=== design 1 ===
**src/rtl/pool_pkg.sv**
```systemverilog
// Shared definitions for the pooling / unpooling datapath blocks.
package pool_pkg;

    // Defaults shared with avg_pool_unit so both ends of a pool/unpool pair agree.
    localparam int unsigned DefFactor = 4;
    localparam int unsigned DefOutW   = 32;

    // Group-emission FSM encoding.
    typedef enum logic {
        StIdle = 1'b0,
        StEmit = 1'b1
    } pool_state_e;

endpackage

```
**src/rtl/avg_unpool_unit.sv**
```systemverilog
// Average unpooling: each accepted signed 8-bit value is replayed FACTOR times,
// sign-extended to OUT_W and scaled by a left shift.
module avg_unpool_unit
    import pool_pkg::*;
#(
    parameter int unsigned FACTOR      = DefFactor,
    parameter int unsigned OUT_W       = DefOutW,
    parameter int unsigned SCALE_SHIFT = 0
) (
    input  logic                      clk,
    input  logic                      rst,
    input  logic                      in_valid,
    output logic                      in_ready,
    input  logic signed [7:0]         in_data,
    output logic                      out_valid,
    input  logic                      out_ready,
    output logic [OUT_W-1:0]          out_data,
    output logic [$clog2(FACTOR)-1:0] out_idx,
    output logic                      out_last,
    output logic                      busy
);

    localparam int unsigned     IdxW    = $clog2(FACTOR);
    localparam logic [IdxW-1:0] LastIdx = IdxW'(FACTOR - 1);

    pool_state_e       state_q, state_d;
    logic [IdxW-1:0]   cnt_q, cnt_d;
    logic signed [7:0] hold_q, hold_d;
    logic              en_q;

    logic                    in_hs;
    logic                    out_hs;
    logic                    at_last;
    logic signed [OUT_W-1:0] ext;

    assign at_last   = (cnt_q == LastIdx);
    assign out_valid = (state_q == StEmit);
    assign busy      = (state_q == StEmit);
    assign out_idx   = cnt_q;
    assign out_last  = at_last && out_valid;
    // en_q keeps in_ready low while in reset and opens it on the first clock after release.
    assign in_ready  = en_q && ((state_q == StIdle) || (out_last && out_ready));
    assign in_hs     = in_valid && in_ready;
    assign out_hs    = out_valid && out_ready;

    // Size cast of a signed operand sign-extends; the shift then truncates to OUT_W.
    assign ext      = OUT_W'(hold_q);
    assign out_data = busy ? (ext <<< SCALE_SHIFT) : '0;

    // Next-state: capture on input handshake, advance per output beat, reload on last beat.
    always_comb begin
        state_d = state_q;
        cnt_d   = cnt_q;
        hold_d  = hold_q;
        unique case (state_q)
            StIdle: begin
                if (in_hs) begin
                    state_d = StEmit;
                    hold_d  = in_data;
                    cnt_d   = '0;
                end
            end
            StEmit: begin
                if (out_hs) begin
                    if (at_last) begin
                        cnt_d = '0;
                        if (in_hs) begin
                            hold_d = in_data;
                        end else begin
                            state_d = StIdle;
                        end
                    end else begin
                        cnt_d = cnt_q + IdxW'(1);
                    end
                end
            end
            default: begin
                state_d = StIdle;
                cnt_d   = '0;
            end
        endcase
    end

    // State registers; reset discards any group in flight.
    always_ff @(posedge clk or negedge rst) begin
        if (!rst) begin
            state_q <= StIdle;
            cnt_q   <= '0;
            hold_q  <= '0;
            en_q    <= 1'b0;
        end else begin
            state_q <= state_d;
            cnt_q   <= cnt_d;
            hold_q  <= hold_d;
            en_q    <= 1'b1;
        end
    end

endmodule

```
**config.mk**
```make
export PLATFORM = sky130hd
export DESIGN_NAME = avg_unpool_unit
export DESIGN_NICKNAME = d
export VERILOG_FILES = /design/src/rtl/pool_pkg.sv /design/src/rtl/avg_unpool_unit.sv
export SDC_FILE = /design/constraint.sdc
export NUM_CORES = 1
export LEC_CHECK = 0
export ABC_AREA = 0
export CAP_MARGIN = 10
export CORE_MARGIN = 3
export CORE_UTILIZATION = 30
export DETAILED_ROUTE_END_ITERATION = 6
export GPL_TIMING_DRIVEN = 1
export HOLD_SLACK_MARGIN = 0.1
export PLACE_DENSITY = 0.72
export SLEW_MARGIN = 15
export SYNTH_ARGS = -nofsm -noshare
export SYNTH_HDL_FRONTEND = slang
export SYNTH_SLANG_ARGS = --single-unit
```
**constraint.sdc**
```tcl
create_clock -name clk -period 1.85 [get_ports clk]
set_clock_uncertainty 0.15 [all_clocks]
set_input_delay 0.37 -clock clk [delete_from_list [all_inputs] [get_ports clk]]
set_output_delay 0.37 -clock clk [all_outputs]
set_load 0.02 [all_outputs]
```
=== design 2 ===
## config.mk

```make
export PLATFORM = sky130hd
export DESIGN_NAME = fir_mac_8bit
export DESIGN_NICKNAME = d
export VERILOG_FILES = /design/src/rtl/fir_mac_8bit.sv
export SDC_FILE = /design/constraint.sdc
export NUM_CORES = 1
export LEC_CHECK = 0
export ABC_CLOCK_PERIOD_IN_PS = 7100
export CAP_MARGIN = 15
export CORE_MARGIN = 2
export CORE_UTILIZATION = 63
export CTS_BUF_LIST = sky130_fd_sc_hd__clkbuf_2 sky130_fd_sc_hd__clkbuf_4 sky130_fd_sc_hd__clkbuf_8
export DETAILED_ROUTE_END_ITERATION = 8
export GPL_TIMING_DRIVEN = 0
export PLACE_DENSITY = 0.84
export SYNTH_ARGS = -nofsm -noshare
export SYNTH_HDL_FRONTEND = slang
export SYNTH_SLANG_ARGS = --single-unit
```

## constraint.sdc

```tcl
create_clock -name clock -period 7.1 [get_ports clock]
set_input_delay 1.065 -clock clock [delete_from_list [all_inputs] [get_ports clock]]
set_output_delay 1.065 -clock clock [all_outputs]
set_load 0.1 [all_outputs]
```

## src/rtl/fir_mac_8bit.sv

```systemverilog
// fir_mac_8bit: sequential multiply-accumulate FIR stage that fetches one weight per cycle from the weight memory.
// Optional macro FIR_MAC_SAT_EN makes the accumulator saturate instead of wrapping.
module fir_mac_8bit #(
    parameter int TAPS = 8,
    parameter int DW   = 8,
    parameter int AW   = 3,
    parameter int ACCW = 19
) (
    input  logic                   clock,
    input  logic                   reset,
    input  logic                   enable,
    input  logic signed [DW-1:0]   x_in,
    output logic                   w_rd,
    output logic [AW-1:0]          w_addr,
    input  logic signed [DW-1:0]   w_q,
    output logic signed [ACCW-1:0] y,
    output logic                   done,
    output logic                   busy
);

    localparam logic [1:0] S_IDLE  = 2'd0;
    localparam logic [1:0] S_RUN   = 2'd1;
    localparam logic [1:0] S_DRAIN = 2'd2;

    logic [1:0]             r_state;
    logic [AW-1:0]          r_idx;
    logic [AW-1:0]          r_addrD;
    logic signed [DW-1:0]   r_tap [TAPS];
    logic signed [ACCW-1:0] r_acc;
    logic signed [ACCW-1:0] r_y;
    logic                   r_done;

    logic signed [DW-1:0]   w_tapSel;
    logic signed [2*DW-1:0] w_prod;
    logic signed [ACCW-1:0] w_prodExt;
    logic signed [ACCW-1:0] w_sum;

    // w_q always answers the address issued one cycle earlier, so pair it with the delayed address.
    assign w_tapSel  = (r_state == S_DRAIN) ? r_tap[TAPS-1] : r_tap[r_addrD];
    assign w_prod    = w_tapSel * w_q;
    assign w_prodExt = ACCW'(w_prod);

`ifdef FIR_MAC_SAT_EN
    localparam logic signed [ACCW-1:0] ACC_MAX = {1'b0, {(ACCW-1){1'b1}}};
    localparam logic signed [ACCW-1:0] ACC_MIN = {1'b1, {(ACCW-1){1'b0}}};

    logic signed [ACCW:0] w_sumWide;

    assign w_sumWide = (ACCW+1)'(r_acc) + (ACCW+1)'(w_prodExt);

    // One guard bit is enough: a disagreeing top pair means the add left the ACCW range.
    always_comb begin
        w_sum = w_sumWide[ACCW-1:0];
        if (w_sumWide[ACCW] != w_sumWide[ACCW-1]) begin
            w_sum = w_sumWide[ACCW] ? ACC_MIN : ACC_MAX;
        end
    end
`else
    assign w_sum = r_acc + w_prodExt;
`endif

    always_ff @(posedge clock or negedge reset) begin
        if (!reset) begin
            r_state <= S_IDLE;
            r_idx   <= '0;
            r_addrD <= '0;
            r_acc   <= '0;
            r_y     <= '0;
            r_done  <= 1'b0;
            for (int k = 0; k < TAPS; k++) begin
                r_tap[k] <= '0;
            end
        end else begin
            r_done <= 1'b0;
            case (r_state)
                S_IDLE: begin
                    if (enable) begin
                        r_tap[0] <= x_in;
                        for (int k = 1; k < TAPS; k++) begin
                            r_tap[k] <= r_tap[k-1];
                        end
                        r_acc   <= '0;
                        r_idx   <= '0;
                        r_state <= S_RUN;
                    end
                end
                S_RUN: begin
                    r_idx   <= r_idx + AW'(1);
                    r_addrD <= r_idx;
                    // The first RUN edge has no weight back from memory yet.
                    if (r_idx != '0) begin
                        r_acc <= w_sum;
                    end
                    if (r_idx == AW'(TAPS-1)) begin
                        r_state <= S_DRAIN;
                    end
                end
                S_DRAIN: begin
                    r_y     <= w_sum;
                    r_done  <= 1'b1;
                    r_state <= S_IDLE;
                end
                default: begin
                    r_state <= S_IDLE;
                end
            endcase
        end
    end

    assign w_rd   = (r_state == S_RUN);
    assign w_addr = r_idx;
    assign y      = r_y;
    assign done   = r_done;
    assign busy   = (r_state != S_IDLE);

endmodule

```

design_1/final_congestion.png
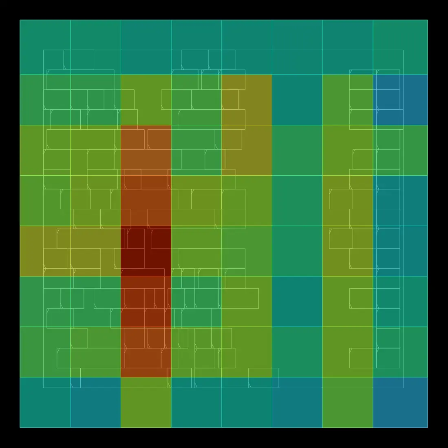
GRT met3 Usage: 3.02%
met2 GRT Util: 16.9%

==> out/qor.yml, design 1 <==
run_status:
  status: "finished clean"
clock_network:
  cts_root_buf: "clkbuf_4"
final_timing:
  grt_setup_unrepaired: "true"
  period_minus_slack_ns: 1.81
  timing.final.crit_share_pct: 97.7
  max-slew-margin-rel_pct: 65.4
  drv_slew: 0
drt:
  first_pass_iters: 2
global_routing:
  grt_pass1_vias: 598
place:
  place_ws_ns: -0.400
final_layout:
  buffers: 57
  clock_area_share_pct: 3.07
floorplanning:
  chipArea_sq_mm: 0.00311
  io_pins: 50
yosys:
  flop_cell: "dfrtp_1"
worst_setup_path:
  endpoint_kind: "output pin"
[design 1: kinds of logic after synthesis]
family / count (synthesis) / share of synthesized area, %
fa+ha+maj: 1 / 1.68
flops: 12 / 40.4
mux: 9 / 13.6
simple gates: 19 / 13.6
buf+inv: 26 / 25.8
compound gates: 4 / 4.38
other cells: 1 / 0.505
[design 1: what timing repair did]
action / in CTS / in global routing
hold buffers: 0 / 0
setup endpoints to repair: 38 / 33
pin swaps: 0 / 2
buffers inserted: 0 / 1
gates cloned: 0 / 1
resized: 54 / 18
design_2/cell_classes.png
The bar under the picture is 20 um long.
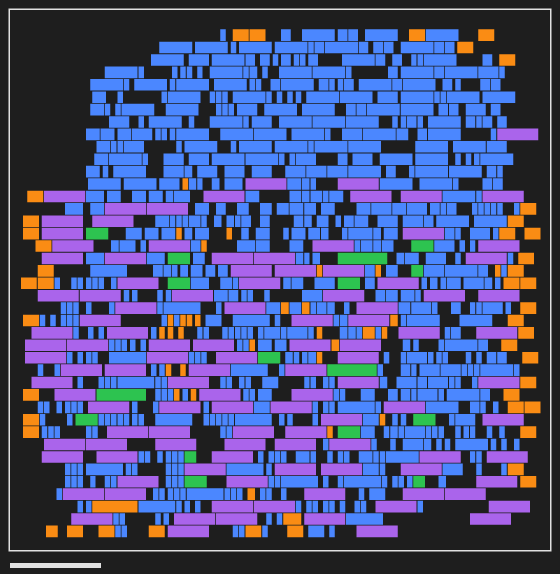
| class | colour | cells | share of their area |
|---|---|---|---|
| clock drivers and dummy loads | green | 16 | 2.8% |
| flip-flops | purple | 111 | 31% |
| all other logic | blue | 698 | 60% |
| other buffers and delay cells | orange | 75 | 6.6% |

design_2/metal_stack.png
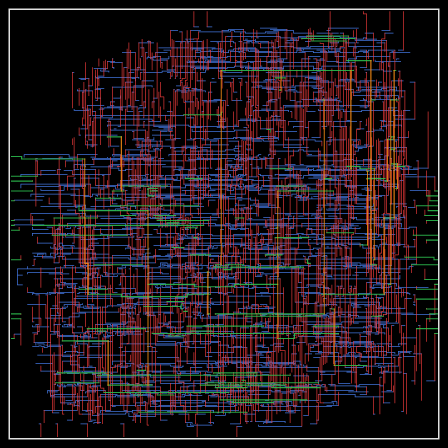
| layer | colour | wire length |
|---|---|---|
| met4 | orange | 561 um |
| met3 | green | 1160 um |
| met1 | blue | 7570 um |
| met2 | red | 9010 um |

==> out/qor.yml, design 2 <==
drt:
  first_pass_iters: 5
  wl_um: 18300
  viasPerCell: 5.67
  drt_iter0_markers: 445
global_routing:
  grt_use_total_pct: 28.2
  antenna_found_initial: 0
final_layout:
  nonClkBufAreaFrac_pct: 6.43
  fillers: 939
  comb_share_pct: 54.3
  regArea_sq_mm: 0.00278
  largest_reg_flops: 64
run_status:
  status: "finished clean"
final_timing:
  timing.final.crit_share_pct: 95.2
  period_minus_slack_ns: 6.76
  setup_tns_ns: 0
floorplanning:
  nWellTaps: 172
yosys:
  synth_cell_types: 44
  yosys.area_share.aoi_pct: 6.24
worst_setup_path:
  endpoint: "y[18]"
  worstPathArrival_ns: 7.04
  critical_path_class: "reg2reg"
  critPathBufInv: 4
min_path:
  hold_path_class: "reg2reg"
clock_network:
  hold_buffers: 0
-- design 2: cell families (layout without fill, tap and decap cells) --
group           count (synthesis)  in the layout
mux                            32             32
flops                         111            111
xor+xnor                       21             21
fa+ha+maj                     131            131
simple gates                  346            346
compound gates                 74             74
buf+inv                       125            185
-- design 2: metal layers --
metal | up-vias | global-route usage [%] | wire length (um)
met5 | - | 0 | 0
met4 | 0 | 9.30 | 560
met3 | 45 | 5.41 | 1160
met2 | 219 | 45.8 | 9010
met1 | 3050 | 38.6 | 7570
li1 | 2762 | - | -

==> notes/layouts.md <==
Pictures saved along the way, in no particular order.

Clock distribution.
The bar under the picture is 20 um long.
(a)
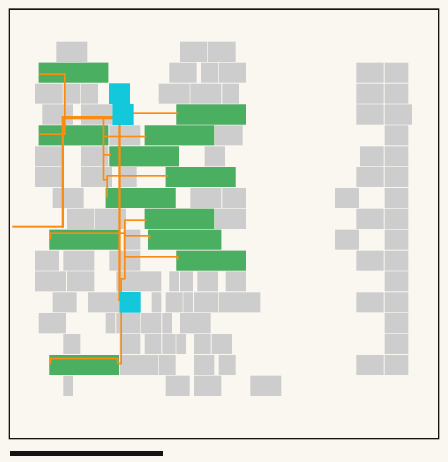
(b)
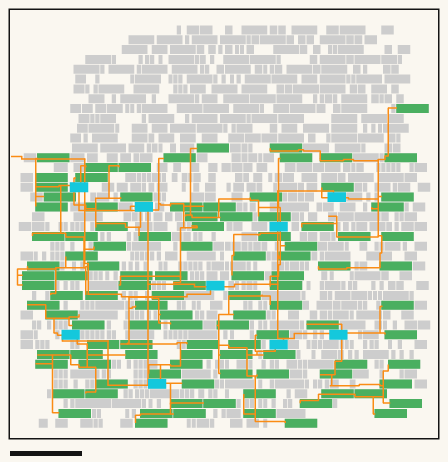
The one with the most sequential cells is (b).
(b) -> design 2
(a) -> design 1


=== design 3 ===
design_3/final_congestion.png
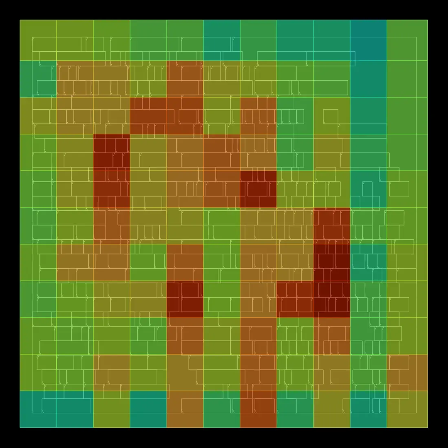

### config.mk
export PLATFORM = sky130hd
export DESIGN_NAME = mc_control
export DESIGN_NICKNAME = d
export VERILOG_FILES = /design/src/rtl/mc_control.sv
export SDC_FILE = /design/constraint.sdc
export NUM_CORES = 1
export LEC_CHECK = 0
export CORE_MARGIN = 2
export CORE_UTILIZATION = 55
export DETAILED_ROUTE_END_ITERATION = 8
export GPL_TIMING_DRIVEN = 0
export PLACE_DENSITY_LB_ADDON = 0.3
export SLEW_MARGIN = 20
export SYNTH_ARGS = -nofsm -noshare
export SYNTH_HDL_FRONTEND = slang
export SYNTH_SLANG_ARGS = --single-unit
### constraint.sdc
create_clock -name clk -period 8.5 [get_ports clk]
set_clock_uncertainty 0.2 [all_clocks]
set_input_delay 0.85 -clock clk [delete_from_list [all_inputs] [get_ports clk]]
set_output_delay 0.85 -clock clk [all_outputs]
set_load 0.03 [all_outputs]
### src/rtl/mc_control.sv
// mc_control: multi-cycle MIPS control FSM (fetch/decode/execute/memory/writeback).
//   clk, reset (async, active-high) ; opcode = IR[31:26], sampled in DECODE only ;
//   mem_ready = memory completes this cycle ; datapath strobes/selects out ;
//   state = current state ; illegal / mem_timeout = sticky traps ; instret = retired count.
module mc_control #(
    parameter int   CNT_W       = 32,
    parameter logic ENABLE_JUMP = 1'b1,
    parameter int   WAIT_LIMIT  = 15
) (
    input  logic             clk,
    input  logic             reset,
    input  logic [5:0]       opcode,
    input  logic             mem_ready,
    output logic             PCWrite,
    output logic             PCWriteCond,
    output logic             IorD,
    output logic             MemRead,
    output logic             MemWrite,
    output logic             MemtoReg,
    output logic             IRWrite,
    output logic             RegWrite,
    output logic             RegDst,
    output logic             ALUSrcA,
    output logic             Ne,
    output logic [1:0]       PCSource,
    output logic [1:0]       ALUSrcB,
    output logic [1:0]       AluOP,
    output logic [3:0]       state,
    output logic             illegal,
    output logic             mem_timeout,
    output logic [CNT_W-1:0] instret
);
    localparam logic [3:0] S_FETCH   = 4'd0;
    localparam logic [3:0] S_DECODE  = 4'd1;
    localparam logic [3:0] S_MEMADR  = 4'd2;
    localparam logic [3:0] S_MEMRD   = 4'd3;
    localparam logic [3:0] S_MEMWB   = 4'd4;
    localparam logic [3:0] S_MEMWR   = 4'd5;
    localparam logic [3:0] S_EXEC    = 4'd6;
    localparam logic [3:0] S_RWB     = 4'd7;
    localparam logic [3:0] S_BRANCH  = 4'd8;
    localparam logic [3:0] S_ADDI_EX = 4'd9;
    localparam logic [3:0] S_ADDI_WB = 4'd10;
    localparam logic [3:0] S_JUMP    = 4'd11;
    localparam logic [3:0] S_TRAP    = 4'd12;
    localparam logic [7:0] WAIT_LIM  = 8'(WAIT_LIMIT);

    logic [3:0]       state_q, state_d;
    logic [5:0]       op_q, op_d;
    logic [7:0]       wait_q, wait_d;
    logic             illegal_q, illegal_d;
    logic             timeout_q, timeout_d;
    logic [CNT_W-1:0] instret_q, instret_d;
    logic             waiting, timed_out, retire;

    always_comb begin
        waiting   = state_q == S_FETCH || state_q == S_MEMRD || state_q == S_MEMWR;
        // mem_ready in the limit cycle still completes the access
        timed_out = WAIT_LIM != 8'd0 && !mem_ready && wait_q + 8'd1 == WAIT_LIM;
        state_d   = state_q;
        op_d      = op_q;
        illegal_d = illegal_q;
        case (state_q)
            S_FETCH:   state_d = mem_ready ? S_DECODE : timed_out ? S_TRAP : S_FETCH;
            S_DECODE: begin
                op_d = opcode;
                case (opcode)
                    6'b100011, 6'b101011: state_d = S_MEMADR;
                    6'b000000:            state_d = S_EXEC;
                    6'b000100, 6'b000101: state_d = S_BRANCH;
                    6'b001000:            state_d = S_ADDI_EX;
                    6'b000010: begin
                        state_d   = ENABLE_JUMP ? S_JUMP : S_TRAP;
                        illegal_d = illegal_q | ~ENABLE_JUMP;
                    end
                    default: begin
                        state_d   = S_TRAP;
                        illegal_d = 1'b1;
                    end
                endcase
            end
            S_MEMADR:  state_d = op_q == 6'b101011 ? S_MEMWR : S_MEMRD;
            S_MEMRD:   state_d = mem_ready ? S_MEMWB : timed_out ? S_TRAP : S_MEMRD;
            S_MEMWR:   state_d = mem_ready ? S_FETCH : timed_out ? S_TRAP : S_MEMWR;
            S_EXEC:    state_d = S_RWB;
            S_ADDI_EX: state_d = S_ADDI_WB;
            S_MEMWB, S_RWB, S_BRANCH, S_ADDI_WB, S_JUMP: state_d = S_FETCH;
            S_TRAP:    state_d = S_TRAP;
            default:   state_d = S_TRAP;
        endcase
        timeout_d = timeout_q | (waiting & timed_out);
        // counter restarts whenever a new state is entered
        wait_d    = state_d != state_q ? 8'd0 : waiting ? wait_q + 8'd1 : wait_q;
        // FETCH is only re-entered from the last cycle of an instruction
        retire    = state_d == S_FETCH && state_q != S_FETCH;
        instret_d = instret_q + CNT_W'(retire);
    end

    always_ff @(posedge clk or posedge reset) begin
        if (reset) begin
            state_q   <= S_FETCH;
            op_q      <= '0;
            wait_q    <= '0;
            illegal_q <= 1'b0;
            timeout_q <= 1'b0;
            instret_q <= '0;
        end else begin
            state_q   <= state_d;
            op_q      <= op_d;
            wait_q    <= wait_d;
            illegal_q <= illegal_d;
            timeout_q <= timeout_d;
            instret_q <= instret_d;
        end
    end

    always_comb begin
        {PCWrite, PCWriteCond, IorD, MemRead, MemWrite, MemtoReg, IRWrite,
         RegWrite, RegDst, ALUSrcA, Ne, PCSource, ALUSrcB, AluOP} = '0;
        case (state_q)
            S_FETCH: begin
                MemRead = 1'b1;
                ALUSrcB = 2'b01;
                IRWrite = mem_ready;
                PCWrite = mem_ready;
            end
            S_DECODE:  ALUSrcB = 2'b11;
            S_MEMADR: begin
                ALUSrcA = 1'b1;
                ALUSrcB = 2'b10;
            end
            S_MEMRD: begin
                MemRead = 1'b1;
                IorD    = 1'b1;
            end
            S_MEMWB: begin
                MemtoReg = 1'b1;
                RegWrite = 1'b1;
            end
            S_MEMWR: begin
                MemWrite = 1'b1;
                IorD     = 1'b1;
            end
            S_EXEC: begin
                ALUSrcA = 1'b1;
                AluOP   = 2'b10;
            end
            S_RWB: begin
                RegDst   = 1'b1;
                RegWrite = 1'b1;
            end
            S_BRANCH: begin
                ALUSrcA     = 1'b1;
                AluOP       = 2'b01;
                PCWriteCond = 1'b1;
                PCSource    = 2'b01;
                Ne          = op_q[0];
            end
            S_ADDI_EX: begin
                ALUSrcA = 1'b1;
                ALUSrcB = 2'b10;
            end
            S_ADDI_WB: RegWrite = 1'b1;
            S_JUMP: begin
                PCWrite  = 1'b1;
                PCSource = 2'b10;
            end
            default: ;
        endcase
        // architectural writes are suppressed for as long as reset is held
        PCWrite     = PCWrite & ~reset;
        IRWrite     = IRWrite & ~reset;
        RegWrite    = RegWrite & ~reset;
        MemWrite    = MemWrite & ~reset;
        PCWriteCond = PCWriteCond & ~reset;
    end

    assign state       = state_q;
    assign illegal     = illegal_q;
    assign mem_timeout = timeout_q;
    assign instret     = instret_q;
endmodule

=== design 4 ===
<file path="src/rtl/hd_downsizer.sv">
// Handshake width-down converter: splits each DATA_WIDTH word into RATIO OUT_WIDTH beats.
// The next word is accepted on the same edge the current word's last beat is consumed.
module hd_downsizer #(
    parameter int unsigned DATA_WIDTH = 32,
    parameter int unsigned OUT_WIDTH  = 8,
    parameter bit          MSB_FIRST  = 1'b0
) (
    input  logic                  clk,
    input  logic                  rst,
    input  logic                  valid,
    input  logic [DATA_WIDTH-1:0] data_src,
    output logic                  ready_output,
    output logic                  valid_output,
    output logic [OUT_WIDTH-1:0]  data_dest,
    output logic                  last_output,
    input  logic                  ready
);

    localparam int unsigned Ratio = DATA_WIDTH / OUT_WIDTH;
    localparam int unsigned CntW  = (Ratio > 1) ? $clog2(Ratio) : 1;
    localparam logic [CntW-1:0] CntLast = CntW'(Ratio - 1);

    // Widths that do not split evenly into at least two beats are rejected at elaboration.
    if ((DATA_WIDTH % OUT_WIDTH) != 0 || Ratio < 2) begin : g_param_check
        $fatal(1, "hd_downsizer: DATA_WIDTH must be a multiple of OUT_WIDTH with ratio >= 2");
    end

    typedef enum logic [0:0] {
        StEmpty,
        StSend
    } state_e;

    state_e                  state_q, state_d;
    logic [CntW-1:0]         cnt_q, cnt_d;
    logic [DATA_WIDTH-1:0]   hold_q, hold_d;
    logic                    last_beat;
    logic [CntW-1:0]         sel;

    // Output decode: beat validity, last-beat flag and upstream ready.
    always_comb begin
        valid_output = (state_q == StSend);
        last_beat    = (state_q == StSend) && (cnt_q == CntLast);
        last_output  = last_beat;
        ready_output = rst && ((state_q == StEmpty) || (ready && last_beat));
    end

    // Beat slice selection; MSB_FIRST walks the word from the top slice down.
    always_comb begin
        sel       = MSB_FIRST ? (CntLast - cnt_q) : cnt_q;
        data_dest = '0;
        for (int unsigned i = 0; i < Ratio; i++) begin
            if (sel == CntW'(i)) begin
                data_dest = hold_q[i*OUT_WIDTH +: OUT_WIDTH];
            end
        end
    end

    // Next-state: load a word when empty or on the last consumed beat, otherwise step the count.
    always_comb begin
        state_d = state_q;
        cnt_d   = cnt_q;
        hold_d  = hold_q;
        unique case (state_q)
            StEmpty: begin
                if (valid) begin
                    hold_d  = data_src;
                    cnt_d   = '0;
                    state_d = StSend;
                end
            end
            StSend: begin
                if (ready) begin
                    if (cnt_q == CntLast) begin
                        cnt_d = '0;
                        if (valid) begin
                            hold_d = data_src;
                        end else begin
                            state_d = StEmpty;
                        end
                    end else begin
                        cnt_d = cnt_q + CntW'(1);
                    end
                end
            end
            default: state_d = StEmpty;
        endcase
    end

    // State registers with asynchronous active-low reset.
    always_ff @(posedge clk or negedge rst) begin
        if (!rst) begin
            state_q <= StEmpty;
            cnt_q   <= '0;
            hold_q  <= '0;
        end else begin
            state_q <= state_d;
            cnt_q   <= cnt_d;
            hold_q  <= hold_d;
        end
    end

endmodule

</file>
<file path="config.mk">
export PLATFORM = sky130hd
export DESIGN_NAME = hd_downsizer
export DESIGN_NICKNAME = d
export VERILOG_FILES = /design/src/rtl/hd_downsizer.sv
export SDC_FILE = /design/constraint.sdc
export NUM_CORES = 1
export LEC_CHECK = 0
export CORE_UTILIZATION = 50
export CTS_BUF_LIST = sky130_fd_sc_hd__clkbuf_4 sky130_fd_sc_hd__clkbuf_8
export CTS_CLUSTER_DIAMETER = 100
export CTS_CLUSTER_SIZE = 14
export DETAILED_ROUTE_END_ITERATION = 10
export PLACE_DENSITY = 0.82
export SYNTH_ARGS = -nofsm -noshare
export SYNTH_HDL_FRONTEND = slang
export SYNTH_SLANG_ARGS = --single-unit
export TNS_END_PERCENT = 20
</file>
<file path="constraint.sdc">
create_clock -name clk -period 2.3 [get_ports clk]
set_clock_uncertainty 0.15 [all_clocks]
set_input_delay 0.46 -clock clk [delete_from_list [all_inputs] [get_ports clk]]
set_output_delay 0.46 -clock clk [all_outputs]
set_load 0.02 [all_outputs]
</file>
=== design 5 ===
--- src/rtl/bfly_pkg.sv ---
// Shared constants for the radix-2 butterfly datapath.
// Holds the default word format and the phase numbering.
package bfly_pkg;

  localparam int DEFAULT_WORD_SIZE = 16;
  localparam int DEFAULT_FRACTION  = 8;

  // Phase number doubles as the slot index of the product that arrives in that phase.
  localparam logic [1:0] PH_RR = 2'd0;
  localparam logic [1:0] PH_IR = 2'd1;
  localparam logic [1:0] PH_RI = 2'd2;
  localparam logic [1:0] PH_II = 2'd3;

endpackage

--- src/rtl/bfly_serial_combine_if.sv ---
// Bus between the butterfly multiplier side and the serial combine stage.
// The master drives the products and in0; the slave returns the phase and the results.
interface bfly_serial_combine_if #(
  parameter int WORD_SIZE = bfly_pkg::DEFAULT_WORD_SIZE
);

  logic [WORD_SIZE-1:0] i_product;
  logic [WORD_SIZE-1:0] i_in0_re;
  logic [WORD_SIZE-1:0] i_in0_im;
  logic [1:0]           o_phase;
  logic [WORD_SIZE-1:0] o_out0_re;
  logic [WORD_SIZE-1:0] o_out0_im;
  logic [WORD_SIZE-1:0] o_out1_re;
  logic [WORD_SIZE-1:0] o_out1_im;
  logic                 o_done;

  modport master (
    output i_product, i_in0_re, i_in0_im,
    input  o_phase, o_out0_re, o_out0_im, o_out1_re, o_out1_im, o_done
  );

  modport slave (
    input  i_product, i_in0_re, i_in0_im,
    output o_phase, o_out0_re, o_out0_im, o_out1_re, o_out1_im, o_done
  );

endinterface

--- src/rtl/bfly_serial_combine_sum3_wrap.sv ---
// Registered three-operand adder that wraps modulo 2^WORD_SIZE.
// Loads only when enabled; callers pass already-negated operands.
module sum3_wrap #(
  parameter int WORD_SIZE = bfly_pkg::DEFAULT_WORD_SIZE
) (
  input  logic                 clk_divided8,
  input  logic                 i_rst,
  input  logic                 en,
  input  logic [WORD_SIZE-1:0] a,
  input  logic [WORD_SIZE-1:0] b,
  input  logic [WORD_SIZE-1:0] c,
  output logic [WORD_SIZE-1:0] sum
);

  always_ff @(posedge clk_divided8 or posedge i_rst) begin
    if (i_rst) begin
      sum <= '0;
    end else if (en) begin
      sum <= a + b + c;
    end
  end

endmodule

--- src/rtl/bfly_serial_combine.sv ---
// Collects the four partial products of in1*W one per cycle and
// combines them with in0 into both butterfly outputs once per frame.
module bfly_serial_combine
  import bfly_pkg::*;
#(
  parameter int WORD_SIZE = DEFAULT_WORD_SIZE,
  parameter int FRACTION  = DEFAULT_FRACTION
) (
  input logic                  clk_divided8,
  input logic                  i_rst,
  bfly_serial_combine_if.slave bus
);

  typedef logic [WORD_SIZE-1:0] word_t;

  localparam word_t ONE = word_t'(1);

  // FRACTION only names the Q format, but it still has to fit inside a word.
  if (FRACTION < 0 || FRACTION >= WORD_SIZE) begin : g_bad_fraction
    $error("FRACTION must lie inside WORD_SIZE");
  end

  word_t      slot [4];
  logic [1:0] phase;
  logic       frame_full;
  logic       load;
  logic       done;

  // frame_full keeps the first phase-0 edge after reset from publishing an empty frame.
  always_ff @(posedge clk_divided8 or posedge i_rst) begin
    if (i_rst) begin
      for (int s = 0; s < 4; s++) begin
        slot[s] <= '0;
      end
      phase      <= PH_RR;
      frame_full <= 1'b0;
      done       <= 1'b0;
    end else begin
      slot[phase] <= bus.i_product;
      phase       <= phase + 2'd1;
      if (phase == PH_II) begin
        frame_full <= 1'b1;
      end
      done <= load;
    end
  end

  assign load = (phase == PH_RR) && frame_full;

  word_t neg_rr, neg_ir, neg_ri, neg_ii;

  assign neg_rr = ~slot[PH_RR] + ONE;
  assign neg_ir = ~slot[PH_IR] + ONE;
  assign neg_ri = ~slot[PH_RI] + ONE;
  assign neg_ii = ~slot[PH_II] + ONE;

  // The load edge also overwrites slot RR, so the adders see the old frame's RR.
  sum3_wrap #(.WORD_SIZE(WORD_SIZE)) u_out0_re (
    .clk_divided8(clk_divided8), .i_rst(i_rst), .en(load),
    .a(bus.i_in0_re), .b(slot[PH_RR]), .c(neg_ii), .sum(bus.o_out0_re)
  );

  sum3_wrap #(.WORD_SIZE(WORD_SIZE)) u_out0_im (
    .clk_divided8(clk_divided8), .i_rst(i_rst), .en(load),
    .a(bus.i_in0_im), .b(slot[PH_IR]), .c(slot[PH_RI]), .sum(bus.o_out0_im)
  );

  sum3_wrap #(.WORD_SIZE(WORD_SIZE)) u_out1_re (
    .clk_divided8(clk_divided8), .i_rst(i_rst), .en(load),
    .a(bus.i_in0_re), .b(neg_rr), .c(slot[PH_II]), .sum(bus.o_out1_re)
  );

  sum3_wrap #(.WORD_SIZE(WORD_SIZE)) u_out1_im (
    .clk_divided8(clk_divided8), .i_rst(i_rst), .en(load),
    .a(bus.i_in0_im), .b(neg_ir), .c(neg_ri), .sum(bus.o_out1_im)
  );

  assign bus.o_phase = phase;
  assign bus.o_done  = done;

endmodule

--- src/flat_wrapper.sv ---
// flat-port wrapper written by rule: the top's interface ports become plain ports
module bfly_serial_combine_flat import bfly_pkg::*;
#(
  parameter int WORD_SIZE = DEFAULT_WORD_SIZE,
  parameter int FRACTION  = DEFAULT_FRACTION
)
  (clk_divided8, i_rst, bus_i_product, bus_i_in0_re, bus_i_in0_im, bus_o_phase, bus_o_out0_re, bus_o_out0_im, bus_o_out1_re, bus_o_out1_im, bus_o_done);
  bfly_serial_combine_if #(.WORD_SIZE(WORD_SIZE)) bus_i ();
  input logic clk_divided8;
  input logic i_rst;
  input wire logic [$bits(bus_i.i_product)-1:0] bus_i_product;
  input wire logic [$bits(bus_i.i_in0_re)-1:0] bus_i_in0_re;
  input wire logic [$bits(bus_i.i_in0_im)-1:0] bus_i_in0_im;
  output wire logic [$bits(bus_i.o_phase)-1:0] bus_o_phase;
  output wire logic [$bits(bus_i.o_out0_re)-1:0] bus_o_out0_re;
  output wire logic [$bits(bus_i.o_out0_im)-1:0] bus_o_out0_im;
  output wire logic [$bits(bus_i.o_out1_re)-1:0] bus_o_out1_re;
  output wire logic [$bits(bus_i.o_out1_im)-1:0] bus_o_out1_im;
  output wire logic [$bits(bus_i.o_done)-1:0] bus_o_done;
  assign bus_i.i_product = bus_i_product;
  assign bus_i.i_in0_re = bus_i_in0_re;
  assign bus_i.i_in0_im = bus_i_in0_im;
  assign bus_o_phase = bus_i.o_phase;
  assign bus_o_out0_re = bus_i.o_out0_re;
  assign bus_o_out0_im = bus_i.o_out0_im;
  assign bus_o_out1_re = bus_i.o_out1_re;
  assign bus_o_out1_im = bus_i.o_out1_im;
  assign bus_o_done = bus_i.o_done;
  bfly_serial_combine #(.WORD_SIZE(WORD_SIZE), .FRACTION(FRACTION)) u_core (.clk_divided8(clk_divided8), .i_rst(i_rst), .bus(bus_i));
endmodule
--- config.mk ---
export PLATFORM = sky130hd
export DESIGN_NAME = bfly_serial_combine_flat
export DESIGN_NICKNAME = d
export VERILOG_FILES = /design/src/rtl/bfly_pkg.sv /design/src/rtl/bfly_serial_combine_if.sv /design/src/rtl/bfly_serial_combine_sum3_wrap.sv /design/src/rtl/bfly_serial_combine.sv /design/src/flat_wrapper.sv
export SDC_FILE = /design/constraint.sdc
export NUM_CORES = 1
export LEC_CHECK = 0
export CAP_MARGIN = 20
export CORE_MARGIN = 10
export CORE_UTILIZATION = 35
export DETAILED_ROUTE_END_ITERATION = 10
export PLACE_DENSITY = 0.63
export SYNTH_ARGS = -nofsm -noshare
export SYNTH_HDL_FRONTEND = slang
export SYNTH_SLANG_ARGS = --single-unit
--- constraint.sdc ---
create_clock -name clk_divided8 -period 14 [get_ports clk_divided8]
set_clock_uncertainty 0.15 [all_clocks]
set_input_delay 2.8 -clock clk_divided8 [delete_from_list [all_inputs] [get_ports clk_divided8]]
set_output_delay 2.8 -clock clk_divided8 [all_outputs]
set_load 0.005 [all_outputs]

==> layout pictures side by side <==
Placement by cell class.
panel A
The bar under the picture is 20 um long.
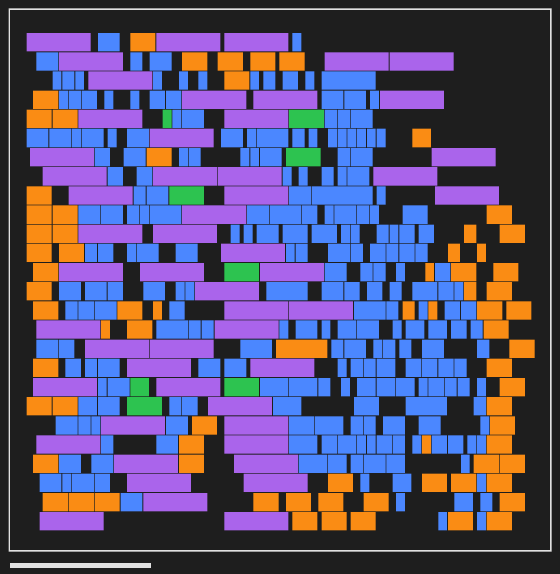
panel B
The bar under the picture is 50 um long.
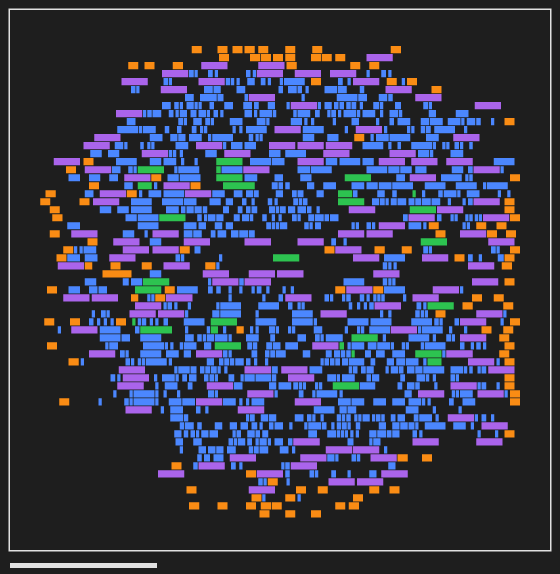
panel C
The bar under the picture is 20 um long.
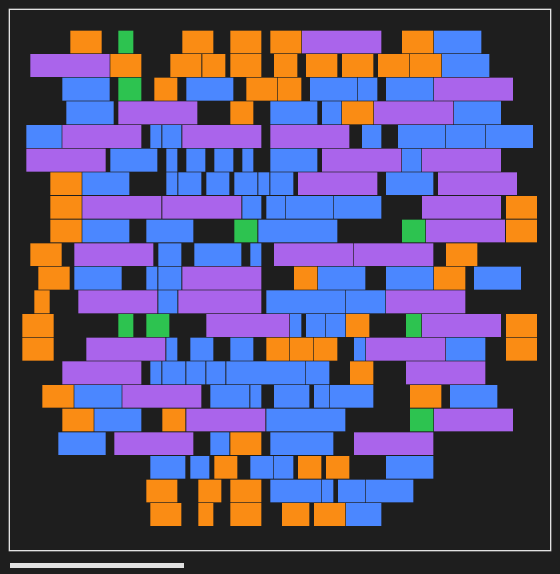
Of these, largest die: panel B
Of these, smallest die: panel C
| picture | from |
|---|---|
| panel C | design 4 |
| panel A | design 3 |
| panel B | design 5 |

Key to panel C:
| class | colour | cells | share of their area |
|---|---|---|---|
| all other logic | blue | 88 | 40% |
| other buffers and delay cells | orange | 55 | 21% |
| flip-flops | purple | 35 | 37% |
| clock drivers and dummy loads | green | 8 | 2.2% |

design_5/final_congestion.png
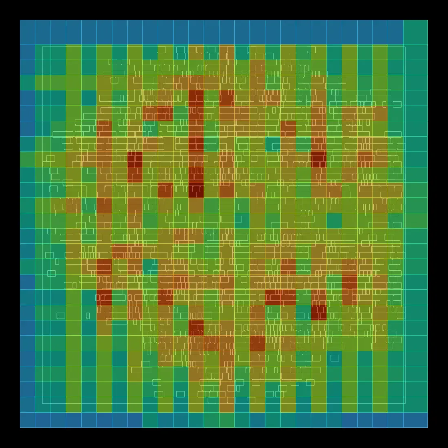
global route hottest layer: met2
post-layout util: 43.6%
GRT met3 Usage: 4.37%

==> out/qor.yml, design 5 <==
final_timing:
  grt_setup_unrepaired: "false"
  drv_slew: 0
  timing.final.crit_share_pct: 40.1
  hold_violations: 0
run_status:
  status: "finished clean"
yosys:
  synthXorXnorAreaFrac_pct: 4.59
  yosysTopAreaCell: "dfrtp_1"
  netlist_instances: 996
  ys_cells: 996
worst_setup_path:
  path_max_fanout: 5
  critical_path_class: "in2reg"
drt:
  wl_per_cell_um: 16.6
  drc: 0
  viasPerCell: 4.92
  wl_um: 24100
final_layout:
  seq_cells: 132
  logic_gates: 679
  area_growth_pct: 22.2
clock_network:
  cts_root_buf: "clkbuf_16"
  clock_tree.buffer_depth: 2
global_routing:
  grt_use_total_pct: 14.6
  grt_pass1_vias: 7355
place:
  hpwl_um: 18500
[design 5: sequential cells by signal, summed over array words and instances, names as in the netlist]
register and count:
u_core.frame_full 1, u_core.u_out1_re.sum 16, u_core.u_out1_im.sum 16, u_core.bus.o_done 1
u_core.bus.o_phase 2, u_core.slot 64, u_core.u_out0_re.sum 16, u_core.u_out0_im.sum 16
[design 5: report_power, final]
| part | total, mW | internal (mW) | switching (mW) |
|---|---|---|---|
| sequential | 0.528 | 0.471 | 0.0574 |
| combinational | 0.629 | 0.321 | 0.307 |
| clock | 0.442 | 0.272 | 0.170 |
| total | 1.60 | 1.06 | 0.535 |
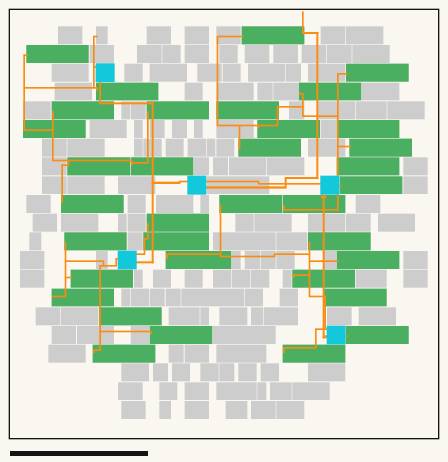
design_4/clock_map.png
The bar under the picture is 20 um long.
[clock wires] orange | length: 396 um
[cells driving clock nets] cyan | count: 5
[flip-flops] green | count: 35
routed clock nets: 6

design_4/metal_stack.png
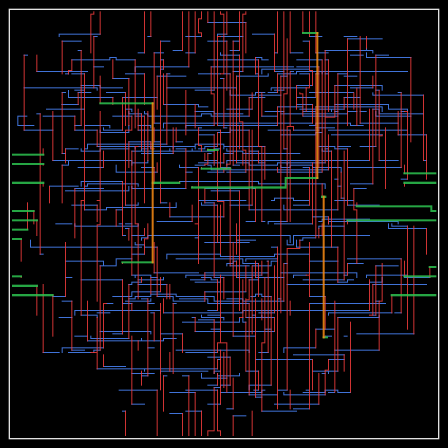
| layer | colour | wire length |
|---|---|---|
| met4 | orange | 64.6 um |
| met2 | red | 1920 um |
| met3 | green | 122 um |
| met1 | blue | 1730 um |
Total GRT Usage: 21.8%
routed wire length: 3850 um
routed length per instance: 16.6 um
routed vias: 1227

==> out/qor.yml, design 4 <==
run_status:
  status: "finished with violations"
  violations: "negative setup slack"
final_timing:
  timing.final.crit_share_pct: 102
  timing.final.ws_setup_ns: -0.0408
  period_minus_slack_ns: 2.34
  finalSetupViolations: 5
pwr:
  clockPowerShare_pct: 9.3
yosys:
  ys_cells: 129
  common_cells: "dfrtp_1, mux2_4, nand2_1"
  yosysTopAreaCell: "dfrtp_1"
place:
  place_ws_ns: -0.254
global_routing:
  met2_usage_pct: 36.5
worst_setup_path:
  path_depth: 7
  path_common_cell: "buf_4"
  rr_worst_depth: 5
  critPathBufInv: 3
drt:
  wl_met1_um: 1730
floorplanning:
  chipArea_sq_mm: 0.00386
min_path:
  worstHoldStart: "hold_q[7]"
clock_network:
  clk_pin_slew_ns: 0.10
-- design 4: flip-flops by register name, indices dropped and copies added (netlist names) --
name,flops
hold_q,32
cnt_q,2
valid_output,1
-- design 4: logic make-up (layout without fill, tap and decap cells) --
family	count (synthesis)	count (layout)	synth area share (%)
multiplexers	33	33	26.8
AND/OR/NAND/NOR	27	27	9.20
AND-OR/OR-AND	20	20	7.61
buffers and inverters	9	66	4.56
flip-flops	35	35	48.4
adder cells (fa/ha/maj)	5	5	3.46
design_3/pdn.png
The bar under the picture is 20 um long. Pins as bars on the die edge.
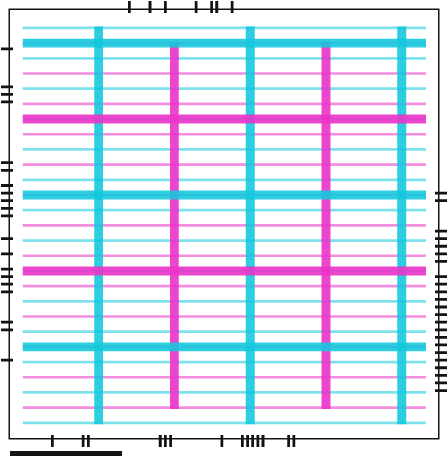
| net | colour |
|---|---|
| VDD | magenta |
| VSS | cyan |
met5 straps: 5
rows: 26

Notes on design_3/final_congestion.png above:
routed length per instance: 14.5 um
post-layout util: 72.9%

==> out/qor.yml, design 3 <==
run_status:
  status: "finished clean"
drt:
  highest_layer: "met4"
worst_setup_path:
  worstPathArrival_ns: 4.23
  path_common_cell: "ha_1"
  rr_worst_depth: 14
  crit_family: "simple AND/OR/NAND/NOR gates"
  endpoint_kind: "flop"
final_timing:
  timing.final.ws_setup_ns: 4.29
  setup_tns_ns: 0
clock_network:
  cts.sinks: 52
  cts-resized-gates: 0
pwr:
  power_leader: "combinational cells"
  powerClk_uw: 144
final_layout:
  drive_gt1_share_pct: 9.14
yosys:
  synth.cell_area_sq_mm: 0.00290
  synthesis.nets: 314
  mux_share_pct: 2.67
  ys_sh_simple_pct: 26.5
  flop_cell: "dfrtp_1"
min_path:
  worstHoldStart: "mem_timeout"
place:
  place_ws_ns: 4.05
-- design 3: sequential cells by signal, summed over array words and instances, names as in the netlist --
name	count
illegal	1
instret	32
state	4
op_q	6
wait_q	8
mem_timeout	1
-- design 3: area by class of cell --
| cell class | instances | area share (%) |
|---|---|---|
| clock buffer | 7 | 2.32 |
| clock inverter | 1 | 0.202 |
| buffer | 11 | 1.34 |
| inverter | 9 | 0.907 |
| tap | 70 | 2.35 |
| timing repair buffer | 63 | 17.2 |
| sequential | 52 | 34.9 |
| multi-input combinational | 229 | 40.7 |

=== design 6 ===
design_6/pdn.png
The bar under the picture is 50 um long. Pins as bars on the die edge.
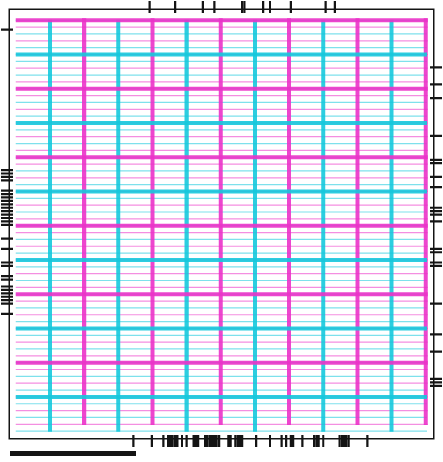

==> config.mk <==
export PLATFORM = sky130hd
export DESIGN_NAME = video_timing_detector
export DESIGN_NICKNAME = d
export VERILOG_FILES = /design/src/rtl/video_timing_detector.sv
export SDC_FILE = /design/constraint.sdc
export NUM_CORES = 1
export LEC_CHECK = 0
export CORE_AREA = 2 2 166 168
export DETAILED_ROUTE_END_ITERATION = 7
export DIE_AREA = 0 0 168 170
export HOLD_SLACK_MARGIN = 0.02
export PLACE_DENSITY_LB_ADDON = 0.15
export SYNTH_ARGS = -nofsm -noshare
export SYNTH_HDL_FRONTEND = slang
export SYNTH_SLANG_ARGS = --single-unit
==> constraint.sdc <==
create_clock -name clk -period 34.3 [get_ports clk]
set_input_delay 10.29 -clock clk [delete_from_list [all_inputs] [get_ports clk]]
set_output_delay 10.29 -clock clk [all_outputs]
set_load 0.1 [all_outputs]
==> src/rtl/video_timing_detector.sv <==
// Receive-side timing detector: measures line/frame geometry of an hs/vs/de stream,
// produces pixel coordinates and declares lock once the geometry repeats.
module video_timing_detector #(
    parameter logic        HS_POL      = 1'b0,
    parameter logic        VS_POL      = 1'b0,
    parameter logic [3:0]  LOCK_FRAMES = 4'd2,
    parameter logic [23:0] TIMEOUT     = 24'd1000000
) (
    input  logic        clk,
    input  logic        rst,
    input  logic        hs_i,
    input  logic        vs_i,
    input  logic        de_i,
    output logic        de_o,
    output logic [15:0] x_pos,
    output logic [15:0] y_pos,
    output logic        frame_start,
    output logic        locked,
    output logic        lock_lost,
    output logic [15:0] h_total,
    output logic [15:0] h_active,
    output logic [15:0] v_total,
    output logic [15:0] v_active
);

    typedef struct packed {
        logic [15:0] len;
        logic [15:0] act;
        logic [15:0] lines;
        logic [15:0] act_lines;
    } meas_t;

    typedef enum logic [1:0] {StSearch, StCheck, StLocked} state_e;

    function automatic logic [15:0] sat_inc(input logic [15:0] v);
        return (v == 16'hFFFF) ? v : v + 16'd1;
    endfunction

    logic hs_q, vs_q, de_q, hs_p_q, vs_p_q, de_p_q;
    logic hs_lead, vs_lead, de_fall;

    always_ff @(posedge clk or posedge rst) begin
        if (rst) begin
            hs_q   <= 1'b0;
            vs_q   <= 1'b0;
            de_q   <= 1'b0;
            hs_p_q <= 1'b0;
            vs_p_q <= 1'b0;
            de_p_q <= 1'b0;
        end else begin
            hs_q   <= hs_i;
            vs_q   <= vs_i;
            de_q   <= de_i;
            hs_p_q <= hs_q;
            vs_p_q <= vs_q;
            de_p_q <= de_q;
        end
    end

    assign hs_lead = (hs_q == HS_POL) && (hs_p_q != HS_POL);
    assign vs_lead = (vs_q == VS_POL) && (vs_p_q != VS_POL);
    assign de_fall = de_p_q && !de_q;

    // x is computed alongside de_q so both land in the same cycle as de_o.
    logic [15:0] x_q, y_q;

    always_ff @(posedge clk or posedge rst) begin
        if (rst) begin
            x_q <= 16'd0;
            y_q <= 16'd0;
        end else begin
            if (de_i) begin
                x_q <= de_q ? sat_inc(x_q) : 16'd0;
            end
            if (vs_lead) begin
                y_q <= 16'd0;
            end else if (de_fall) begin
                y_q <= sat_inc(y_q);
            end
        end
    end

    logic [15:0] h_cnt_q, line_len_q, de_run_q, line_act_q, line_cnt_q, act_lines_q;

    always_ff @(posedge clk or posedge rst) begin
        if (rst) begin
            h_cnt_q     <= 16'd0;
            line_len_q  <= 16'd0;
            de_run_q    <= 16'd0;
            line_act_q  <= 16'd0;
            line_cnt_q  <= 16'd0;
            act_lines_q <= 16'd0;
        end else begin
            if (hs_lead) begin
                line_len_q <= sat_inc(h_cnt_q);
                h_cnt_q    <= 16'd0;
            end else begin
                h_cnt_q <= sat_inc(h_cnt_q);
            end
            if (de_q) begin
                de_run_q <= sat_inc(de_run_q);
            end else begin
                de_run_q <= 16'd0;
                if (de_fall) begin
                    line_act_q <= de_run_q;
                end
            end
            if (vs_lead) begin
                line_cnt_q  <= 16'd0;
                act_lines_q <= 16'd0;
            end else begin
                if (hs_lead) line_cnt_q <= sat_inc(line_cnt_q);
                if (de_fall) act_lines_q <= sat_inc(act_lines_q);
            end
        end
    end

    // A line or de run closing on the vs edge itself still belongs to the ending frame.
    meas_t meas;
    assign meas.len       = line_len_q;
    assign meas.act       = line_act_q;
    assign meas.lines     = hs_lead ? sat_inc(line_cnt_q) : line_cnt_q;
    assign meas.act_lines = de_fall ? sat_inc(act_lines_q) : act_lines_q;

    logic [23:0] to_cnt_q;
    logic        timeout_hit;

    assign timeout_hit = !hs_lead && (to_cnt_q == TIMEOUT - 24'd1);

    always_ff @(posedge clk or posedge rst) begin
        if (rst) begin
            to_cnt_q <= 24'd0;
        end else if (hs_lead) begin
            to_cnt_q <= 24'd0;
        end else if (to_cnt_q != TIMEOUT) begin
            to_cnt_q <= to_cnt_q + 24'd1;
        end
    end

    state_e     state_q;
    meas_t      ref_q, pub_q;
    logic [3:0] match_q, match_inc;
    logic       lock_lost_q, frame_start_q;

    assign match_inc = match_q + 4'd1;

    always_ff @(posedge clk or posedge rst) begin
        if (rst) begin
            state_q       <= StSearch;
            ref_q         <= '0;
            pub_q         <= '0;
            match_q       <= 4'd0;
            lock_lost_q   <= 1'b0;
            frame_start_q <= 1'b0;
        end else begin
            lock_lost_q   <= 1'b0;
            frame_start_q <= vs_lead;
            if (timeout_hit) begin
                state_q     <= StSearch;
                match_q     <= 4'd0;
                lock_lost_q <= (state_q == StLocked);
            end else if (vs_lead) begin
                unique case (state_q)
                    StSearch: begin
                        ref_q   <= meas;
                        match_q <= 4'd0;
                        state_q <= StCheck;
                    end
                    StCheck: begin
                        if (meas == ref_q) begin
                            match_q <= match_inc;
                            if (match_inc >= LOCK_FRAMES) begin
                                state_q <= StLocked;
                                pub_q   <= meas;
                            end
                        end else begin
                            ref_q   <= meas;
                            match_q <= 4'd0;
                        end
                    end
                    StLocked: begin
                        if (meas == pub_q) begin
                            pub_q <= meas;
                        end else begin
                            state_q     <= StSearch;
                            ref_q       <= meas;
                            match_q     <= 4'd0;
                            lock_lost_q <= 1'b1;
                        end
                    end
                    default: state_q <= StSearch;
                endcase
            end
        end
    end

    assign de_o        = de_q;
    assign x_pos       = x_q;
    assign y_pos       = y_q;
    assign frame_start = frame_start_q;
    assign locked      = (state_q == StLocked);
    assign lock_lost   = lock_lost_q;
    assign h_total     = pub_q.len;
    assign h_active    = pub_q.act;
    assign v_total     = pub_q.lines;
    assign v_active    = pub_q.act_lines;

endmodule

=== design 7 ===
===== src/rtl/dsp_frame_sequencer_if.sv =====
// rtl/dsp_frame_sequencer_if.sv - handshake, core and status bundle for dsp_frame_sequencer
//
// slave  : the sequencer side (receives frames and core results, drives core and status)
// master : the environment side (sample I/O plus dsp_core)
interface dsp_frame_sequencer_if #(
  parameter int data_width = 16,
  parameter int n_channels = 2
);
  localparam int CH_W = (n_channels > 1) ? $clog2(n_channels) : 1;

  logic                             full_reset;
  logic                             enable;
  logic [n_channels*data_width-1:0] in_frame;
  logic                             in_valid;
  logic                             in_ready;
  logic                             core_tick;
  logic [CH_W-1:0]                  core_channel;
  logic [data_width-1:0]            core_sample_in;
  logic [data_width-1:0]            core_sample_out;
  logic                             core_ready;
  logic [n_channels*data_width-1:0] out_frame;
  logic                             out_valid;
  logic                             error;
  logic [1:0]                       fault_code;
  logic [31:0]                      frames_done;
  logic [15:0]                      overruns;

  modport slave (
    input  full_reset, enable, in_frame, in_valid, core_sample_out, core_ready,
    output in_ready, core_tick, core_channel, core_sample_in, out_frame, out_valid,
    output error, fault_code, frames_done, overruns
  );

  modport master (
    output full_reset, enable, in_frame, in_valid, core_sample_out, core_ready,
    input  in_ready, core_tick, core_channel, core_sample_in, out_frame, out_valid,
    input  error, fault_code, frames_done, overruns
  );
endinterface


===== src/rtl/dsp_frame_sequencer.sv =====
// rtl/dsp_frame_sequencer.sv - frame FIFO plus serial per-channel sequencer in front of dsp_core
//
// Buffers input frames, feeds each channel to the core with a tick/ready handshake,
// collects results and emits one registered output frame per input frame.
// Ports:
//   clk, reset       : clock, asynchronous active-high reset
//   bus (slave)      : full_reset/enable control, in_frame/in_valid/in_ready input side,
//                      core_tick/core_channel/core_sample_in/core_sample_out/core_ready core side,
//                      out_frame/out_valid result side, error/fault_code/frames_done/overruns status
// Optional feature macro: SEQ_WATCHDOG_EN (core-stall watchdog leading to the FAULT state)
module dsp_frame_sequencer #(
  parameter int data_width     = 16,
  parameter int n_channels     = 2,
  parameter int fifo_depth     = 4,
  parameter int timeout_cycles = 4096
) (
  input logic                   clk,
  input logic                   reset,
  dsp_frame_sequencer_if.slave  bus
);
  localparam int FW    = n_channels * data_width;
  localparam int CH_W  = (n_channels > 1) ? $clog2(n_channels) : 1;
  localparam int PTR_W = $clog2(fifo_depth);
  localparam int CNT_W = PTR_W + 1;

  typedef enum logic [2:0] {S_IDLE, S_TICK, S_GUARD, S_WAIT, S_DONE, S_FAULT} state_t;
  state_t state_q, state_d;

  logic [FW-1:0]    fifo_mem [fifo_depth];
  logic [PTR_W-1:0] wr_ptr_q, rd_ptr_q;
  logic [CNT_W-1:0] count_q;
  logic [FW-1:0]    frame_q, result_q, out_frame_q;
  logic [CH_W-1:0]  ch_q;
  logic             out_valid_q, ovr_seen_q;
  logic [31:0]      frames_done_q;
  logic [15:0]      overruns_q;
  logic             fifo_full, fifo_empty, pop, push, overrun, last_ch, core_done;
  logic             wd_expire, wd_fault, core_tick;

  assign fifo_full  = (count_q == CNT_W'(fifo_depth));
  assign fifo_empty = (count_q == '0);
  assign pop        = (state_q == S_IDLE) && bus.enable && !fifo_empty;
  // A pop in the same cycle frees a slot, so a push into a full FIFO still lands.
  assign push       = bus.in_valid && (!fifo_full || pop);
  assign overrun    = bus.in_valid && !push;
  assign last_ch    = (ch_q == CH_W'(n_channels - 1));
  assign core_done  = (state_q == S_WAIT) && bus.core_ready;

`ifdef SEQ_WATCHDOG_EN
  localparam int WD_W = $clog2(timeout_cycles + 1);
  logic [WD_W-1:0] wdog_q;
  logic            wd_fault_q;

  // The n-th WAIT cycle sees wdog_q == n-1, so expiry lands exactly timeout_cycles into WAIT.
  assign wd_expire = (state_q == S_WAIT) && !bus.core_ready && (wdog_q == WD_W'(timeout_cycles - 1));
  assign wd_fault  = wd_fault_q;

  always_ff @(posedge clk or posedge reset) begin
    if (reset) begin
      wdog_q     <= '0;
      wd_fault_q <= 1'b0;
    end else if (bus.full_reset) begin
      wdog_q     <= '0;
      wd_fault_q <= 1'b0;
    end else begin
      if (state_q == S_TICK)      wdog_q <= '0;
      else if (state_q == S_WAIT) wdog_q <= wdog_q + WD_W'(1);
      if (wd_expire)              wd_fault_q <= 1'b1;
    end
  end
`else
  assign wd_expire = 1'b0;
  assign wd_fault  = 1'b0;
`endif

  // State register
  always_ff @(posedge clk or posedge reset) begin
    if (reset)               state_q <= S_IDLE;
    else if (bus.full_reset) state_q <= S_IDLE;
    else                     state_q <= state_d;
  end

  // Next-state logic
  always_comb begin
    state_d = state_q;
    case (state_q)
      S_IDLE:  if (pop) state_d = S_TICK;
      S_TICK:  state_d = S_GUARD;
      S_GUARD: state_d = S_WAIT;
      S_WAIT: begin
        if (bus.core_ready) state_d = last_ch ? S_DONE : S_TICK;
        else if (wd_expire) state_d = S_FAULT;
      end
      S_DONE:  state_d = S_IDLE;
      S_FAULT: state_d = S_FAULT;
      default: state_d = S_IDLE;
    endcase
  end

  // Output logic
  always_comb begin
    core_tick = 1'b0;
    case (state_q)
      S_TICK:  core_tick = 1'b1;
      default: core_tick = 1'b0;
    endcase
  end

  always_ff @(posedge clk) begin
    if (push) fifo_mem[wr_ptr_q] <= bus.in_frame;
  end

  always_ff @(posedge clk or posedge reset) begin
    if (reset) begin
      wr_ptr_q <= '0; rd_ptr_q <= '0; count_q <= '0;
      frame_q <= '0; result_q <= '0; out_frame_q <= '0; ch_q <= '0;
      out_valid_q <= 1'b0; ovr_seen_q <= 1'b0; frames_done_q <= '0; overruns_q <= '0;
    end else if (bus.full_reset) begin
      wr_ptr_q <= '0; rd_ptr_q <= '0; count_q <= '0;
      frame_q <= '0; result_q <= '0; out_frame_q <= '0; ch_q <= '0;
      out_valid_q <= 1'b0; ovr_seen_q <= 1'b0; frames_done_q <= '0; overruns_q <= '0;
    end else begin
      if (push) wr_ptr_q <= wr_ptr_q + PTR_W'(1);
      if (pop) begin
        rd_ptr_q <= rd_ptr_q + PTR_W'(1);
        frame_q  <= fifo_mem[rd_ptr_q];
        ch_q     <= '0;
      end
      case ({push, pop})
        2'b10:   count_q <= count_q + CNT_W'(1);
        2'b01:   count_q <= count_q - CNT_W'(1);
        default: count_q <= count_q;
      endcase
      if (overrun) begin
        ovr_seen_q <= 1'b1;
        if (overruns_q != 16'hFFFF) overruns_q <= overruns_q + 16'd1;
      end
      if (core_done) begin
        result_q[int'(ch_q)*data_width +: data_width] <= bus.core_sample_out;
        if (!last_ch) ch_q <= ch_q + CH_W'(1);
      end
      out_valid_q <= (state_q == S_DONE);
      if (state_q == S_DONE) begin
        out_frame_q   <= result_q;
        frames_done_q <= frames_done_q + 32'd1;
      end
    end
  end

  assign bus.in_ready       = !fifo_full;
  assign bus.core_tick      = core_tick;
  assign bus.core_channel   = ch_q;
  assign bus.core_sample_in = frame_q[int'(ch_q)*data_width +: data_width];
  assign bus.out_frame      = out_frame_q;
  assign bus.out_valid      = out_valid_q;
  assign bus.error          = ovr_seen_q | wd_fault;
  assign bus.fault_code     = {wd_fault, ovr_seen_q};
  assign bus.frames_done    = frames_done_q;
  assign bus.overruns       = overruns_q;
endmodule


===== src/flat_wrapper.sv =====
// flat-port wrapper written by rule: the top's interface ports become plain ports
module dsp_frame_sequencer_flat 
#(
  parameter int data_width     = 16,
  parameter int n_channels     = 2,
  parameter int fifo_depth     = 4,
  parameter int timeout_cycles = 4096
)
  (clk, reset, bus_full_reset, bus_enable, bus_in_frame, bus_in_valid, bus_core_sample_out, bus_core_ready, bus_in_ready, bus_core_tick, bus_core_channel, bus_core_sample_in, bus_out_frame, bus_out_valid, bus_error, bus_fault_code, bus_frames_done, bus_overruns);
  dsp_frame_sequencer_if #(.data_width(data_width), .n_channels(n_channels)) bus_i ();
  input logic clk;
  input logic reset;
  input wire logic [$bits(bus_i.full_reset)-1:0] bus_full_reset;
  input wire logic [$bits(bus_i.enable)-1:0] bus_enable;
  input wire logic [$bits(bus_i.in_frame)-1:0] bus_in_frame;
  input wire logic [$bits(bus_i.in_valid)-1:0] bus_in_valid;
  input wire logic [$bits(bus_i.core_sample_out)-1:0] bus_core_sample_out;
  input wire logic [$bits(bus_i.core_ready)-1:0] bus_core_ready;
  output wire logic [$bits(bus_i.in_ready)-1:0] bus_in_ready;
  output wire logic [$bits(bus_i.core_tick)-1:0] bus_core_tick;
  output wire logic [$bits(bus_i.core_channel)-1:0] bus_core_channel;
  output wire logic [$bits(bus_i.core_sample_in)-1:0] bus_core_sample_in;
  output wire logic [$bits(bus_i.out_frame)-1:0] bus_out_frame;
  output wire logic [$bits(bus_i.out_valid)-1:0] bus_out_valid;
  output wire logic [$bits(bus_i.error)-1:0] bus_error;
  output wire logic [$bits(bus_i.fault_code)-1:0] bus_fault_code;
  output wire logic [$bits(bus_i.frames_done)-1:0] bus_frames_done;
  output wire logic [$bits(bus_i.overruns)-1:0] bus_overruns;
  assign bus_i.full_reset = bus_full_reset;
  assign bus_i.enable = bus_enable;
  assign bus_i.in_frame = bus_in_frame;
  assign bus_i.in_valid = bus_in_valid;
  assign bus_i.core_sample_out = bus_core_sample_out;
  assign bus_i.core_ready = bus_core_ready;
  assign bus_in_ready = bus_i.in_ready;
  assign bus_core_tick = bus_i.core_tick;
  assign bus_core_channel = bus_i.core_channel;
  assign bus_core_sample_in = bus_i.core_sample_in;
  assign bus_out_frame = bus_i.out_frame;
  assign bus_out_valid = bus_i.out_valid;
  assign bus_error = bus_i.error;
  assign bus_fault_code = bus_i.fault_code;
  assign bus_frames_done = bus_i.frames_done;
  assign bus_overruns = bus_i.overruns;
  dsp_frame_sequencer #(.data_width(data_width), .n_channels(n_channels), .fifo_depth(fifo_depth), .timeout_cycles(timeout_cycles)) u_core (.clk(clk), .reset(reset), .bus(bus_i));
endmodule

===== config.mk =====
export PLATFORM = sky130hd
export DESIGN_NAME = dsp_frame_sequencer_flat
export DESIGN_NICKNAME = d
export VERILOG_FILES = /design/src/rtl/dsp_frame_sequencer_if.sv /design/src/rtl/dsp_frame_sequencer.sv /design/src/flat_wrapper.sv
export SDC_FILE = /design/constraint.sdc
export NUM_CORES = 1
export LEC_CHECK = 0
export ABC_AREA = 1
export CORE_UTILIZATION = 45
export DETAILED_ROUTE_END_ITERATION = 16
export GPL_TIMING_DRIVEN = 0
export PLACE_DENSITY = 0.64
export SYNTH_ARGS = -nofsm -noshare
export SYNTH_HDL_FRONTEND = slang
export SYNTH_SLANG_ARGS = --single-unit

===== constraint.sdc =====
create_clock -name clk -period 16.8 [get_ports clk]
set_input_delay 5.04 -clock clk [delete_from_list [all_inputs] [get_ports clk]]
set_output_delay 5.04 -clock clk [all_outputs]
set_load 0.03 [all_outputs]

=== design 8 ===
$ cat src/rtl/pe_col_seq_ctrl_if.sv
// Job handshake bundle for the PE column sequencer, plus the shared weight-mode type.
// The master offers a job; the slave (sequencer) answers with ready and finish.
package pe_col_seq_pkg;
  typedef enum logic [2:0] {
    A_MODE = 3'd0,
    B_MODE = 3'd1,
    C_MODE = 3'd2,
    D_MODE = 3'd3,
    E_MODE = 3'd4
  } PE_weight_mode_t;
endpackage

interface pe_col_seq_ctrl_if #(
  parameter int NSLOT = 6
);
  logic             ctrl_valid;
  logic             ctrl_ready;
  logic             ctrl_finish;
  logic [NSLOT-1:0] guard_map_i;
  logic             bit_mode_i;
  logic             kernel_mode_i;
  logic             is_odd_row_i;
  logic             end_of_row_i;

  modport master (
    output ctrl_valid, guard_map_i, bit_mode_i, kernel_mode_i, is_odd_row_i, end_of_row_i,
    input  ctrl_ready, ctrl_finish
  );

  modport slave (
    input  ctrl_valid, guard_map_i, bit_mode_i, kernel_mode_i, is_odd_row_i, end_of_row_i,
    output ctrl_ready, ctrl_finish
  );
endinterface

$ cat src/rtl/pe_col_seq_ctrl.sv
// PE column sequencer: walks the set slots of a job's guard map MSB first, one per
// unstalled cycle, accepting the next job on the last slot so jobs run back to back.
module pe_col_seq_ctrl
  import pe_col_seq_pkg::*;
#(
  parameter int NSLOT  = 6,
  parameter int NSTALL = 1,
  parameter int SW     = $clog2(NSLOT)
) (
  input  logic              clk,
  input  logic              rst_n,
  pe_col_seq_ctrl_if.slave  ctrl,
  input  logic [NSTALL-1:0] stall_i,
  output logic [SW-1:0]     slot_o,
  output PE_weight_mode_t   weight_mode_o,
  output logic              bit_mode_o,
  output logic              end_of_row_o,
  output logic              activation_en_o
);

  typedef enum logic {
    ST_IDLE = 1'b0,
    ST_RUN  = 1'b1
  } state_t;

  state_t           state_q, state_d;
  logic [SW-1:0]    slot_q, slot_d;
  logic [NSLOT-1:0] map_q, map_d;
  logic             kernel_q, kernel_d;
  logic             odd_q, odd_d;
  logic             bm_q, bm_d;
  logic             eor_q, eor_d;
  PE_weight_mode_t  wm_q, wm_d;

  logic             stall_s;
  logic             run_s;
  logic             last_s;
  logic             ready_s;
  logic             accept_s;
  logic             empty_s;
  logic             finish_s;
  logic [NSLOT-1:0] eff_map_s;
  logic [NSLOT-1:0] lower_s;

  function automatic logic [SW-1:0] top_slot(input logic [NSLOT-1:0] m);
    logic [SW-1:0] idx;
    idx = {SW{1'b0}};
    for (int i = 0; i < NSLOT; i++) begin
      idx = m[i] ? SW'(i) : idx;
    end
    return idx;
  endfunction

  // Ordinal k counts from the MSB slot (k=1); its parity picks the mode pair.
  function automatic PE_weight_mode_t slot_mode(input logic run, input logic [SW-1:0] s,
                                                input logic kern, input logic odd);
    logic [31:0] k;
    PE_weight_mode_t m;
    k = 32'(NSLOT) - 32'(s);
    if (!run || !kern) begin
      m = E_MODE;
    end else if (k[0]) begin
      m = odd ? A_MODE : C_MODE;
    end else begin
      m = odd ? B_MODE : D_MODE;
    end
    return m;
  endfunction

  // Handshake decode; last means no set map bit remains below the current slot.
  always_comb begin
    stall_s   = |stall_i;
    eff_map_s = ctrl.bit_mode_i ? {NSLOT{1'b1}} : ctrl.guard_map_i;
    lower_s   = map_q & ((NSLOT'(1'b1) << slot_q) - NSLOT'(1'b1));
    run_s     = (state_q == ST_RUN);
    last_s    = run_s && (lower_s == {NSLOT{1'b0}});
    ready_s   = !stall_s && (!run_s || last_s);
    accept_s  = ctrl.ctrl_valid && ready_s;
    empty_s   = (eff_map_s == {NSLOT{1'b0}});
    finish_s  = !stall_s && (last_s || (accept_s && empty_s));
  end

  // Next-state: stall holds everything, accept reloads, otherwise step or retire.
  always_comb begin
    state_d  = state_q;
    slot_d   = slot_q;
    map_d    = map_q;
    kernel_d = kernel_q;
    odd_d    = odd_q;
    bm_d     = bm_q;
    eor_d    = eor_q;
    if (stall_s) begin
      state_d = state_q;
    end else if (accept_s) begin
      map_d    = eff_map_s;
      kernel_d = ctrl.kernel_mode_i;
      odd_d    = ctrl.is_odd_row_i;
      bm_d     = ctrl.bit_mode_i;
      eor_d    = ctrl.end_of_row_i;
      if (empty_s) begin
        state_d = ST_IDLE;
      end else begin
        state_d = ST_RUN;
        slot_d  = top_slot(eff_map_s);
      end
    end else if (run_s && !last_s) begin
      slot_d = top_slot(lower_s);
    end else if (run_s) begin
      state_d = ST_IDLE;
    end else begin
      state_d = state_q;
    end
    wm_d = slot_mode(state_d == ST_RUN, slot_d, kernel_d, odd_d);
  end

  // State and registered outputs.
  always_ff @(posedge clk or negedge rst_n) begin
    if (!rst_n) begin
      state_q  <= ST_IDLE;
      slot_q   <= {SW{1'b0}};
      map_q    <= {NSLOT{1'b0}};
      kernel_q <= 1'b0;
      odd_q    <= 1'b0;
      bm_q     <= 1'b0;
      eor_q    <= 1'b0;
      wm_q     <= E_MODE;
    end else begin
      state_q  <= state_d;
      slot_q   <= slot_d;
      map_q    <= map_d;
      kernel_q <= kernel_d;
      odd_q    <= odd_d;
      bm_q     <= bm_d;
      eor_q    <= eor_d;
      wm_q     <= wm_d;
    end
  end

  assign ctrl.ctrl_ready  = ready_s;
  assign ctrl.ctrl_finish = finish_s;
  assign slot_o           = slot_q;
  assign weight_mode_o    = wm_q;
  assign bit_mode_o       = bm_q;
  assign end_of_row_o     = eor_q;
  assign activation_en_o  = run_s && !stall_s;

endmodule

$ cat src/flat_wrapper.sv
// flat-port wrapper written by rule: the top's interface ports become plain ports
module pe_col_seq_ctrl_flat import pe_col_seq_pkg::*;
#(
  parameter int NSLOT  = 6,
  parameter int NSTALL = 1,
  parameter int SW     = $clog2(NSLOT)
)
  (clk, rst_n, stall_i, slot_o, weight_mode_o, bit_mode_o, end_of_row_o, activation_en_o, ctrl_ctrl_valid, ctrl_guard_map_i, ctrl_bit_mode_i, ctrl_kernel_mode_i, ctrl_is_odd_row_i, ctrl_end_of_row_i, ctrl_ctrl_ready, ctrl_ctrl_finish);
  pe_col_seq_ctrl_if #(.NSLOT(NSLOT)) ctrl_i ();
  input  logic clk;
  input  logic rst_n;
  input  logic [NSTALL-1:0] stall_i;
  output logic [SW-1:0] slot_o;
  output PE_weight_mode_t weight_mode_o;
  output logic bit_mode_o;
  output logic end_of_row_o;
  output logic activation_en_o;
  input wire logic [$bits(ctrl_i.ctrl_valid)-1:0] ctrl_ctrl_valid;
  input wire logic [$bits(ctrl_i.guard_map_i)-1:0] ctrl_guard_map_i;
  input wire logic [$bits(ctrl_i.bit_mode_i)-1:0] ctrl_bit_mode_i;
  input wire logic [$bits(ctrl_i.kernel_mode_i)-1:0] ctrl_kernel_mode_i;
  input wire logic [$bits(ctrl_i.is_odd_row_i)-1:0] ctrl_is_odd_row_i;
  input wire logic [$bits(ctrl_i.end_of_row_i)-1:0] ctrl_end_of_row_i;
  output wire logic [$bits(ctrl_i.ctrl_ready)-1:0] ctrl_ctrl_ready;
  output wire logic [$bits(ctrl_i.ctrl_finish)-1:0] ctrl_ctrl_finish;
  assign ctrl_i.ctrl_valid = ctrl_ctrl_valid;
  assign ctrl_i.guard_map_i = ctrl_guard_map_i;
  assign ctrl_i.bit_mode_i = ctrl_bit_mode_i;
  assign ctrl_i.kernel_mode_i = ctrl_kernel_mode_i;
  assign ctrl_i.is_odd_row_i = ctrl_is_odd_row_i;
  assign ctrl_i.end_of_row_i = ctrl_end_of_row_i;
  assign ctrl_ctrl_ready = ctrl_i.ctrl_ready;
  assign ctrl_ctrl_finish = ctrl_i.ctrl_finish;
  pe_col_seq_ctrl #(.NSLOT(NSLOT), .NSTALL(NSTALL), .SW(SW)) u_core (.clk(clk), .rst_n(rst_n), .ctrl(ctrl_i), .stall_i(stall_i), .slot_o(slot_o), .weight_mode_o(weight_mode_o), .bit_mode_o(bit_mode_o), .end_of_row_o(end_of_row_o), .activation_en_o(activation_en_o));
endmodule
$ cat config.mk
export PLATFORM = sky130hd
export DESIGN_NAME = pe_col_seq_ctrl_flat
export DESIGN_NICKNAME = d
export VERILOG_FILES = /design/src/rtl/pe_col_seq_ctrl_if.sv /design/src/rtl/pe_col_seq_ctrl.sv /design/src/flat_wrapper.sv
export SDC_FILE = /design/constraint.sdc
export NUM_CORES = 1
export LEC_CHECK = 0
export CORE_ASPECT_RATIO = 0.9
export CORE_MARGIN = 2
export CORE_UTILIZATION = 53
export CTS_CLUSTER_SIZE = 28
export DETAILED_ROUTE_END_ITERATION = 7
export PLACE_DENSITY_LB_ADDON = 0.1
export SLEW_MARGIN = 20
export SYNTH_ARGS = -nofsm -noshare
export SYNTH_HDL_FRONTEND = slang
export SYNTH_SLANG_ARGS = --single-unit
$ cat constraint.sdc
create_clock -name clk -period 4 [get_ports clk]
set_input_delay 0.6 -clock clk [delete_from_list [all_inputs] [get_ports clk]]
set_output_delay 0.6 -clock clk [all_outputs]
set_load 0.005 [all_outputs]
=== design 9 ===
File: src/rtl/dsam_decoder.sv
// DSAM decoder: undoes the XOR chain and the CHANNELS-distance difference.
// Define DSAM_DECODER_SYNC_CLEAR_EN to add a synchronous stream-restart input.
module dsam_decoder #(
  parameter int DATA_WIDTH = 16,
  parameter int CHANNELS   = 256
) (
  input  logic                  clk,
  input  logic                  reset,
`ifdef DSAM_DECODER_SYNC_CLEAR_EN
  input  logic                  clear,
`endif
  input  logic [DATA_WIDTH-1:0] in,
  input  logic                  in_valid,
  output logic                  in_ready,
  output logic [DATA_WIDTH-1:0] out,
  output logic                  out_valid,
  input  logic                  out_ready
);

  localparam int W  = DATA_WIDTH;
  localparam int PW = (CHANNELS > 1) ? $clog2(CHANNELS) : 1;
  localparam logic [PW-1:0] LAST = PW'(CHANNELS - 1);

  logic [W-1:0]  hist [CHANNELS];
  logic [PW-1:0] ptr;
  logic          warm;
  logic [W-2:0]  c_prev;
  logic [W-2:0]  m;
  logic [W-2:0]  low;
  logic [W-1:0]  d;
  logic [W-1:0]  x;
  logic          accept;
  logic          xfer;
  logic          flush;
  logic          wrap;

`ifdef DSAM_DECODER_SYNC_CLEAR_EN
  assign flush = clear;
`else
  assign flush = 1'b0;
`endif

  assign in_ready = !out_valid || out_ready;
  assign accept   = in_valid && in_ready;
  assign xfer     = out_valid && out_ready;
  assign wrap     = (ptr == LAST);

  // During warm-up the history slot is unwritten, so d passes straight out
  always_comb begin
    m   = in[W-2:0] ^ c_prev;
    low = in[W-1] ? ~m : m;
    d   = {in[W-1], low};
    x   = warm ? (hist[ptr] - d) : d;
  end

  always_ff @(posedge clk) begin
    if (accept && !flush)
      hist[ptr] <= x;
  end

  always_ff @(posedge clk or negedge reset) begin
    if (!reset) begin
      out       <= '0;
      out_valid <= 1'b0;
      c_prev    <= '0;
      ptr       <= '0;
      warm      <= 1'b0;
    end else if (flush) begin
      out       <= '0;
      out_valid <= 1'b0;
      c_prev    <= '0;
      ptr       <= '0;
      warm      <= 1'b0;
    end else if (accept) begin
      out       <= x;
      out_valid <= 1'b1;
      c_prev    <= in[W-2:0];
      ptr       <= wrap ? '0 : ptr + PW'(1);
      if (wrap)
        warm <= 1'b1;
    end else if (xfer) begin
      out_valid <= 1'b0;
    end
  end

endmodule

File: config.mk
export PLATFORM = sky130hd
export DESIGN_NAME = dsam_decoder
export DESIGN_NICKNAME = d
export VERILOG_FILES = /design/src/rtl/dsam_decoder.sv
export SDC_FILE = /design/constraint.sdc
export NUM_CORES = 2
export LEC_CHECK = 0
export ABC_CLOCK_PERIOD_IN_PS = 25900
export CAP_MARGIN = 20
export CORE_AREA = 2 2 519 521
export CTS_BUF_LIST = sky130_fd_sc_hd__clkbuf_4 sky130_fd_sc_hd__clkbuf_8 sky130_fd_sc_hd__clkbuf_16
export DETAILED_ROUTE_END_ITERATION = 7
export DIE_AREA = 0 0 521 523
export PLACE_DENSITY = 0.76
export SETUP_SLACK_MARGIN = 0.15
export SLEW_MARGIN = 20
export SYNTH_ARGS = -nofsm -noshare
export SYNTH_HDL_FRONTEND = slang
export SYNTH_SLANG_ARGS = --single-unit
File: constraint.sdc
create_clock -name clk -period 25.9 [get_ports clk]
set_input_delay 2.59 -clock clk [delete_from_list [all_inputs] [get_ports clk]]
set_output_delay 2.59 -clock clk [all_outputs]
set_load 0.02 [all_outputs]

==> layout pictures side by side <==
Clock distribution.
shot_01.png
The bar under the picture is 50 um long.
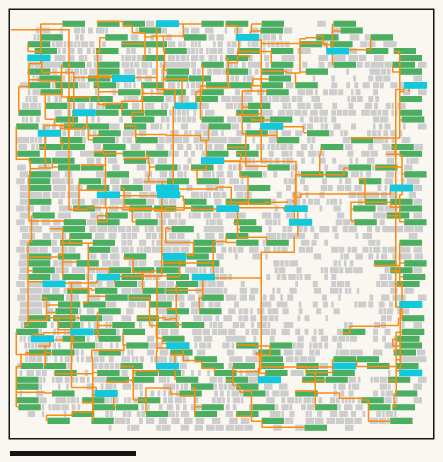
shot_02.png
The bar under the picture is 50 um long.
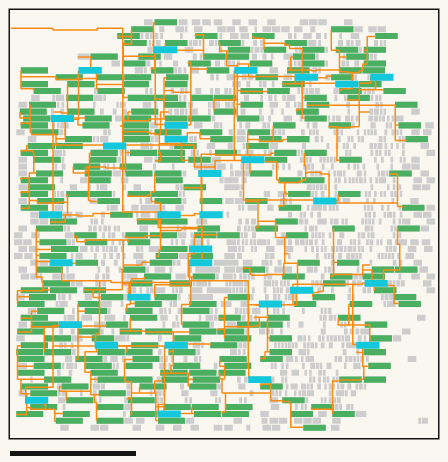
shot_03.png
The bar under the picture is 20 um long.
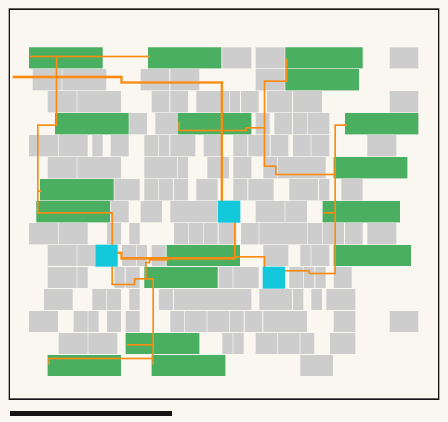
shot_04.png
The bar under the picture is 200 um long.
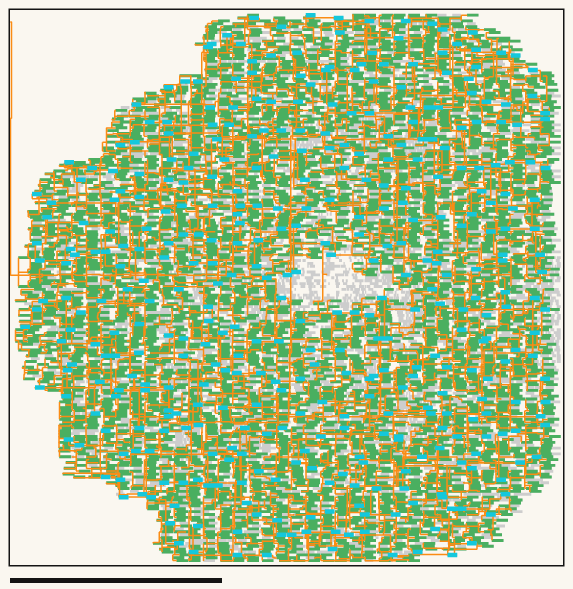
Design 8 is shot_03.png.
Design 9 is shot_04.png.
Design 7 is shot_02.png.
Design 6 is shot_01.png.
The one with the most sequential cells is shot_04.png.
The one with the smallest die is shot_03.png.

design_8/pdn.png
The bar under the picture is 20 um long. Pins as bars on the die edge.
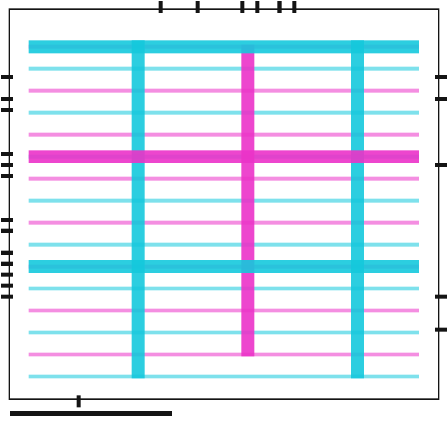
| net | colour |
|---|---|
| VSS | cyan |
| VDD | magenta |
met5 straps: 3
signal pins: 25
rows: 15
met1 rails: 16
Die Wd: 53.0 um
CORE AREA: 0.00197 sq mm
die height: 48.1 um
Worst IR Drop VDD: 0.476 mV

==> out/qor.yml, design 8 <==
min_path:
  min_path_cells: 1
worst_setup_path:
  critical_path_class: "reg2out"
  endpoint_kind: "output pin"
  r2r_setup_slack_ns: 1.28
  rr_endpoint: "u_core.weight_mode_o[1]"
  r2r_start: "u_core.slot_o[1]"
final_layout:
  seq_cells: 17
  comb_share_pct: 47.6
  largest_reg_flops: 6
  dominant-cell-class: "multi-input combinational cells"
  antennaDiodeCount: 0
final_timing:
  clock_skew_ns: 0.00351
  timing.final.ws_setup_ns: 0.249
place:
  postPlaceCellArea_sq_mm: 0.00138
job:
  tool_warnings: 26
yosys:
  netlist_instances: 123
floorplanning:
  chipArea_sq_mm: 0.00255
clock_network:
  clock_tree.buffer_depth: 2
  cts_root_buf: "clkbuf_4"
  clk_pin_slew_ns: 0.10
run_status:
  status: "finished clean"
pwr:
  internal_power_uw: 638
  power_leader: "combinational cells"
  power.density_mw_per_mm2: 807
global_routing:
  antenna_found_initial: 0
-- design 8: cell usage after synthesis (all sizes together), types with 3 or more instances --
master / instances / area [sq um]
nor3: 3 / 15.0
a21oi: 6 / 41.3
nand2b: 3 / 18.8
inv: 3 / 11.3
mux2: 4 / 56.3
clkbuf: 3 / 12.5
dfrtp: 16 / 400
buf: 4 / 26.3
o21ai: 21 / 124
nor2b: 6 / 37.5
nor2: 9 / 33.8
nand2: 8 / 37.5
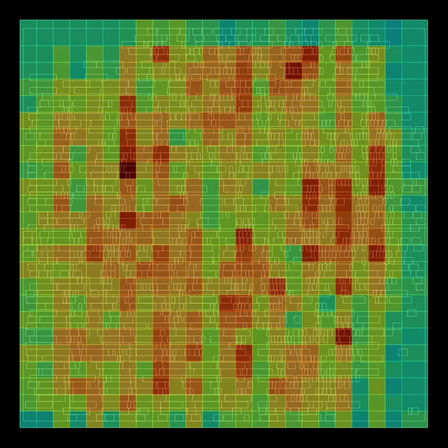
design_7/final_congestion.png
post-layout util: 57.5%
met2 GRT Util: 37.9%
GRT met3 Usage: 2.94%
routed length per instance: 17.3 um
Total GRT Usage: 22.7%

design_7/pdn.png
The bar under the picture is 50 um long. Pins as bars on the die edge.
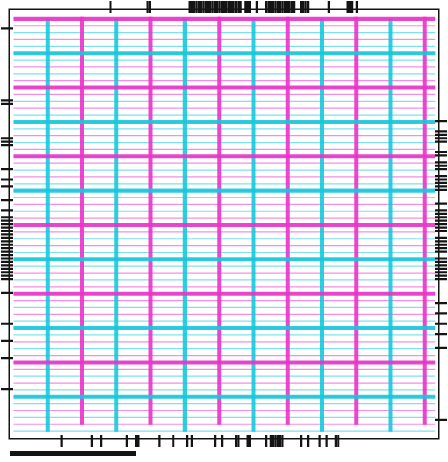
| net | colour |
|---|---|
| VDD | magenta |
| VSS | cyan |
met1 rails: 61
rows: 60
met5 straps: 12
met4 straps: 12
Worst IR Drop VDD: 0.0872 mV
Die Wd: 169 um
die height: 169 um
CORE AREA: 0.0273 sq mm

==> out/qor.yml, design 7 <==
place:
  postPlaceCellArea_sq_mm: 0.0148
  placed_cells: 1798
final_timing:
  hold_violations: 0
  whs_ns: 0.484
  timing.final.crit_share_pct: 44.6
  setup_tns_ns: 0
yosys:
  async_reset_ff_share_pct: 55.1
  postSynthAreaPerCell_sq_um: 9.96
  ys_cells: 1267
  synth_cell_types: 44
  ys_sh_simple_pct: 17.8
pwr:
  pwr-share-comb_pct: 14.6
  internal_power_mw: 1.19
  powerClk_uw: 600
run_status:
  status: "finished clean"
final_layout:
  largest-register: "u_core.fifo_mem"
  lay_top_count: "nand2_1"
worst_setup_path:
  rr_endpoint: "u_core.fifo_mem[2][17]"
  path_max_fanout: 10
  crit_start: "u_core.bus.core_channel"
global_routing:
  grt_start_max_net_pins: 116
  top_usage_layer: "met2"
  overflow: 0
clock_network:
  tritoncts: "yes"
drt:
  highest_layer: "met4"
==> design 7: worst max-delay path, stage by stage, from the launching register on <==
cell,delay [ns]
dfrtp_1,0.37
buf_2,0.19
clkbuf_1,0.23
o21ai_0,0.38
clkdlybuf4s50_1,0.74
==> design 7: cell type report <==
type / instances / area [sq um] / share of cell area [%]
inverter: 135 / 520 / 3.32
buffer: 54 / 308 / 1.96
tap: 372 / 465 / 2.97
multi-input combinational: 793 / 4050 / 25.8
sequential: 285 / 7770 / 49.6
clock inverter: 12 / 51.3 / 0.327
clock buffer: 43 / 831 / 5.30
timing repair buffer: 159 / 1680 / 10.7
design_9/metal_stack.png
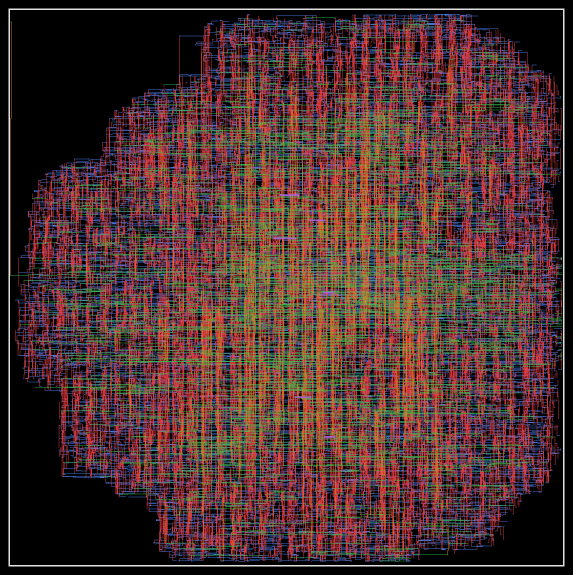
| layer | colour | wire length |
|---|---|---|
| met4 | orange | 23.6 mm |
| met2 | red | 203 mm |
| met3 | green | 62.8 mm |
| met1 | blue | 144 mm |
| met5 | purple | 82.8 um |

design_9/cell_classes.png
The bar under the picture is 200 um long.
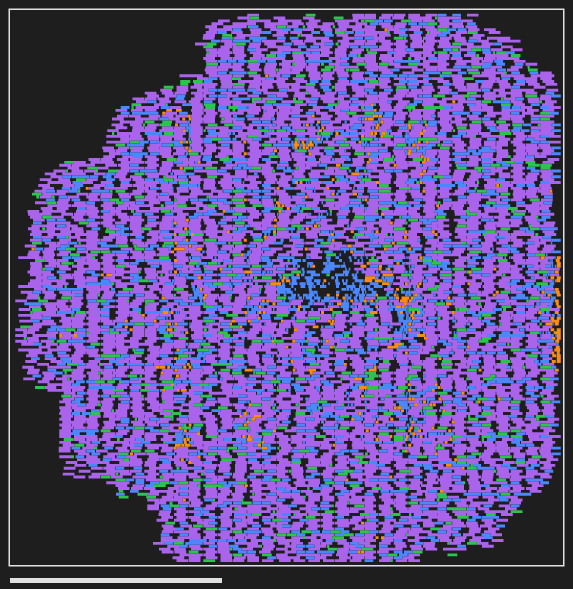
| class | colour | cells | share of their area |
|---|---|---|---|
| all other logic | blue | 2114 | 20% |
| clock drivers and dummy loads | green | 716 | 7.4% |
| flip-flops | purple | 4137 | 71% |
| other buffers and delay cells | orange | 431 | 2.1% |

==> out/qor.yml, design 9 <==
run_status:
  status: "finished clean"
drt:
  wl_per_cell_um: 39.6
  highest_layer: "met5"
  drt_iter0_markers: 13000
  ant_nets: 0
  wl_um: 434000
worst_setup_path:
  crit_start: "ptr[0]"
  path_common_cell: "buf_4"
  r2r_start: "ptr[0]"
yosys:
  postSynthSeqShare_pct: 77.9
  synth_warnings: 0
  fa_ha_area_share_pct: 0.162
pwr:
  ir_worst_vdd_mv: 0.443
  seq_power_share_pct: 45.4
final_timing:
  setup_tns_ns: 0
  timing.final.crit_share_pct: 44.9
  max_clock_freq_ghz: 0.0859
floorplanning:
  die_w_um: 521
  fp_util_pct: 59.7
final_layout:
  largest_reg_flops: 4096
  comb_area_sq_mm: 0.0342
  nets: 7123
  largest-register: "hist"
global_routing:
  grt_use_total_pct: 32.2
  grt_first_pass_wirelength_um: 608000
clock_network:
  clock_tree.buffer_depth: 4
  post_cts_buffers: 0
[design 9: final cells by class]
cell class                      instances  area share, %
Clock buffer                          495           6.04
Inverter                               12         0.0251
Sequential cell                      4137           69.2
Antenna cell                            9         0.0126
Multi-Input combinational cell       2102           19.0
Tap cell                             3552           2.48
Timing Repair Buffer                  431           2.03
Clock inverter                        221           1.20
[design 9: power groups by stage]
stage,Sequential (mW),Clock [mW],Combinational (mW)
after floorplan,14.4,0,4.48
after global placement,12.7,0,8.30
after CTS,12.6,5.85,8.91
after detailed placement,12.7,0,8.84
final,12.5,5.81,9.25
after global routing,12.5,6.07,9.64
design_6/metal_stack.png
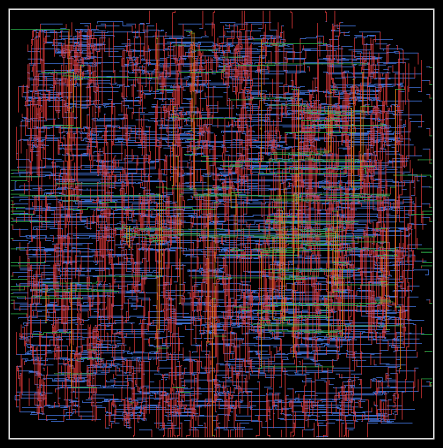
| layer | colour | wire length |
|---|---|---|
| met2 | red | 19700 um |
| met4 | orange | 1640 um |
| met3 | green | 2640 um |
| met1 | blue | 18100 um |
routed length per instance: 20.9 um
Total GRT Usage: 29.8%
routed vias: 12400
routed wire length: 42100 um

design_6/final_congestion.png
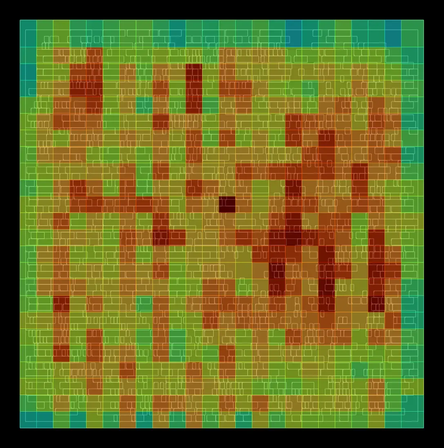
post-layout util: 68.8%
GRT met1 Usage: 40.1%
GRT met3 Usage: 4.60%
met2 GRT Util: 49.2%

About design_6/pdn.png:
| net | colour |
|---|---|
| VSS | cyan |
| VDD | magenta |
signal pins: 105
met5 straps: 12
met1 rails: 61

==> out/qor.yml, design 6 <==
yosys:
  common_cells: "dfrtp_1, nand2_1, nor2_1"
  ys_cells: 1563
  yosysTopAreaCell: "dfrtp_1"
  synthXorXnorAreaFrac_pct: 10.5
  postSynthSeqShare_pct: 46.2
  mux_share_pct: 11.1
  yosys.area_share.aoi_pct: 7.72
pwr:
  internal_power_uw: 633
  powerClk_uw: 376
final_layout:
  buffers: 117
  postLayoutCellArea_sq_mm: 0.0183
  clock_buffers: 41
  seq_cells: 294
  area_growth_pct: 15.2
worst_setup_path:
  crit_slowest_cell: "clkdlybuf4s50_1"
  critPathBufInv: 1
  crit_start: "state_q[1]"
  r2r_setup_slack_ns: 29.07
  worstPathArrival_ns: 2.61
  endpoint: "locked"
clock_network:
  clk_pin_slew_ns: 0.07
  cts_root_buf: "clkbuf_16"
final_timing:
  worst_pin_slew_ns: 1.31
  grt_setup_unrepaired: "false"
  hold_violations: 0
floorplanning:
  coreArea_sq_mm: 0.0267
job:
  max_cap_violations: 0
min_path:
  min_to: "vs_p_q"
place:
  placed_cells: 1953
run_status:
  status: "finished clean"
==> design 6: layer usage <==
layer | GRT usage (%) | up-vias | share of wire (%)
li1 | - | 5741 | -
met3 | 4.60 | 102 | 6.3
met2 | 49.2 | 408 | 47
met4 | 10.9 | 0 | 3.9
met1 | 40.1 | 6115 | 43
met5 | 0 | - | 0
==> design 6: registers in the layout, indices dropped and copies added, names as in the netlist, 16 cells and up <==
signal and count:
x_pos 16, h_cnt_q 16, line_cnt_q 16, v_total 16, h_total 16, ref_q 64, to_cnt_q 24, act_lines_q 16
line_act_q 16, y_pos 16, de_run_q 16, line_len_q 16, h_active 16, v_active 16


## Gallery

Metal layers overlaid.
image #1
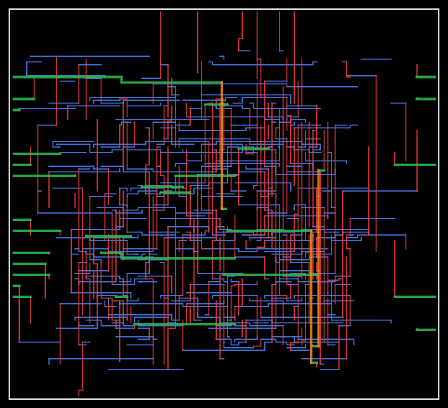
image #2
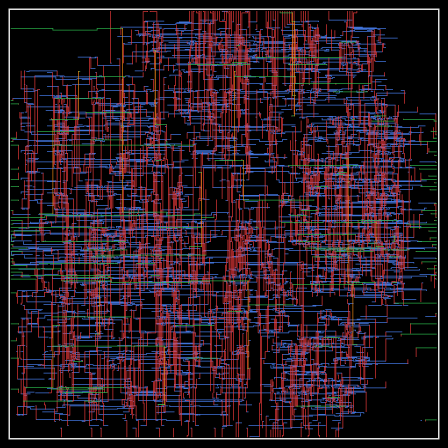
image #3
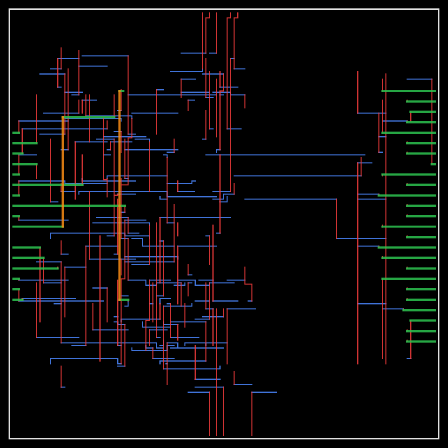
image #4
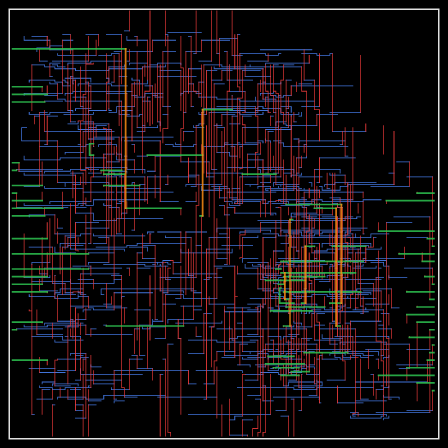
image #5
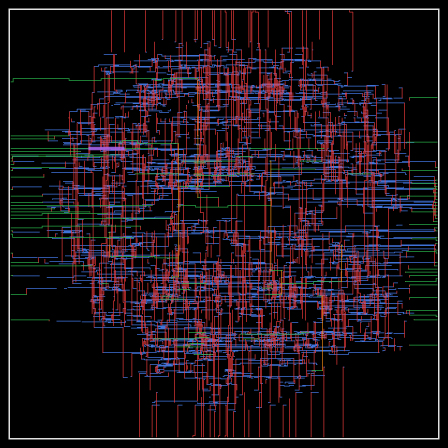
Image #5 is design 5.
Image #4 is design 3.
Image #1 is design 8.
Image #3 is design 1.
Image #2 is design 7.
Of these, least wire: image #3
Of these, most wire: image #2


## Gallery

Placement by cell class.
picture 1
The bar under the picture is 20 um long.
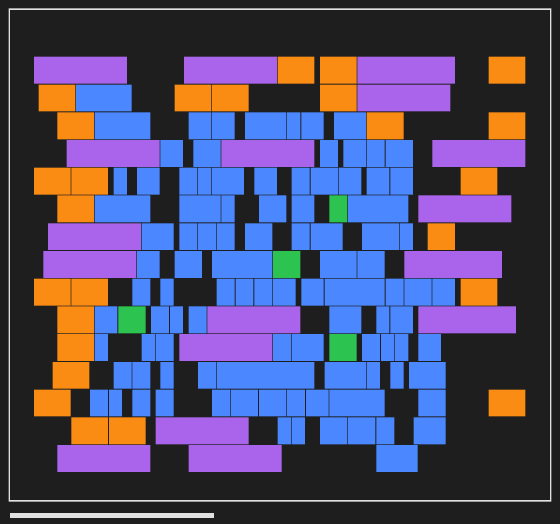
picture 2
The bar under the picture is 50 um long.
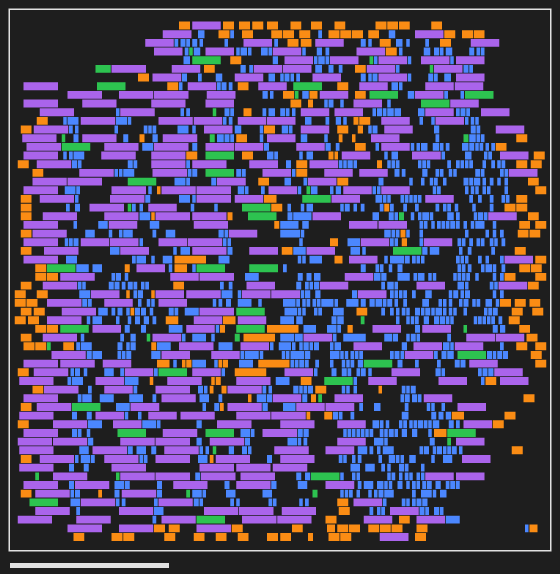
picture 3
The bar under the picture is 20 um long.
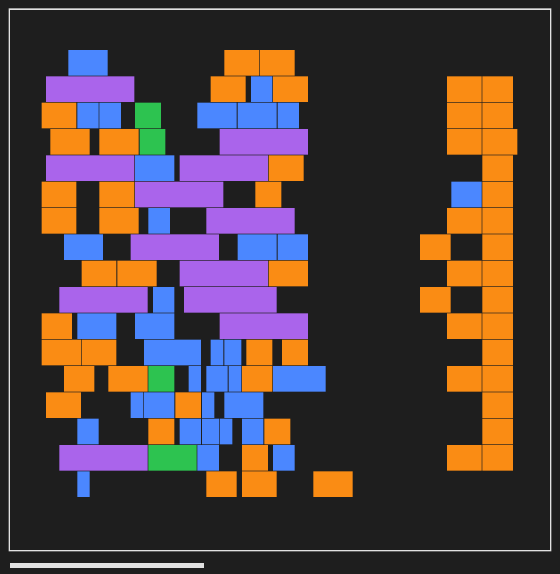
picture 4
The bar under the picture is 50 um long.
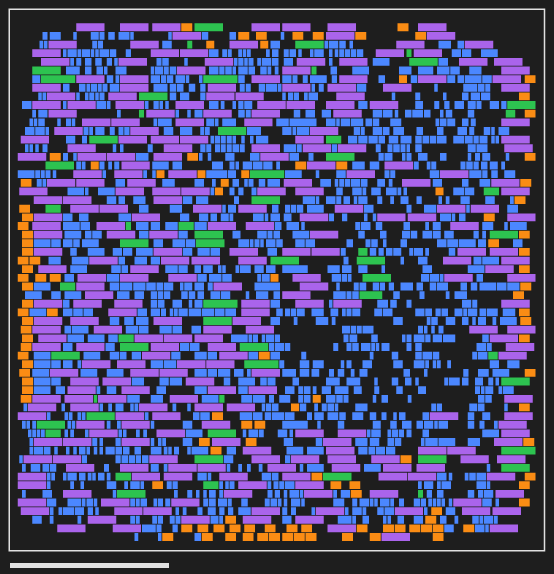
- picture 3 = design 1
- picture 4 = design 6
- picture 2 = design 7
- picture 1 = design 8
The one with the fewest cells is picture 3.
The one with the smallest die is picture 1.

Key to picture 1:
| class | colour | cells | share of their area |
|---|---|---|---|
| all other logic | blue | 99 | 50% |
| flip-flops | purple | 17 | 31% |
| clock drivers and dummy loads | green | 4 | 2.0% |
| other buffers and delay cells | orange | 25 | 18% |

No activity file was given, so power comes from the tool's default toggle rates.
